=== design 1 ===
### Clock wiring as the flow saved it, design 1

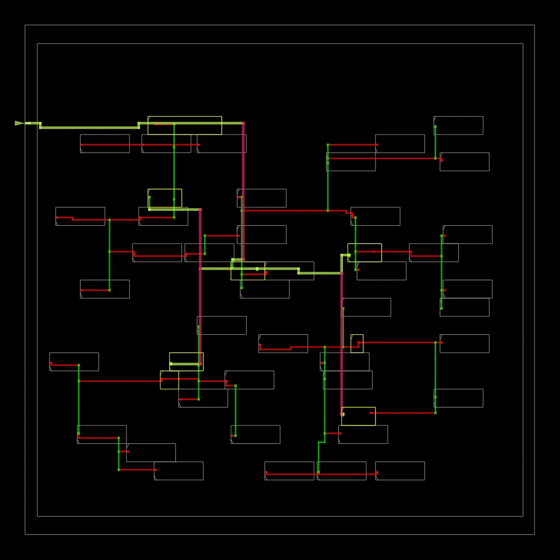

===== src/rtl/serial_add_ctrl.sv =====
// Bit-serial adder controller: feeds one full_adder an operand bit pair per
// clock, LSB first, and assembles the WIDTH-bit result over WIDTH cycles.
//
// Handshake: start is sampled on every rising edge. It is accepted only in
// IDLE or DONE, where op_a/op_b/cin are captured on that same edge. Starts
// seen in RUN are dropped and not queued. busy is high for the WIDTH cycles
// of RUN. done is a one-cycle pulse in the cycle after the last RUN edge.
// sum/cout change only on that edge. busy and done are never high together.

// 1-bit full adder: s = a ^ b ^ d, c = majority(a, b, d)
module full_adder (
  output logic s,
  output logic c,
  input  logic a,
  input  logic b,
  input  logic d
);
  // Purely combinational sum and carry
  always_comb begin
    s = a ^ b ^ d;
    c = (a & b) | (a & d) | (b & d);
  end
endmodule

module serial_add_ctrl #(
  parameter int WIDTH = 8
) (
  input  logic             clk,
  input  logic             rst,
  input  logic             start,
  input  logic [WIDTH-1:0] op_a,
  input  logic [WIDTH-1:0] op_b,
  input  logic             cin,
  output logic             busy,
  output logic             done,
  output logic [WIDTH-1:0] sum,
  output logic             cout
);

  localparam int CW = (WIDTH > 2) ? $clog2(WIDTH) : 1;
  localparam logic [CW-1:0] LAST = CW'(WIDTH - 1);

  typedef enum logic [1:0] {
    S_IDLE = 2'd0,
    S_RUN  = 2'd1,
    S_DONE = 2'd2
  } state_t;

  // Current controller state; kept as a named signal so checkers can bind to it
  state_t           state_q;
  logic [WIDTH-1:0] a_sh;
  logic [WIDTH-1:0] b_sh;
  logic [WIDTH-1:0] res_sh;
  logic             carry;
  logic [CW-1:0]    cnt;
  logic             fa_s;
  logic             fa_c;

  // The only adder in the design: one bit pair plus the running carry
  full_adder u_fa (
    .s (fa_s),
    .c (fa_c),
    .a (a_sh[0]),
    .b (b_sh[0]),
    .d (carry)
  );

  // Controller FSM and serial datapath, all registered
  always_ff @(posedge clk) begin
    if (rst) begin
      state_q <= S_IDLE;
      busy    <= 1'b0;
      done    <= 1'b0;
      sum     <= '0;
      cout    <= 1'b0;
      a_sh    <= '0;
      b_sh    <= '0;
      res_sh  <= '0;
      carry   <= 1'b0;
      cnt     <= '0;
    end else begin
      case (state_q)
        S_IDLE, S_DONE: begin
          done <= 1'b0;
          if (start) begin
            // Accept: capture operands, clear the bit counter and partial result
            a_sh    <= op_a;
            b_sh    <= op_b;
            carry   <= cin;
            cnt     <= '0;
            res_sh  <= '0;
            busy    <= 1'b1;
            state_q <= S_RUN;
          end else begin
            busy    <= 1'b0;
            state_q <= S_IDLE;
          end
        end
        S_RUN: begin
          // One bit per edge: result fills from the MSB side as operands drain
          res_sh <= {fa_s, res_sh[WIDTH-1:1]};
          a_sh   <= a_sh >> 1;
          b_sh   <= b_sh >> 1;
          carry  <= fa_c;
          cnt    <= cnt + 1'b1;
          if (cnt == LAST) begin
            // Final bit: publish the whole result at once, never a partial one
            sum     <= {fa_s, res_sh[WIDTH-1:1]};
            cout    <= fa_c;
            busy    <= 1'b0;
            done    <= 1'b1;
            state_q <= S_DONE;
          end
        end
        default: begin
          busy    <= 1'b0;
          done    <= 1'b0;
          state_q <= S_IDLE;
        end
      endcase
    end
  end

endmodule


===== config.mk =====
export PLATFORM = sky130hd
export DESIGN_NAME = serial_add_ctrl
export DESIGN_NICKNAME = d
export VERILOG_FILES = /design/src/rtl/serial_add_ctrl.sv
export SDC_FILE = /design/constraint.sdc
export NUM_CORES = 1
export LEC_CHECK = 0
export CAP_MARGIN = 15
export CORE_MARGIN = 1.5
export CORE_UTILIZATION = 30
export DETAILED_ROUTE_END_ITERATION = 10
export REMOVE_ABC_BUFFERS = 1
export SLEW_MARGIN = 30
export SYNTH_ARGS = -nofsm -noshare
export SYNTH_HDL_FRONTEND = slang
export SYNTH_SLANG_ARGS = --single-unit

===== constraint.sdc =====
create_clock -name clk -period 1.5 [get_ports clk]
set_clock_uncertainty 0.05 [all_clocks]
set_input_delay 0.225 -clock clk [delete_from_list [all_inputs] [get_ports clk]]
set_output_delay 0.225 -clock clk [all_outputs]
set_load 0.005 [all_outputs]

=== design 2 ===
`src/rtl/sim_ctrl_pkg.sv`:
```
// Shared types and constants for the simulation run controller.
// Holds the run-state encoding, done-cause codes and the ECALL instruction word.
package sim_ctrl_pkg;

    typedef enum logic [1:0] {
        S_IDLE     = 2'd0,
        S_RST_HOLD = 2'd1,
        S_RUN      = 2'd2,
        S_DONE     = 2'd3
    } run_state_t;

    localparam logic [1:0]  CAUSE_NONE    = 2'd0;
    localparam logic [1:0]  CAUSE_ECALL   = 2'd1;
    localparam logic [1:0]  CAUSE_LOOP    = 2'd2;
    localparam logic [1:0]  CAUSE_TIMEOUT = 2'd3;

    localparam logic [31:0] ECALL_WORD    = 32'h0000_0073;

endpackage

```
`src/rtl/sim_run_controller_if.sv`:
```
// Retirement bus from the single-cycle core into the run controller.
interface sim_run_controller_if #(
    parameter int XLEN = 64
);
    logic            retire_valid;
    logic [XLEN-1:0] pc;
    logic [31:0]     instruction;
    logic [XLEN-1:0] alu_result;

    modport master (output retire_valid, pc, instruction, alu_result);
    modport slave  (input  retire_valid, pc, instruction, alu_result);
endinterface

```
`src/rtl/sim_trace_buf.sv`:
```
// Circular PC/instruction trace; read address is logical (0 = oldest valid entry).
module sim_trace_buf #(
    parameter int XLEN  = 64,
    parameter int DEPTH = 16
) (
    input  logic                     i_clk,
    input  logic                     i_reset,
    input  logic                     i_clear,
    input  logic                     i_wr_en,
    input  logic [XLEN-1:0]          i_wr_pc,
    input  logic [31:0]              i_wr_instr,
    input  logic [$clog2(DEPTH)-1:0] i_rd_addr,
    output logic [XLEN-1:0]          o_rd_pc,
    output logic [31:0]              o_rd_instr,
    output logic [$clog2(DEPTH):0]   o_count,
    output logic                     o_wrapped
);
    localparam int AW = $clog2(DEPTH);
    localparam int EW = XLEN + 32;

    logic [EW-1:0] r_mem [DEPTH];
    logic [AW-1:0] r_wr_ptr;
    logic [AW:0]   r_count;
    logic          r_wrapped;
    logic [AW-1:0] w_rd_idx;
    logic [EW-1:0] w_rd_entry;

    always_ff @(posedge i_clk) begin
        if (!i_reset) begin
            r_wr_ptr  <= '0;
            r_count   <= '0;
            r_wrapped <= 1'b0;
        end else if (i_clear) begin
            r_wr_ptr  <= '0;
            r_count   <= '0;
            r_wrapped <= 1'b0;
        end else if (i_wr_en) begin
            r_wr_ptr <= r_wr_ptr + 1'b1;
            // once full, every write replaces the oldest entry
            if (r_count == (AW+1)'(DEPTH)) begin
                r_wrapped <= 1'b1;
            end else begin
                r_count <= r_count + 1'b1;
            end
        end
    end

    always_ff @(posedge i_clk) begin
        if (i_wr_en) begin
            r_mem[r_wr_ptr] <= {i_wr_pc, i_wr_instr};
        end
    end

    assign w_rd_idx   = (r_wrapped ? r_wr_ptr : '0) + i_rd_addr;
    assign w_rd_entry = r_mem[w_rd_idx];
    assign o_rd_pc    = w_rd_entry[EW-1:32];
    assign o_rd_instr = w_rd_entry[31:0];
    assign o_count    = r_count;
    assign o_wrapped  = r_wrapped;
endmodule

```
`src/rtl/sim_run_controller.sv`:
```
// Run controller: sequences core reset, detects end of program, counts and signs retires.
//   state    | meaning
//   IDLE     | after reset, waiting for start
//   RST_HOLD | core held in reset for RST_CYCLES+1 edges
//   RUN      | core released, counting cycles and retires
//   DONE     | halted, results frozen until next start
module sim_run_controller
    import sim_ctrl_pkg::*;
#(
    parameter int XLEN        = 64,
    parameter int CNT_W       = 32,
    parameter int RST_CYCLES  = 4,
    parameter int MAX_CYCLES  = 1024,
    parameter int TRACE_DEPTH = 16,
    parameter int LOOP_THRESH = 3
) (
    input  logic                           i_clk,
    input  logic                           i_reset,
    input  logic                           i_start,
    sim_run_controller_if.slave            rif,
    output logic                           o_core_reset_n,
    output logic                           o_running,
    output logic                           o_done,
    output logic [1:0]                     o_done_cause,
    output logic [CNT_W-1:0]               o_cycle_count,
    output logic [CNT_W-1:0]               o_instret_count,
    output logic [XLEN-1:0]                o_signature,
    output logic [$clog2(TRACE_DEPTH):0]   o_trace_count,
    output logic                           o_trace_wrapped,
    input  logic [$clog2(TRACE_DEPTH)-1:0] i_trace_rd_addr,
    output logic [XLEN-1:0]                o_trace_rd_pc,
    output logic [31:0]                    o_trace_rd_instr
);
    localparam int HW = $clog2(RST_CYCLES + 1);
    localparam int LW = $clog2(LOOP_THRESH);

    run_state_t       r_state;
    logic [HW-1:0]    r_hold_cnt;
    logic             r_core_reset_n;
    logic             r_running;
    logic             r_done;
    logic [1:0]       r_done_cause;
    logic [CNT_W-1:0] r_cycle_count;
    logic [CNT_W-1:0] r_instret;
    logic [XLEN-1:0]  r_signature;
    logic [XLEN-1:0]  r_prev_pc;
    logic             r_prev_valid;
    logic [LW-1:0]    r_loop_cnt;

    logic             w_start_acc;
    logic             w_retire;
    logic             w_pc_match;
    logic [LW-1:0]    w_loop_next;
    logic             w_halt_ecall;
    logic             w_halt_loop;
    logic             w_halt_timeout;
    logic             w_halt;
    logic [1:0]       w_cause;

    assign w_start_acc    = i_start && (r_state == S_IDLE || r_state == S_DONE);
    assign w_retire       = (r_state == S_RUN) && rif.retire_valid;
    assign w_pc_match     = w_retire && r_prev_valid && (rif.pc == r_prev_pc);
    assign w_loop_next    = w_pc_match ? r_loop_cnt + 1'b1 : '0;
    assign w_halt_ecall   = w_retire && (rif.instruction == ECALL_WORD);
    assign w_halt_loop    = w_pc_match && (w_loop_next == LW'(LOOP_THRESH - 1));
    assign w_halt_timeout = (r_state == S_RUN) && (r_cycle_count == CNT_W'(MAX_CYCLES - 1));
    assign w_halt         = w_halt_ecall || w_halt_loop || w_halt_timeout;

    always_comb begin
        w_cause = CAUSE_NONE;
        if (w_halt_ecall)        w_cause = CAUSE_ECALL;
        else if (w_halt_loop)    w_cause = CAUSE_LOOP;
        else if (w_halt_timeout) w_cause = CAUSE_TIMEOUT;
    end

    always_ff @(posedge i_clk) begin
        if (!i_reset) begin
            r_state        <= S_IDLE;
            r_hold_cnt     <= '0;
            r_core_reset_n <= 1'b0;
            r_running      <= 1'b0;
            r_done         <= 1'b0;
            r_done_cause   <= CAUSE_NONE;
            r_cycle_count  <= '0;
            r_instret      <= '0;
            r_signature    <= '0;
            r_prev_pc      <= '0;
            r_prev_valid   <= 1'b0;
            r_loop_cnt     <= '0;
        end else begin
            case (r_state)
                S_IDLE, S_DONE: begin
                    if (i_start) begin
                        r_state       <= S_RST_HOLD;
                        r_hold_cnt    <= HW'(RST_CYCLES);
                        r_done        <= 1'b0;
                        r_done_cause  <= CAUSE_NONE;
                        r_cycle_count <= '0;
                        r_instret     <= '0;
                        r_signature   <= '0;
                        r_prev_valid  <= 1'b0;
                        r_loop_cnt    <= '0;
                    end
                end
                S_RST_HOLD: begin
                    if (r_hold_cnt == '0) begin
                        r_state        <= S_RUN;
                        r_core_reset_n <= 1'b1;
                        r_running      <= 1'b1;
                    end else begin
                        r_hold_cnt <= r_hold_cnt - 1'b1;
                    end
                end
                S_RUN: begin
                    if (r_cycle_count != '1) r_cycle_count <= r_cycle_count + 1'b1;
                    if (rif.retire_valid) begin
                        if (r_instret != '1) r_instret <= r_instret + 1'b1;
                        r_signature  <= {r_signature[XLEN-2:0], r_signature[XLEN-1]} ^ rif.alu_result;
                        r_prev_pc    <= rif.pc;
                        r_prev_valid <= 1'b1;
                        r_loop_cnt   <= w_loop_next;
                    end
                    // the halting retire is still counted and signed above
                    if (w_halt) begin
                        r_state        <= S_DONE;
                        r_core_reset_n <= 1'b0;
                        r_running      <= 1'b0;
                        r_done         <= 1'b1;
                        r_done_cause   <= w_cause;
                    end
                end
                default: r_state <= S_IDLE;
            endcase
        end
    end

    sim_trace_buf #(
        .XLEN  (XLEN),
        .DEPTH (TRACE_DEPTH)
    ) u_trace (
        .i_clk      (i_clk),
        .i_reset    (i_reset),
        .i_clear    (w_start_acc),
        .i_wr_en    (w_retire),
        .i_wr_pc    (rif.pc),
        .i_wr_instr (rif.instruction),
        .i_rd_addr  (i_trace_rd_addr),
        .o_rd_pc    (o_trace_rd_pc),
        .o_rd_instr (o_trace_rd_instr),
        .o_count    (o_trace_count),
        .o_wrapped  (o_trace_wrapped)
    );

    assign o_core_reset_n  = r_core_reset_n;
    assign o_running       = r_running;
    assign o_done          = r_done;
    assign o_done_cause    = r_done_cause;
    assign o_cycle_count   = r_cycle_count;
    assign o_instret_count = r_instret;
    assign o_signature     = r_signature;
endmodule

```
`src/flat_wrapper.sv`:
```
// flat-port wrapper written by rule: the top's interface ports become plain ports
module sim_run_controller_flat import sim_ctrl_pkg::*;
#(
    parameter int XLEN        = 64,
    parameter int CNT_W       = 32,
    parameter int RST_CYCLES  = 4,
    parameter int MAX_CYCLES  = 1024,
    parameter int TRACE_DEPTH = 16,
    parameter int LOOP_THRESH = 3
)
  (i_clk, i_reset, i_start, o_core_reset_n, o_running, o_done, o_done_cause, o_cycle_count, o_instret_count, o_signature, o_trace_count, o_trace_wrapped, i_trace_rd_addr, o_trace_rd_pc, o_trace_rd_instr, rif_retire_valid, rif_pc, rif_instruction, rif_alu_result);
  sim_run_controller_if #(.XLEN(XLEN)) rif_i ();
  input  logic i_clk;
  input  logic i_reset;
  input  logic i_start;
  output logic o_core_reset_n;
  output logic o_running;
  output logic o_done;
  output logic [1:0] o_done_cause;
  output logic [CNT_W-1:0] o_cycle_count;
  output logic [CNT_W-1:0] o_instret_count;
  output logic [XLEN-1:0] o_signature;
  output logic [$clog2(TRACE_DEPTH):0] o_trace_count;
  output logic o_trace_wrapped;
  input  logic [$clog2(TRACE_DEPTH)-1:0] i_trace_rd_addr;
  output logic [XLEN-1:0] o_trace_rd_pc;
  output logic [31:0] o_trace_rd_instr;
  input wire logic [$bits(rif_i.retire_valid)-1:0] rif_retire_valid;
  input wire logic [$bits(rif_i.pc)-1:0] rif_pc;
  input wire logic [$bits(rif_i.instruction)-1:0] rif_instruction;
  input wire logic [$bits(rif_i.alu_result)-1:0] rif_alu_result;
  assign rif_i.retire_valid = rif_retire_valid;
  assign rif_i.pc = rif_pc;
  assign rif_i.instruction = rif_instruction;
  assign rif_i.alu_result = rif_alu_result;
  sim_run_controller #(.XLEN(XLEN), .CNT_W(CNT_W), .RST_CYCLES(RST_CYCLES), .MAX_CYCLES(MAX_CYCLES), .TRACE_DEPTH(TRACE_DEPTH), .LOOP_THRESH(LOOP_THRESH)) u_core (.i_clk(i_clk), .i_reset(i_reset), .i_start(i_start), .rif(rif_i), .o_core_reset_n(o_core_reset_n), .o_running(o_running), .o_done(o_done), .o_done_cause(o_done_cause), .o_cycle_count(o_cycle_count), .o_instret_count(o_instret_count), .o_signature(o_signature), .o_trace_count(o_trace_count), .o_trace_wrapped(o_trace_wrapped), .i_trace_rd_addr(i_trace_rd_addr), .o_trace_rd_pc(o_trace_rd_pc), .o_trace_rd_instr(o_trace_rd_instr));
endmodule
```
`config.mk`:
```
export PLATFORM = sky130hd
export DESIGN_NAME = sim_run_controller_flat
export DESIGN_NICKNAME = d
export VERILOG_FILES = /design/src/rtl/sim_ctrl_pkg.sv /design/src/rtl/sim_run_controller_if.sv /design/src/rtl/sim_trace_buf.sv /design/src/rtl/sim_run_controller.sv /design/src/flat_wrapper.sv
export SDC_FILE = /design/constraint.sdc
export NUM_CORES = 2
export LEC_CHECK = 0
export ABC_AREA = 1
export CORE_MARGIN = 2
export CORE_UTILIZATION = 60
export CTS_CLUSTER_DIAMETER = 50
export CTS_CLUSTER_SIZE = 24
export DETAILED_ROUTE_END_ITERATION = 8
export DONT_BUFFER_PORTS = 1
export PLACE_DENSITY = 0.76
export SKIP_CTS_REPAIR_TIMING = 1
export SYNTH_ARGS = -nofsm -noshare
export SYNTH_HDL_FRONTEND = slang
export SYNTH_HIERARCHICAL = 1
export SYNTH_SLANG_ARGS = --single-unit
```
`constraint.sdc`:
```
create_clock -name i_clk -period 8.1 [get_ports i_clk]
set_input_delay 1.62 -clock i_clk [delete_from_list [all_inputs] [get_ports i_clk]]
set_output_delay 1.62 -clock i_clk [all_outputs]
set_load 0.02 [all_outputs]
```
=== design 3 ===
File: src/rtl/chs_power_ramp_ctrl_pkg.sv
// Shared types and helpers for the heater/cooler power ramp controller.
package chs_pkg;

  typedef enum logic [1:0] {
    ST_IDLE = 2'd0,
    ST_DOWN = 2'd1,
    ST_DEAD = 2'd2,
    ST_UP   = 2'd3
  } chs_state_e;

  localparam logic MODE_HEAT = 1'b1;
  localparam logic MODE_COOL = 1'b0;

  // Bits needed to hold a popcount of a conf_w-bit word.
  function automatic int unsigned chs_pwr_width(input int unsigned conf_w);
    return $clog2(conf_w + 1);
  endfunction

endpackage

File: src/rtl/chs_power_ramp_ctrl_popcount.sv
// Combinational popcount and parity of the configuration word.
module chs_popcount #(
  parameter int unsigned CONF_W = 8,
  parameter int unsigned PWR_W  = 4
) (
  input  logic [CONF_W-1:0] conf,
  output logic [PWR_W-1:0]  cnt,
  output logic              parity
);

  always_comb begin
    cnt = '0;
    for (int unsigned i = 0; i < CONF_W; i++) begin
      cnt = cnt + PWR_W'(conf[i]);
    end
  end

  assign parity = ^conf;

endmodule

File: src/rtl/chs_power_ramp_ctrl.sv
// Heater/cooler power ramp controller: steps power toward popcount target, zero-power dead time on mode flips.
// Optional clamp of the target power to MAX_PWR when CHS_SAT_LIMIT_EN is defined.
module chs_power_ramp_ctrl
  import chs_pkg::*;
#(
  parameter int unsigned CONF_W   = 8,
  parameter int unsigned PWR_W    = chs_pwr_width(CONF_W),
  parameter int unsigned RAMP_DIV = 4,
  parameter int unsigned DEAD_CYC = 3,
  parameter int unsigned MAX_PWR  = CONF_W
) (
  input  logic              clk,
  input  logic              rst,
  input  logic              conf_valid,
  output logic              conf_ready,
  input  logic [CONF_W-1:0] chs_conf,
  output logic [PWR_W-1:0]  chs_power,
  output logic              chs_mode,
  output logic              chs_busy,
  output logic              chs_done
);

  localparam int unsigned PRESC_W = $clog2(RAMP_DIV + 1);
  localparam int unsigned DEAD_W  = $clog2(DEAD_CYC + 1);
  localparam logic [PRESC_W-1:0] PRESC_LAST = PRESC_W'(RAMP_DIV - 1);
  localparam logic [DEAD_W-1:0]  DEAD_LAST  = DEAD_W'(DEAD_CYC - 1);

  chs_state_e         state;
  logic [PWR_W-1:0]   tpwr;
  logic               tmode;
  logic [PRESC_W-1:0] presc;
  logic [DEAD_W-1:0]  dead_cnt;

  logic [PWR_W-1:0]   pop_cnt;
  logic               pop_par;
  logic [PWR_W-1:0]   new_tpwr;
  logic               new_tmode;
  logic [PWR_W-1:0]   step_pwr;
  chs_state_e         acc_state;
  chs_state_e         step_state;

  chs_popcount #(
    .CONF_W (CONF_W),
    .PWR_W  (PWR_W)
  ) u_popcount (
    .conf   (chs_conf),
    .cnt    (pop_cnt),
    .parity (pop_par)
  );

`ifdef CHS_SAT_LIMIT_EN
  assign new_tpwr = (pop_cnt > PWR_W'(MAX_PWR)) ? PWR_W'(MAX_PWR) : pop_cnt;
`else
  assign new_tpwr = pop_cnt;
`endif
  assign new_tmode = pop_par ? MODE_HEAT : MODE_COOL;

  function automatic chs_state_e decide(input logic mode, input logic [PWR_W-1:0] pwr,
                                        input logic t_mode, input logic [PWR_W-1:0] t_pwr);
    if (mode != t_mode) return (pwr != '0) ? ST_DOWN : ST_DEAD;
    if (t_pwr < pwr)    return ST_DOWN;
    if (t_pwr > pwr)    return ST_UP;
    return ST_IDLE;
  endfunction

  // The state after a ramp step is decided on the already-stepped power.
  always_comb begin
    step_pwr   = (state == ST_UP) ? chs_power + PWR_W'(1) : chs_power - PWR_W'(1);
    step_state = decide(chs_mode, step_pwr, tmode, tpwr);
    acc_state  = decide(chs_mode, chs_power, new_tmode, new_tpwr);
  end

  assign conf_ready = (state != ST_DEAD);
  assign chs_busy   = (state != ST_IDLE);

  always_ff @(posedge clk) begin
    if (rst) begin
      state     <= ST_IDLE;
      chs_power <= '0;
      chs_mode  <= MODE_COOL;
      tpwr      <= '0;
      tmode     <= MODE_COOL;
      presc     <= '0;
      dead_cnt  <= '0;
      chs_done  <= 1'b0;
    end else begin
      chs_done <= 1'b0;
      if (conf_valid && conf_ready) begin
        tpwr     <= new_tpwr;
        tmode    <= new_tmode;
        presc    <= '0;
        dead_cnt <= '0;
        state    <= acc_state;
        chs_done <= (acc_state == ST_IDLE);
      end else begin
        case (state)
          ST_DOWN, ST_UP: begin
            if (presc == PRESC_LAST) begin
              presc     <= '0;
              dead_cnt  <= '0;
              chs_power <= step_pwr;
              state     <= step_state;
              chs_done  <= (step_state == ST_IDLE);
            end else begin
              presc <= presc + PRESC_W'(1);
            end
          end
          ST_DEAD: begin
            if (dead_cnt == DEAD_LAST) begin
              dead_cnt <= '0;
              presc    <= '0;
              chs_mode <= tmode;
              state    <= (tpwr != '0) ? ST_UP : ST_IDLE;
              chs_done <= (tpwr == '0);
            end else begin
              dead_cnt <= dead_cnt + DEAD_W'(1);
            end
          end
          default: ;
        endcase
      end
    end
  end

endmodule
File: config.mk
export PLATFORM = sky130hd
export DESIGN_NAME = chs_power_ramp_ctrl
export DESIGN_NICKNAME = d
export VERILOG_FILES = /design/src/rtl/chs_power_ramp_ctrl_pkg.sv /design/src/rtl/chs_power_ramp_ctrl_popcount.sv /design/src/rtl/chs_power_ramp_ctrl.sv
export SDC_FILE = /design/constraint.sdc
export NUM_CORES = 1
export LEC_CHECK = 0
export ABC_CLOCK_PERIOD_IN_PS = 3500
export CORE_AREA = 3 3 80 44
export CTS_CLUSTER_DIAMETER = 200
export CTS_CLUSTER_SIZE = 20
export DETAILED_ROUTE_END_ITERATION = 8
export DIE_AREA = 0 0 83 47
export GPL_ROUTABILITY_DRIVEN = 1
export HOLD_SLACK_MARGIN = 0.03
export PLACE_DENSITY = 0.76
export SYNTH_ARGS = -nofsm -noshare
export SYNTH_HDL_FRONTEND = slang
export SYNTH_SLANG_ARGS = --single-unit
File: constraint.sdc
create_clock -name clk -period 3.5 [get_ports clk]
set_input_delay 0.525 -clock clk [delete_from_list [all_inputs] [get_ports clk]]
set_output_delay 0.525 -clock clk [all_outputs]
set_load 0.005 [all_outputs]

==> gallery <==
Routed clock nets over the placement.
panel A
(1 px per um)
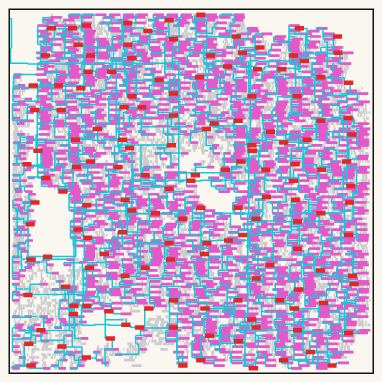
panel B
(4 px per um)
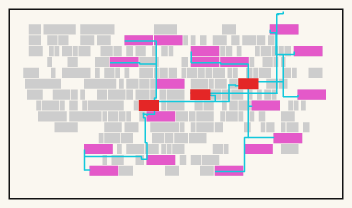
panel C
(4 px per um)
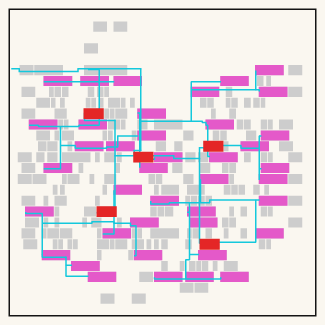
The one with the fewest sequential cells is panel B.
For design 2, see panel A.
For design 1, see panel C.
For design 3, see panel B.

### PDN straps and rails, design 3

(6 px per um) Pins as bars on the die edge.
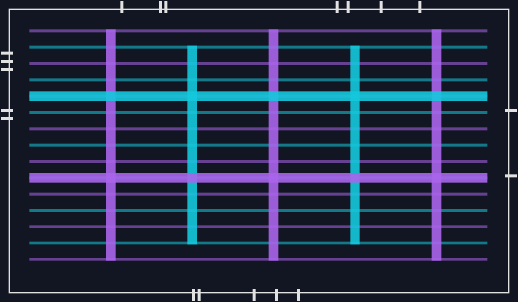
VDD: in cyan. VSS: in purple.
The core has 14 rows. 5 straps on met4. 2 straps on met5. 15 met1 rails follow the rows. 19 signal pins sit on the boundary.

### Wiring by layer, design 3

(8 px per um)
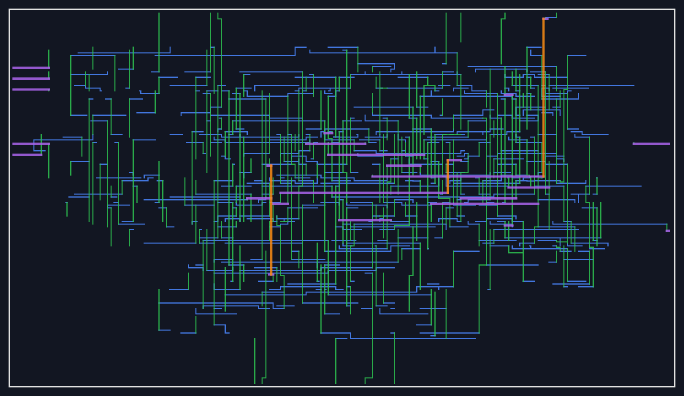
met2: in green, wire length 1,460 um. met1: in blue, wire length 1,450 um. met3: in purple, wire length 133 um. met4: in orange, wire length 37.4 um.

==> flow_metrics.tcl, design 3 <==
# implementation run metrics
set metrics [dict create \
    grt_max_degree 16 \
    ys_types 40 \
    comb_power_share_pct 41.4 \
    signal_buffers 25 \
    r2r_setup_slack_ps 490 \
    layout.nonclk_buf_share_pct 13.15 \
    die_height_um 47 \
    nNonClkInverters 21 \
    comb_area_um2 992.2 \
    setup_slack_ps -88.80 \
    switching_share_pct 34.18 \
    wl_met1_um 1451 \
    slew_headroom_pct 51.13 \
    synth-warning-count 0 \
    final_core_util_pct 60.84 \
    drt_iter0_drc 78 \
    violations "setup timing" \
    setup_viol 3 \
    most-common-layout-cells "18 x inv_1, 18 x nand2_1, 18 x dfxtp_1" \
    status "finished with violations" \
    ys_seq_elements 18 \
]
### PDN straps and rails, design 1

(4 px per um) Pins as bars on the die edge.
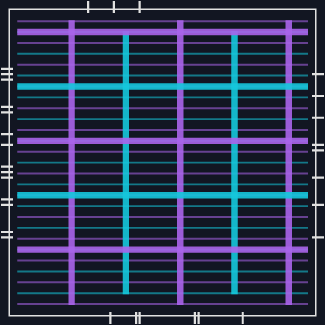
VDD: in cyan. VSS: in purple.
5 straps on met5. 31 signal pins sit on the boundary. 27 met1 rails follow the rows. The core has 26 rows.

## Picture notes: 'Clock wiring as the flow saved it' of design 1
clock-net power: 0.000876 W
Flops: 40
worst skew pair latency: 290 ps

==> flow_metrics.tcl, design 1 <==
# implementation run metrics
set metrics [dict create \
    viasPerCell 4.647 \
    edf_count 0 \
    simple_gate_share_pct 25.89 \
    status "complete, no violations" \
    seq_area_um2 800.8 \
    wl_met1_um 1545 \
    nNetsFinal 247 \
    clkSinkCount 40 \
    clk_pin_slew_ps 80 \
    p_sw_w 0.0005531 \
    die_area_mm2 0.005812 \
    vias 1371 \
    cp_cell_sequence "clkdlybuf4s50_1" \
    cts-buffers-inserted 5 \
    dp_hpwl_um 1997 \
    ys_types 20 \
    dp_cells 287 \
    wl_met2_um 1383 \
    met3WireLength_um 157 \
    comb_power_share_pct 11.9 \
    slew_headroom_pct 75.18 \
    yosysTopAreaCellShare_pct 49.77 \
    ys_cells 195 \
    worstSetupEndpoint "sum[7]" \
    cts_tree "yes" \
]
### Wiring by layer, design 2

(1 px per um)
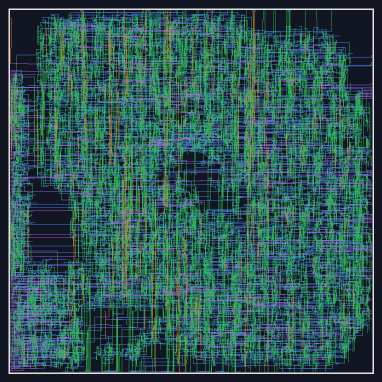
met2: in green, wire length 95.2 mm. met3: in purple, wire length 18,700 um. met1: in blue, wire length 76.0 mm. met4: in orange, wire length 6,590 um.

==> flow_metrics.tcl, design 2 <==
# implementation run metrics
set metrics [dict create \
    comb_power_share_pct 8.1 \
    r2r_setup_slack_ps 3430 \
    pre_cts_slack_ps 1688 \
    status "complete, no violations" \
    reg2reg_to "u_core/o_done_cause[0]" \
    worst-path-stages 8 \
    synthToLayoutAreaGrowth_pct 8.626 \
    dr.pass1.iters 5 \
    setup_slack_ps 1567 \
    ys_types 45 \
    busiest_layer "met2" \
    dominant_cells "registers" \
    clk_latency_ps 800 \
    diodes 1 \
    met3WireLength_um 18690 \
    tightest_slew_ps 1367 \
    wl_met2_um 95200 \
    synthTopCellsByArea "edfxtp_1 60%, nand2_1 12%, nand3_1 7.8%" \
]

=== design 4 ===
### Routed clock nets over the placement, design 4

(1 px per um)
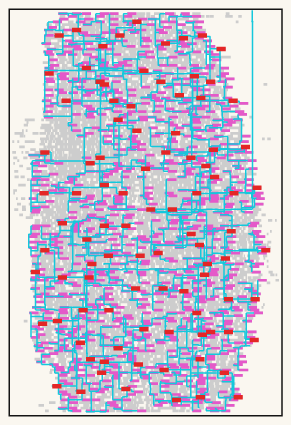

File: src/rtl/register_file_32x32_pkg.sv
// Shared constants and types for the PA-RISC general register file.
// REG_IDX_W : width of a register index
// NUM_GR    : number of architectural general registers (GR0..GR31)
// GR_ZERO   : index of the hardwired-zero register
package pa_risc_pkg;

  localparam int unsigned REG_IDX_W          = 5;
  localparam int unsigned NUM_GR             = 32;
  localparam int unsigned DEFAULT_DATA_WIDTH = 32;

  typedef logic [REG_IDX_W-1:0] gr_index_t;

  localparam gr_index_t GR_ZERO = 5'd0;

endpackage : pa_risc_pkg

File: src/rtl/register_file_32x32_decoder.sv
// binaryDecoder: 5-to-32 one-hot decoder producing the per-register
// write-select vector.
// Ports:
//   d : binary index to decode
//   e : enable; when low the output is all zeros
//   y : one-hot output, bit d set when e is high
module binaryDecoder
  import pa_risc_pkg::*;
(
  input  logic [REG_IDX_W-1:0] d,
  input  logic                 e,
  output logic [NUM_GR-1:0]    y
);

  always_comb begin
    y = '0;
    if (e) y[d] = 1'b1;
  end

endmodule : binaryDecoder

File: src/rtl/register_file_32x32_dff.sv
// reg_dff_en: one register of the file; loads d when ld is high.
// Ports:
//   clk   : rising-edge clock
//   rst_n : asynchronous active-low clear
//   ld    : load enable
//   d     : data in
//   q     : stored value
module reg_dff_en #(
  parameter int unsigned WIDTH = 32
) (
  input  logic             clk,
  input  logic             rst_n,
  input  logic             ld,
  input  logic [WIDTH-1:0] d,
  output logic [WIDTH-1:0] q
);

  always_ff @(posedge clk or negedge rst_n) begin
    if (!rst_n)  q <= '0;
    else if (ld) q <= d;
  end

endmodule : reg_dff_en

File: src/rtl/register_file_32x32.sv
// register_file_32x32: 32-entry general register file, GR0 hardwired to zero,
// one synchronous write port and two combinational read ports with an
// optional write-to-read bypass.
// Ports:
//   clk   : rising-edge clock
//   rst_n : asynchronous active-low reset (clears GR1..GR31, forces reads to 0)
//   we    : write enable
//   rw    : write destination index
//   pw    : write data
//   ra/rb : read indices for ports A/B
//   pa/pb : read data for ports A/B
module register_file_32x32
  import pa_risc_pkg::*;
#(
  parameter int unsigned DATA_WIDTH = DEFAULT_DATA_WIDTH,
  parameter bit          BYPASS     = 1'b1
) (
  input  logic                  clk,
  input  logic                  rst_n,
  input  logic                  we,
  input  logic [REG_IDX_W-1:0]  rw,
  input  logic [DATA_WIDTH-1:0] pw,
  input  logic [REG_IDX_W-1:0]  ra,
  input  logic [REG_IDX_W-1:0]  rb,
  output logic [DATA_WIDTH-1:0] pa,
  output logic [DATA_WIDTH-1:0] pb
);

  logic [NUM_GR-1:0]     load;
  logic [DATA_WIDTH-1:0] gr_q [NUM_GR];

  binaryDecoder u_dec (
    .d (rw),
    .e (we),
    .y (load)
  );

  // No storage behind GR0; load[0] is deliberately left unconnected.
  assign gr_q[0] = '0;

  for (genvar n = 1; n < NUM_GR; n++) begin : g_gr
    reg_dff_en #(.WIDTH(DATA_WIDTH)) u_gr (
      .clk   (clk),
      .rst_n (rst_n),
      .ld    (load[n]),
      .d     (pw),
      .q     (gr_q[n])
    );
  end

  // Reads are forced to zero during reset, and the bypass is gated too so a
  // pending write cannot leak through while reset is held.
  always_comb begin
    pa = '0;
    if (rst_n && ra != GR_ZERO) begin
      if (BYPASS && we && rw == ra) pa = pw;
      else                          pa = gr_q[ra];
    end
  end

  always_comb begin
    pb = '0;
    if (rst_n && rb != GR_ZERO) begin
      if (BYPASS && we && rw == rb) pb = pw;
      else                          pb = gr_q[rb];
    end
  end

  a_load_onehot : assert property (@(posedge clk) disable iff (!rst_n) $onehot0(load));

endmodule : register_file_32x32

File: config.mk
export PLATFORM = sky130hd
export DESIGN_NAME = register_file_32x32
export DESIGN_NICKNAME = d
export VERILOG_FILES = /design/src/rtl/register_file_32x32_pkg.sv /design/src/rtl/register_file_32x32_decoder.sv /design/src/rtl/register_file_32x32_dff.sv /design/src/rtl/register_file_32x32.sv
export SDC_FILE = /design/constraint.sdc
export NUM_CORES = 2
export LEC_CHECK = 0
export CORE_ASPECT_RATIO = 1.5
export CORE_MARGIN = 2
export CORE_UTILIZATION = 55
export DETAILED_ROUTE_END_ITERATION = 16
export PLACE_DENSITY = 0.75
export SYNTH_ARGS = -nofsm -noshare
export SYNTH_HDL_FRONTEND = slang
export SYNTH_HIERARCHICAL = 1
export SYNTH_SLANG_ARGS = --single-unit
File: constraint.sdc
create_clock -name clk -period 3.5 [get_ports clk]
set_clock_uncertainty 0.15 [all_clocks]
set_input_delay 0.875 -clock clk [delete_from_list [all_inputs] [get_ports clk]]
set_output_delay 0.875 -clock clk [all_outputs]
set_load 0.01 [all_outputs]
=== design 5 ===
**config.mk**
```make
export PLATFORM = sky130hd
export DESIGN_NAME = nibble_serial_adder
export DESIGN_NICKNAME = d
export VERILOG_FILES = /design/src/rtl/nsa_pkg.sv /design/src/rtl/bit4_adder.sv /design/src/rtl/nibble_serial_adder.sv
export SDC_FILE = /design/constraint.sdc
export NUM_CORES = 1
export LEC_CHECK = 0
export ABC_AREA = 1
export CAP_MARGIN = 5
export CORE_MARGIN = 5
export CORE_UTILIZATION = 24
export CTS_BUF_LIST = sky130_fd_sc_hd__clkbuf_8
export DETAILED_ROUTE_END_ITERATION = 8
export PLACE_DENSITY = 0.5
export SYNTH_ARGS = -nofsm -noshare
export SYNTH_HDL_FRONTEND = slang
export SYNTH_HIERARCHICAL = 1
export SYNTH_SLANG_ARGS = --single-unit
```
**constraint.sdc**
```tcl
create_clock -name clk -period 2.57 [get_ports clk]
set_input_delay 0.771 -clock clk [delete_from_list [all_inputs] [get_ports clk]]
set_output_delay 0.771 -clock clk [all_outputs]
set_load 0.1 [all_outputs]
```
**src/rtl/nsa_pkg.sv**
```systemverilog
// Shared types and helpers for the nibble-serial adder.
// Latency: n/a (declarations only).
// Backpressure: n/a.
package nsa_pkg;

    typedef enum logic [1:0] {
        IDLE = 2'd0,
        RUN  = 2'd1,
        DONE = 2'd2
    } state_t;

    localparam logic OP_ADD = 1'b0;
    localparam logic OP_SUB = 1'b1;

    function automatic int clog2(input int n);
        int r;
        r = 0;
        while ((1 << r) < n) r++;
        return r;
    endfunction

endpackage

```
**src/rtl/bit4_adder.sv**
```systemverilog
// 4-bit ripple-carry adder, one full adder per bit.
// Latency: combinational.
// Backpressure: none.
module bit4_adder (
    input  logic [3:0] x,
    input  logic [3:0] y,
    input  logic       c_in,
    output logic [3:0] sum,
    output logic       c_out
);

    logic [4:0] c;

    always_comb begin
        c    = '0;
        sum  = '0;
        c[0] = c_in;
        for (int i = 0; i < 4; i++) begin
            sum[i]   = x[i] ^ y[i] ^ c[i];
            c[i+1]   = (x[i] & y[i]) | (c[i] & (x[i] ^ y[i]));
        end
        c_out = c[4];
    end

endmodule

```
**src/rtl/nibble_serial_adder.sv**
```systemverilog
// Wide add (optionally subtract, NSA_SUB_EN) using one 4-bit adder stepped over nibbles, LSB first.
// Latency: WIDTH/4 cycles from accept to out_valid.
// Backpressure: result held in DONE until out_ready; in_ready low whenever an operation is in flight.
module nibble_serial_adder
    import nsa_pkg::*;
#(
    parameter int WIDTH = 16
) (
    input  logic             clk,
    input  logic             rst,
    input  logic             in_valid,
    output logic             in_ready,
    input  logic [WIDTH-1:0] a,
    input  logic [WIDTH-1:0] b,
    input  logic             c_in,
    input  logic             op,
    output logic             out_valid,
    input  logic             out_ready,
    output logic [WIDTH-1:0] sum,
    output logic             c_out,
    output logic             busy
);

    localparam int NIB = WIDTH / 4;
    localparam int CW  = (clog2(NIB) < 1) ? 1 : clog2(NIB);

    state_t           state;
    logic [WIDTH-1:0] a_sh;
    logic [WIDTH-1:0] b_sh;
    logic [WIDTH-5:0] sum_sh;
    logic [WIDTH-1:0] sum_nx;
    logic             carry;
    logic [CW-1:0]    cnt;
    logic [3:0]       nib_sum;
    logic             nib_c;

    bit4_adder u_add (
        .x     (a_sh[3:0]),
        .y     (b_sh[3:0]),
        .c_in  (carry),
        .sum   (nib_sum),
        .c_out (nib_c)
    );

    // Newest nibble enters at the top; after NIB steps the word is aligned.
    assign sum_nx   = {nib_sum, sum_sh};
    assign in_ready = (state == IDLE) && !rst;

`ifndef NSA_SUB_EN
    logic unused_op;
    assign unused_op = op;
`endif

    always_ff @(posedge clk) begin
        if (rst) begin
            state     <= IDLE;
            out_valid <= 1'b0;
            busy      <= 1'b0;
            sum       <= '0;
            c_out     <= 1'b0;
            carry     <= 1'b0;
            cnt       <= '0;
            a_sh      <= '0;
            b_sh      <= '0;
            sum_sh    <= '0;
        end else begin
            case (state)
                IDLE: begin
                    if (in_valid) begin
                        a_sh  <= a;
                        cnt   <= '0;
                        busy  <= 1'b1;
                        state <= RUN;
`ifdef NSA_SUB_EN
                        // a - b computed as a + ~b + 1
                        if (op == OP_SUB) begin
                            b_sh  <= ~b;
                            carry <= 1'b1;
                        end else begin
                            b_sh  <= b;
                            carry <= c_in;
                        end
`else
                        b_sh  <= b;
                        carry <= c_in;
`endif
                    end
                end
                RUN: begin
                    a_sh   <= {4'h0, a_sh[WIDTH-1:4]};
                    b_sh   <= {4'h0, b_sh[WIDTH-1:4]};
                    sum_sh <= sum_nx[WIDTH-1:4];
                    carry  <= nib_c;
                    cnt    <= cnt + 1'b1;
                    if (cnt == CW'(NIB - 1)) begin
                        sum       <= sum_nx;
                        c_out     <= nib_c;
                        out_valid <= 1'b1;
                        state     <= DONE;
                    end
                end
                DONE: begin
                    if (out_ready) begin
                        out_valid <= 1'b0;
                        busy      <= 1'b0;
                        state     <= IDLE;
                    end
                end
                default: state <= IDLE;
            endcase
        end
    end

endmodule

```
=== design 6 ===
`src/rtl/uart_tx_buffer.sv`:
```
// uart_tx_buffer: byte FIFO and start/done sequencer in front of a UART transmitter.
// Optional sticky overflow flag (OVF_O / OVF_CLR_I) when UART_TX_BUFFER_OVF_EN is defined.
module uart_tx_buffer #(
   parameter int DEPTH = 16,
   parameter int WIDTH = 8
) (
   input  logic             CLK_I,
   input  logic             RST_NI,
   input  logic             WE_I,
   input  logic [WIDTH-1:0] DATA_I,
   input  logic             FLUSH_I,
   output logic             FULL_O,
   output logic             EMPTY_O,
   output logic             BUSY_O,
   output logic             TX_START_O,
   output logic [WIDTH-1:0] TX_DATA_O,
`ifdef UART_TX_BUFFER_OVF_EN
   output logic             OVF_O,
   input  logic             OVF_CLR_I,
`endif
   input  logic             TX_DONE_I
);

   localparam int AW = $clog2(DEPTH);
   localparam int CW = AW + 1;

   typedef enum logic {ST_IDLE, ST_WAIT_DONE} state_t;

   state_t           state, state_next;
   logic [WIDTH-1:0] mem [DEPTH];
   logic [AW-1:0]    wr_ptr, rd_ptr;
   logic [CW-1:0]    count;
   logic             wr_en, pop;

   assign FULL_O  = (count == CW'(DEPTH));
   assign EMPTY_O = (count == '0);
   assign BUSY_O  = (count != '0) | (state == ST_WAIT_DONE);

   // A full FIFO refuses writes even when a pop frees a slot in the same cycle.
   assign wr_en = WE_I & ~FULL_O & ~FLUSH_I;

   // Next-state decode; the pop is tied to leaving ST_IDLE.
   always_comb begin
      state_next = state;
      pop        = 1'b0;
      case (state)
         ST_IDLE: begin
            if (!EMPTY_O && !FLUSH_I) begin
               pop        = 1'b1;
               state_next = ST_WAIT_DONE;
            end
         end
         ST_WAIT_DONE: begin
            if (TX_DONE_I) state_next = ST_IDLE;
         end
         default: state_next = ST_IDLE;
      endcase
   end

   // State register.
   always_ff @(posedge CLK_I) begin
      if (!RST_NI) state <= ST_IDLE;
      else         state <= state_next;
   end

   // Pointer and occupancy bookkeeping; flush clears everything but the frame in flight.
   always_ff @(posedge CLK_I) begin
      if (!RST_NI || FLUSH_I) begin
         wr_ptr <= '0;
         rd_ptr <= '0;
         count  <= '0;
      end else begin
         if (wr_en) wr_ptr <= wr_ptr + AW'(1);
         if (pop)   rd_ptr <= rd_ptr + AW'(1);
         case ({wr_en, pop})
            2'b10:   count <= count + CW'(1);
            2'b01:   count <= count - CW'(1);
            default: count <= count;
         endcase
      end
   end

   // Storage array; contents need no reset since occupancy is tracked by count.
   always_ff @(posedge CLK_I) begin
      if (wr_en) mem[wr_ptr] <= DATA_I;
   end

   // Transmitter handshake: one-cycle start, data held until the next start.
   always_ff @(posedge CLK_I) begin
      if (!RST_NI) begin
         TX_START_O <= 1'b0;
         TX_DATA_O  <= '0;
      end else begin
         TX_START_O <= pop;
         if (pop) TX_DATA_O <= mem[rd_ptr];
      end
   end

`ifdef UART_TX_BUFFER_OVF_EN
   // Sticky overflow flag; a new overflow beats a simultaneous clear.
   always_ff @(posedge CLK_I) begin
      if (!RST_NI)               OVF_O <= 1'b0;
      else if (WE_I && FULL_O)   OVF_O <= 1'b1;
      else if (OVF_CLR_I)        OVF_O <= 1'b0;
   end
`endif

endmodule

```
`config.mk`:
```
export PLATFORM = sky130hd
export DESIGN_NAME = uart_tx_buffer
export DESIGN_NICKNAME = d
export VERILOG_FILES = /design/src/rtl/uart_tx_buffer.sv
export SDC_FILE = /design/constraint.sdc
export NUM_CORES = 1
export LEC_CHECK = 0
export CAP_MARGIN = 20
export CORE_AREA = 2 2 104 116
export DETAILED_ROUTE_END_ITERATION = 10
export DIE_AREA = 0 0 106 118
export GPL_TIMING_DRIVEN = 1
export PLACE_DENSITY = 0.72
export SKIP_CTS_REPAIR_TIMING = 1
export SLEW_MARGIN = 20
export SYNTH_ARGS = -nofsm -noshare
export SYNTH_HDL_FRONTEND = slang
export SYNTH_SLANG_ARGS = --single-unit
```
`constraint.sdc`:
```
create_clock -name CLK_I -period 3.1 [get_ports CLK_I]
set_input_delay 0.62 -clock CLK_I [delete_from_list [all_inputs] [get_ports CLK_I]]
set_output_delay 0.62 -clock CLK_I [all_outputs]
set_load 0.01 [all_outputs]
```
=== design 7 ===
===== src/rtl/id_ex_stage_if.sv =====
// ID/EX boundary bundle: ID-side instruction fields, hazard-unit selects,
// same-cycle bypass data, and the registered EXE-stage view fed back out.
interface id_ex_stage_if #(
    parameter int DW     = 32,
    parameter int CTRL_W = 16,
    parameter int CNT_W  = 16
);
    // Instruction fields presented by the decode stage
    logic              id_valid;
    logic [31:0]       id_pc;
    logic [4:0]        id_rA;
    logic [4:0]        id_rB;
    logic [4:0]        id_rw;
    logic              id_we;
    logic              id_mem_read;
    logic [CTRL_W-1:0] id_ctrl;
    logic [DW-1:0]     rf_A;
    logic [DW-1:0]     rf_B;

    // Forward selects and stall/flush requests from the hazard unit
    logic              A_ALU;
    logic              B_ALU;
    logic              A_MEM;
    logic              B_MEM;
    logic              bubble;
    logic              flush;

    // Same-cycle bypass sources
    logic [DW-1:0]     exe_result;
    logic [DW-1:0]     mem_data;

    // Registered EXE-stage view
    logic              ex_valid;
    logic [31:0]       ex_pc;
    logic [DW-1:0]     ex_A;
    logic [DW-1:0]     ex_B;
    logic [4:0]        ex_rw;
    logic [CTRL_W-1:0] ex_ctrl;
    logic              ex_we_alu;
    logic              ex_we_mem;
    logic              hold_id;
    logic [CNT_W-1:0]  bubble_cnt;
    logic [CNT_W-1:0]  flush_cnt;

    // Upstream side: decode stage, hazard unit and bypass network
    modport master (
        output id_valid, id_pc, id_rA, id_rB, id_rw, id_we, id_mem_read, id_ctrl,
        output rf_A, rf_B, A_ALU, B_ALU, A_MEM, B_MEM, bubble, flush,
        output exe_result, mem_data,
        input  ex_valid, ex_pc, ex_A, ex_B, ex_rw, ex_ctrl, ex_we_alu, ex_we_mem,
        input  hold_id, bubble_cnt, flush_cnt
    );

    // The pipeline register itself
    modport slave (
        input  id_valid, id_pc, id_rA, id_rB, id_rw, id_we, id_mem_read, id_ctrl,
        input  rf_A, rf_B, A_ALU, B_ALU, A_MEM, B_MEM, bubble, flush,
        input  exe_result, mem_data,
        output ex_valid, ex_pc, ex_A, ex_B, ex_rw, ex_ctrl, ex_we_alu, ex_we_mem,
        output hold_id, bubble_cnt, flush_cnt
    );
endinterface


===== src/rtl/id_ex_stage.sv =====
// ID/EX pipeline register: operand forwarding at the boundary, load-use bubbles,
// branch flushes, and saturating hazard-event counters.
module id_ex_stage #(
    parameter int DW     = 32,
    parameter int CTRL_W = 16,
    parameter int CNT_W  = 16
) (
    input  logic           clk,
    input  logic           rst,
    id_ex_stage_if.slave   bus
);
    // Handshake: the ID instruction is accepted at a rising edge when id_valid=1
    // and hold_id=0. With hold_id=1 the decode stage must present the same
    // instruction again next cycle; flush kills it and always accepts.

    typedef enum logic [1:0] {
        UPD_IDLE  = 2'd0,
        UPD_LOAD  = 2'd1,
        UPD_STALL = 2'd2,
        UPD_FLUSH = 2'd3
    } upd_e;

    upd_e              upd;
    logic [DW-1:0]     a_next;
    logic [DW-1:0]     b_next;

    logic              ex_valid_q,    ex_valid_d;
    logic [31:0]       ex_pc_q,       ex_pc_d;
    logic [DW-1:0]     ex_a_q,        ex_a_d;
    logic [DW-1:0]     ex_b_q,        ex_b_d;
    logic [4:0]        ex_rw_q,       ex_rw_d;
    logic [CTRL_W-1:0] ex_ctrl_q,     ex_ctrl_d;
    logic              ex_we_q,       ex_we_d;
    logic              ex_mem_read_q, ex_mem_read_d;
    logic [CNT_W-1:0]  bubble_cnt_q,  bubble_cnt_d;
    logic [CNT_W-1:0]  flush_cnt_q,   flush_cnt_d;

    // The EXE result is the youngest producer, so it beats MEM/WB data.
    always_comb begin
        a_next = bus.rf_A;
        if (bus.A_ALU)      a_next = bus.exe_result;
        else if (bus.A_MEM) a_next = bus.mem_data;

        b_next = bus.rf_B;
        if (bus.B_ALU)      b_next = bus.exe_result;
        else if (bus.B_MEM) b_next = bus.mem_data;
    end

    always_comb begin
        upd = UPD_IDLE;
        if (bus.flush)                    upd = UPD_FLUSH;
        else if (bus.id_valid && bus.bubble) upd = UPD_STALL;
        else if (bus.id_valid)            upd = UPD_LOAD;
    end

    always_comb begin
        ex_valid_d    = 1'b0;
        ex_pc_d       = '0;
        ex_a_d        = '0;
        ex_b_d        = '0;
        ex_rw_d       = '0;
        ex_ctrl_d     = '0;
        ex_we_d       = 1'b0;
        ex_mem_read_d = 1'b0;
        bubble_cnt_d  = bubble_cnt_q;
        flush_cnt_d   = flush_cnt_q;

        unique case (upd)
            UPD_LOAD: begin
                ex_valid_d    = 1'b1;
                ex_pc_d       = bus.id_pc;
                ex_a_d        = a_next;
                ex_b_d        = b_next;
                ex_rw_d       = bus.id_rw;
                ex_ctrl_d     = bus.id_ctrl;
                ex_we_d       = bus.id_we;
                ex_mem_read_d = bus.id_mem_read;
            end
            UPD_STALL: begin
                if (bubble_cnt_q != '1) bubble_cnt_d = bubble_cnt_q + 1'b1;
            end
            UPD_FLUSH: begin
                if (flush_cnt_q != '1) flush_cnt_d = flush_cnt_q + 1'b1;
            end
            default: ;
        endcase
    end

    always_ff @(posedge clk) begin
        if (rst) begin
            ex_valid_q    <= 1'b0;
            ex_pc_q       <= '0;
            ex_a_q        <= '0;
            ex_b_q        <= '0;
            ex_rw_q       <= '0;
            ex_ctrl_q     <= '0;
            ex_we_q       <= 1'b0;
            ex_mem_read_q <= 1'b0;
            bubble_cnt_q  <= '0;
            flush_cnt_q   <= '0;
        end else begin
            ex_valid_q    <= ex_valid_d;
            ex_pc_q       <= ex_pc_d;
            ex_a_q        <= ex_a_d;
            ex_b_q        <= ex_b_d;
            ex_rw_q       <= ex_rw_d;
            ex_ctrl_q     <= ex_ctrl_d;
            ex_we_q       <= ex_we_d;
            ex_mem_read_q <= ex_mem_read_d;
            bubble_cnt_q  <= bubble_cnt_d;
            flush_cnt_q   <= flush_cnt_d;
        end
    end

    assign bus.hold_id    = bus.bubble & bus.id_valid & ~bus.flush & ~rst;
    assign bus.ex_valid   = ex_valid_q;
    assign bus.ex_pc      = ex_pc_q;
    assign bus.ex_A       = ex_a_q;
    assign bus.ex_B       = ex_b_q;
    assign bus.ex_rw      = ex_rw_q;
    assign bus.ex_ctrl    = ex_ctrl_q;
    // Decoded from flops only so the hazard unit never sees ID-side glitches.
    assign bus.ex_we_alu  = ex_we_q & ~ex_mem_read_q;
    assign bus.ex_we_mem  = ex_we_q & ex_mem_read_q;
    assign bus.bubble_cnt = bubble_cnt_q;
    assign bus.flush_cnt  = flush_cnt_q;

    // Source-register fields are consumed by the hazard unit, not here.
    logic unused_ok;
    assign unused_ok = ^{bus.id_rA, bus.id_rB};
endmodule


===== src/flat_wrapper.sv =====
// flat-port wrapper written by rule: the top's interface ports become plain ports
module id_ex_stage_flat 
#(
    parameter int DW     = 32,
    parameter int CTRL_W = 16,
    parameter int CNT_W  = 16
)
  (clk, rst, bus_id_valid, bus_id_pc, bus_id_rA, bus_id_rB, bus_id_rw, bus_id_we, bus_id_mem_read, bus_id_ctrl, bus_rf_A, bus_rf_B, bus_A_ALU, bus_B_ALU, bus_A_MEM, bus_B_MEM, bus_bubble, bus_flush, bus_exe_result, bus_mem_data, bus_ex_valid, bus_ex_pc, bus_ex_A, bus_ex_B, bus_ex_rw, bus_ex_ctrl, bus_ex_we_alu, bus_ex_we_mem, bus_hold_id, bus_bubble_cnt, bus_flush_cnt);
  id_ex_stage_if #(.DW(DW), .CTRL_W(CTRL_W), .CNT_W(CNT_W)) bus_i ();
  input  logic clk;
  input  logic rst;
  input wire logic [$bits(bus_i.id_valid)-1:0] bus_id_valid;
  input wire logic [$bits(bus_i.id_pc)-1:0] bus_id_pc;
  input wire logic [$bits(bus_i.id_rA)-1:0] bus_id_rA;
  input wire logic [$bits(bus_i.id_rB)-1:0] bus_id_rB;
  input wire logic [$bits(bus_i.id_rw)-1:0] bus_id_rw;
  input wire logic [$bits(bus_i.id_we)-1:0] bus_id_we;
  input wire logic [$bits(bus_i.id_mem_read)-1:0] bus_id_mem_read;
  input wire logic [$bits(bus_i.id_ctrl)-1:0] bus_id_ctrl;
  input wire logic [$bits(bus_i.rf_A)-1:0] bus_rf_A;
  input wire logic [$bits(bus_i.rf_B)-1:0] bus_rf_B;
  input wire logic [$bits(bus_i.A_ALU)-1:0] bus_A_ALU;
  input wire logic [$bits(bus_i.B_ALU)-1:0] bus_B_ALU;
  input wire logic [$bits(bus_i.A_MEM)-1:0] bus_A_MEM;
  input wire logic [$bits(bus_i.B_MEM)-1:0] bus_B_MEM;
  input wire logic [$bits(bus_i.bubble)-1:0] bus_bubble;
  input wire logic [$bits(bus_i.flush)-1:0] bus_flush;
  input wire logic [$bits(bus_i.exe_result)-1:0] bus_exe_result;
  input wire logic [$bits(bus_i.mem_data)-1:0] bus_mem_data;
  output wire logic [$bits(bus_i.ex_valid)-1:0] bus_ex_valid;
  output wire logic [$bits(bus_i.ex_pc)-1:0] bus_ex_pc;
  output wire logic [$bits(bus_i.ex_A)-1:0] bus_ex_A;
  output wire logic [$bits(bus_i.ex_B)-1:0] bus_ex_B;
  output wire logic [$bits(bus_i.ex_rw)-1:0] bus_ex_rw;
  output wire logic [$bits(bus_i.ex_ctrl)-1:0] bus_ex_ctrl;
  output wire logic [$bits(bus_i.ex_we_alu)-1:0] bus_ex_we_alu;
  output wire logic [$bits(bus_i.ex_we_mem)-1:0] bus_ex_we_mem;
  output wire logic [$bits(bus_i.hold_id)-1:0] bus_hold_id;
  output wire logic [$bits(bus_i.bubble_cnt)-1:0] bus_bubble_cnt;
  output wire logic [$bits(bus_i.flush_cnt)-1:0] bus_flush_cnt;
  assign bus_i.id_valid = bus_id_valid;
  assign bus_i.id_pc = bus_id_pc;
  assign bus_i.id_rA = bus_id_rA;
  assign bus_i.id_rB = bus_id_rB;
  assign bus_i.id_rw = bus_id_rw;
  assign bus_i.id_we = bus_id_we;
  assign bus_i.id_mem_read = bus_id_mem_read;
  assign bus_i.id_ctrl = bus_id_ctrl;
  assign bus_i.rf_A = bus_rf_A;
  assign bus_i.rf_B = bus_rf_B;
  assign bus_i.A_ALU = bus_A_ALU;
  assign bus_i.B_ALU = bus_B_ALU;
  assign bus_i.A_MEM = bus_A_MEM;
  assign bus_i.B_MEM = bus_B_MEM;
  assign bus_i.bubble = bus_bubble;
  assign bus_i.flush = bus_flush;
  assign bus_i.exe_result = bus_exe_result;
  assign bus_i.mem_data = bus_mem_data;
  assign bus_ex_valid = bus_i.ex_valid;
  assign bus_ex_pc = bus_i.ex_pc;
  assign bus_ex_A = bus_i.ex_A;
  assign bus_ex_B = bus_i.ex_B;
  assign bus_ex_rw = bus_i.ex_rw;
  assign bus_ex_ctrl = bus_i.ex_ctrl;
  assign bus_ex_we_alu = bus_i.ex_we_alu;
  assign bus_ex_we_mem = bus_i.ex_we_mem;
  assign bus_hold_id = bus_i.hold_id;
  assign bus_bubble_cnt = bus_i.bubble_cnt;
  assign bus_flush_cnt = bus_i.flush_cnt;
  id_ex_stage #(.DW(DW), .CTRL_W(CTRL_W), .CNT_W(CNT_W)) u_core (.clk(clk), .rst(rst), .bus(bus_i));
endmodule

===== config.mk =====
export PLATFORM = sky130hd
export DESIGN_NAME = id_ex_stage_flat
export DESIGN_NICKNAME = d
export VERILOG_FILES = /design/src/rtl/id_ex_stage_if.sv /design/src/rtl/id_ex_stage.sv /design/src/flat_wrapper.sv
export SDC_FILE = /design/constraint.sdc
export NUM_CORES = 1
export LEC_CHECK = 0
export CAP_MARGIN = 30
export CORE_AREA = 2 2 136 138
export CTS_CLUSTER_DIAMETER = 200
export DETAILED_ROUTE_END_ITERATION = 6
export DIE_AREA = 0 0 138 140
export DONT_BUFFER_PORTS = 1
export GPL_TIMING_DRIVEN = 1
export SYNTH_ARGS = -nofsm -noshare
export SYNTH_HDL_FRONTEND = slang
export SYNTH_SLANG_ARGS = --single-unit

===== constraint.sdc =====
create_clock -name clk -period 3.3 [get_ports clk]
set_input_delay 0.66 -clock clk [delete_from_list [all_inputs] [get_ports clk]]
set_output_delay 0.66 -clock clk [all_outputs]
set_load 0.01 [all_outputs]

### Wiring by layer, design 5

(4 px per um)
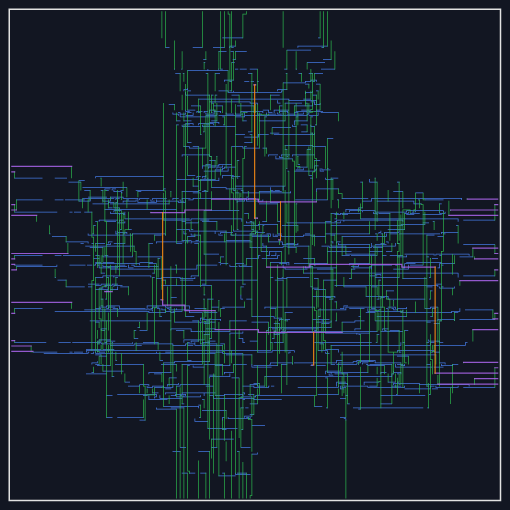
met1: in blue, wire length 3,350 um. met3: in purple, wire length 313 um. met2: in green, wire length 3,500 um. met4: in orange, wire length 99.3 um.

==> flow_metrics.tcl, design 5 <==
# implementation run metrics
set metrics [dict create \
    status "complete, no violations" \
    edf_count 0 \
    fp_util_pct 24.23 \
    drt_iter0_drc 202 \
    synth-warning-count 6 \
    grt_use_total_pct 10.32 \
    postSynth.asyncResetShare_pct 0 \
    grt_max_degree 62 \
    crit_buf_inv 2 \
    netlist_instances 456 \
    clk_pin_slew_ps 70 \
    clk_latency_ps 350 \
    dp_cells 668 \
    synth_top_cell_by_area "dfxtp_1" \
    r2r-start "b_sh[0]" \
    nNetsFinal 550 \
    setup_slack_ps 205.1 \
    fin_crit_sh_pct 92.02 \
    clk_share_pct 5.603 \
    tightest_slew_ps 618.7 \
    reg_top3 "a_sh x16, b_sh x16, sum x16" \
    slew_headroom_pct 58.71 \
    rsz0062_at_grt "false" \
    num-clock-buffers 9 \
    p_int_w 0.001832 \
    clock_skew_ps 11.38 \
    p_sw_w 0.0006817 \
    simple_gate_share_pct 27.39 \
    cts_setup_buffers 0 \
    synthTopCellsByArea "dfxtp_1 45%, nand2_1 17%, inv_1 9.2%" \
]
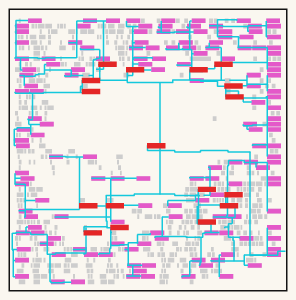
*Routed clock nets over the placement, design 7*
(2 px per um)
clock wires: in cyan, length 1,940 um. flip-flops: in magenta, count 152. cells driving clock nets: in red, count 17.
Position of the flops: all over the die. There are 18 routed clock nets.

### Wiring by layer, design 7

(3 px per um)
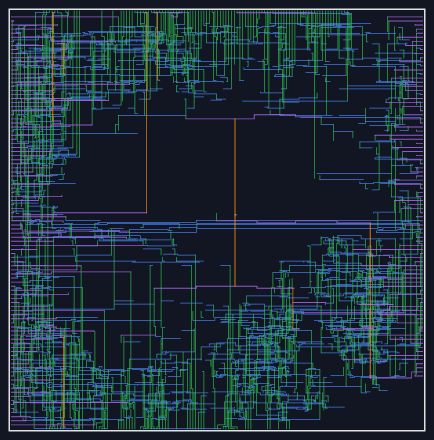
met4: in orange, wire length 286 um. met3: in purple, wire length 2,080 um. met1: in blue, wire length 6,940 um. met2: in green, wire length 8,090 um.

==> flow_metrics.tcl, design 7 <==
# implementation run metrics
set metrics [dict create \
    nNetsFinal 860 \
    required_ps 3590 \
    layout-drive-gt1-share_pct 7.175 \
    clock_skew_ps 9.013 \
    yosysTopAreaCellShare_pct 50.30 \
    ys_top_cells_by_count "152 x dfxtp_1, 149 x nor2_1, 82 x a21oi_1, 66 x mux2i_1, 57 x and2_1" \
    nNonClkInverters 4 \
    worstSetupEndpoint "u_core.bus.bubble_cnt[0]" \
    vias 4672 \
    num-clock-buffers 17 \
    busiest_layer "met2" \
    synthXorXnorAreaFrac_pct 0.1448 \
    seq_share_pct 44.95 \
    warnings 36 \
    holdPathStages 1 \
    cpMaxStageDelayCell "nor3_1" \
    cts_resized 0 \
    finalWirelength_um 17410 \
    final_area_mm2 0.006769 \
    yosysChipArea_mm2 0.006050 \
    status "complete, no violations" \
    reg2reg_to "u_core.bus.bubble_cnt[0]" \
    viasPerCell 5.191 \
    nWellTaps 229 \
    ant_nets 0 \
    netlist_instances 678 \
    clock.fmax_mhz 469.4 \
    pin_count 355 \
]
### Wiring by layer, design 6

(4 px per um)
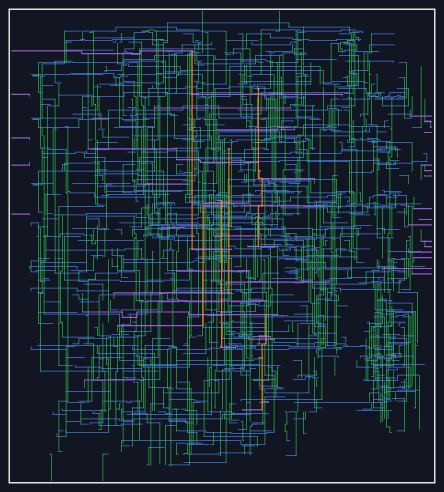
met1: in blue, wire length 5,330 um. met3: in purple, wire length 572 um. met4: in orange, wire length 218 um. met2: in green, wire length 5,940 um.

==> flow_metrics.tcl, design 6 <==
# implementation run metrics
set metrics [dict create \
    grt_antenna_before_repair 0 \
    hold_ws_ps 536.8 \
    reg_top3 "mem x128, TX_DATA_O x8, count x5" \
    rows 41 \
    max_stage_delay_ps 460 \
    p_seq_w 0.00223 \
    edf_count 128 \
    path_max_fanout 3 \
    drv_cap 0 \
    slew_headroom_pct 55.31 \
    wl_met1_um 5327 \
    drt-wirelength-per-cell_um 20.26 \
    setup_viol 0 \
    synthTopCellsByArea "edfxtp_1 63%, dfxtp_1 7.5%, mux2i_1 7.2%" \
    portBuffers 24 \
    status "complete, no violations" \
    pg_comb_w 0.000145 \
    ys_cells 384 \
    clockPowerShare_pct 46.6 \
    tightest_slew_ps 668.3 \
]
### Clock wiring as the flow saved it, design 4

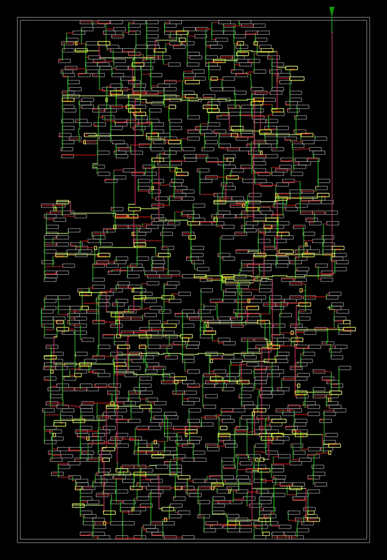
clock buffers: 132
worst skew pair latency: 710 ps
clock-net power: 0.0109 W
Flops: 992
CTS Sinks: 992

About 'Routed clock nets over the placement' of design 4:
clock wires: in cyan, length 13,100 um. cells driving clock nets: in red, count 95. flip-flops: in magenta, count 992.
Position of the flops: all over the die. There are 96 routed clock nets.

==> flow_metrics.tcl, design 4 <==
# implementation run metrics
set metrics [dict create \
    comb_area_mm2 0.03283 \
    setup_slack_ps -486.7 \
    cts_resized 661 \
    finalWirelength_um 219200 \
    tightest_slew_ps 1204 \
    setup_viol 64 \
    grt_pass1_vias 43570 \
    status "finished with violations" \
    pg_comb_w 0.0102 \
    violations "setup timing" \
    required_ps 2470 \
    final_cells 5767 \
    r2r_setup_slack_ps 2490 \
    comb_share_pct 45.18 \
    post-route-drc-count 0 \
    slew_headroom_pct 19.71 \
    die_area_mm2 0.1098 \
    cpMaxStageDelayCell "mux4_2" \
    busiest_layer "met2" \
    ant_nets 0 \
]

==> screenshots <==
PDN straps and rails.
Plate I
(3 px per um) Pins as bars on the die edge.
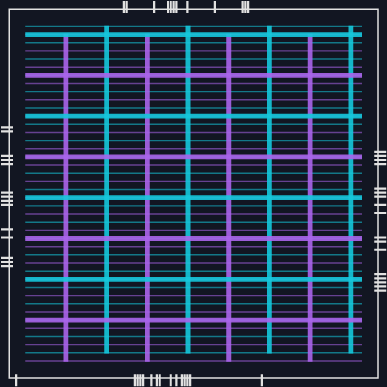
Plate II
(1 px per um) Pins as bars on the die edge.
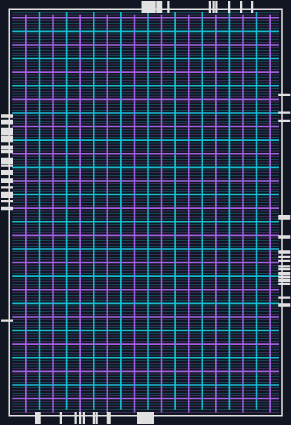
Plate III
(3 px per um) Pins as bars on the die edge.
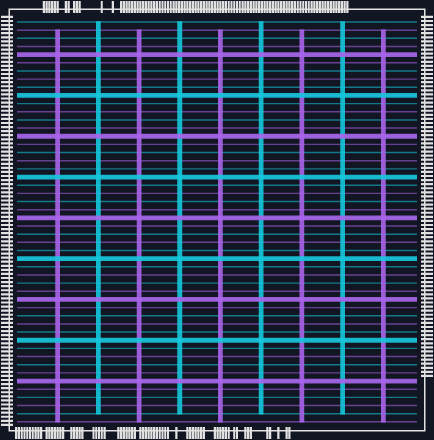
Plate IV
(3 px per um) Pins as bars on the die edge.
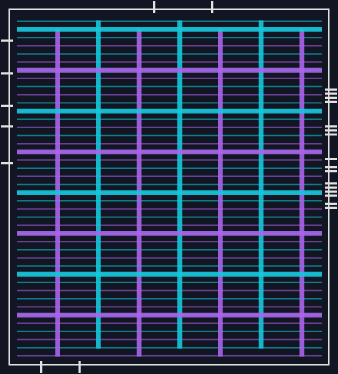
- design 7 = Plate III
- design 5 = Plate I
- design 4 = Plate II
- design 6 = Plate IV



==> layout pictures side by side <==
Clock wiring as the flow saved it.
picture 1
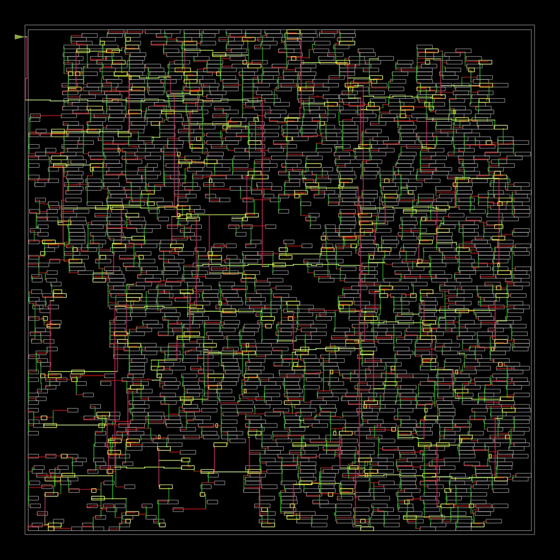
picture 2
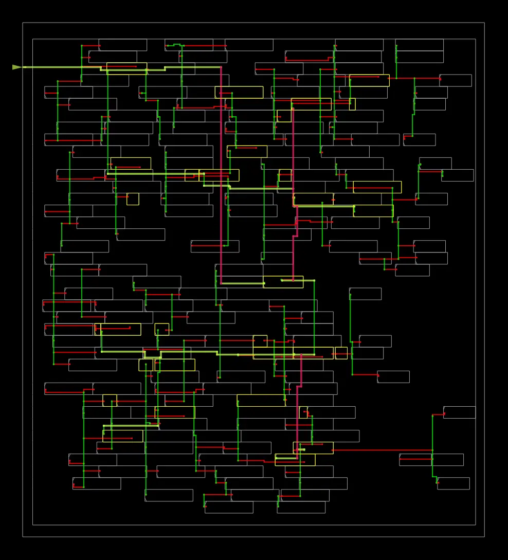
picture 3
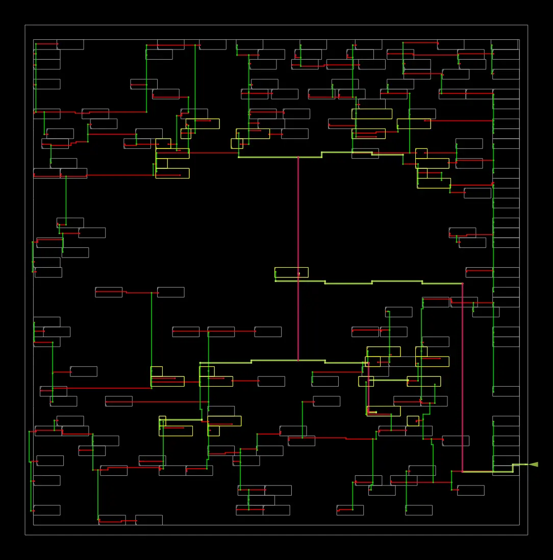
picture 4
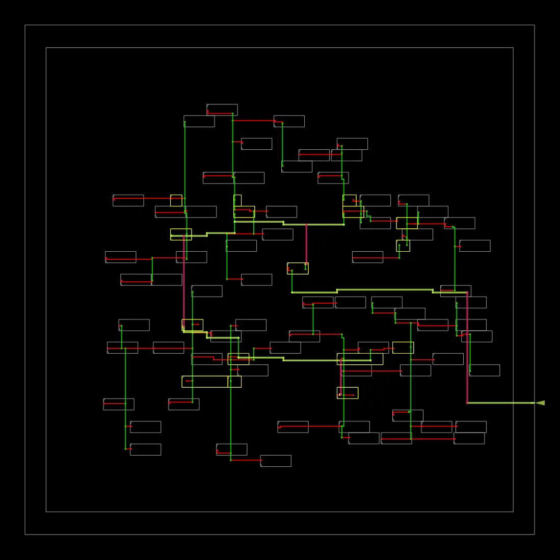
picture 5
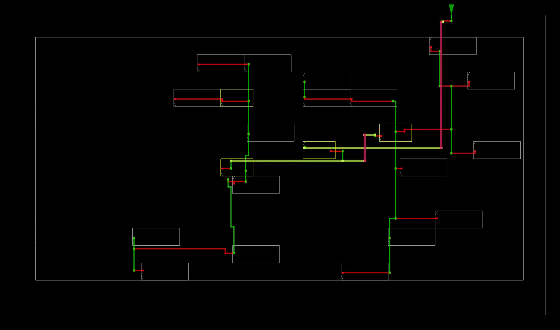
picture 2 -> design 6
picture 4 -> design 5
picture 1 -> design 2
picture 5 -> design 3
picture 3 -> design 7


==> screenshots <==
Selected gate families.
shot_01.png
(2 px per um)
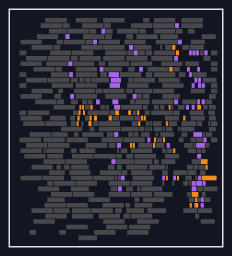
shot_02.png
(2 px per um)
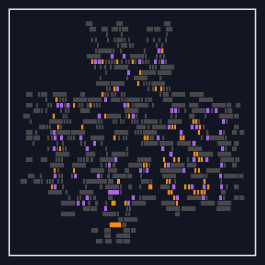
shot_03.png
(4 px per um)
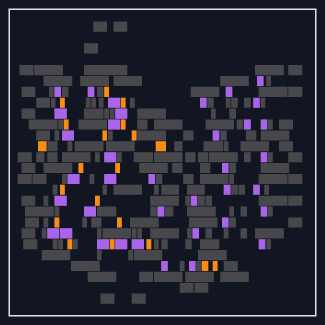
shot_04.png
(4 px per um)
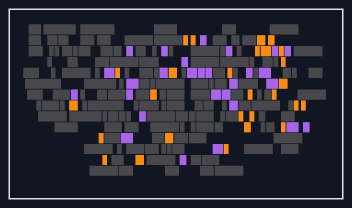
shot_05.png
(2 px per um)
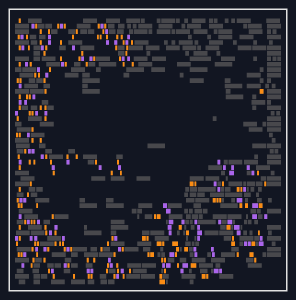
The one with the fewest cells is shot_04.png.
| picture | from |
|---|---|
| shot_02.png | design 5 |
| shot_04.png | design 3 |
| shot_05.png | design 7 |
| shot_03.png | design 1 |
| shot_01.png | design 6 |

Power is estimated from default activity; no workload was simulated.
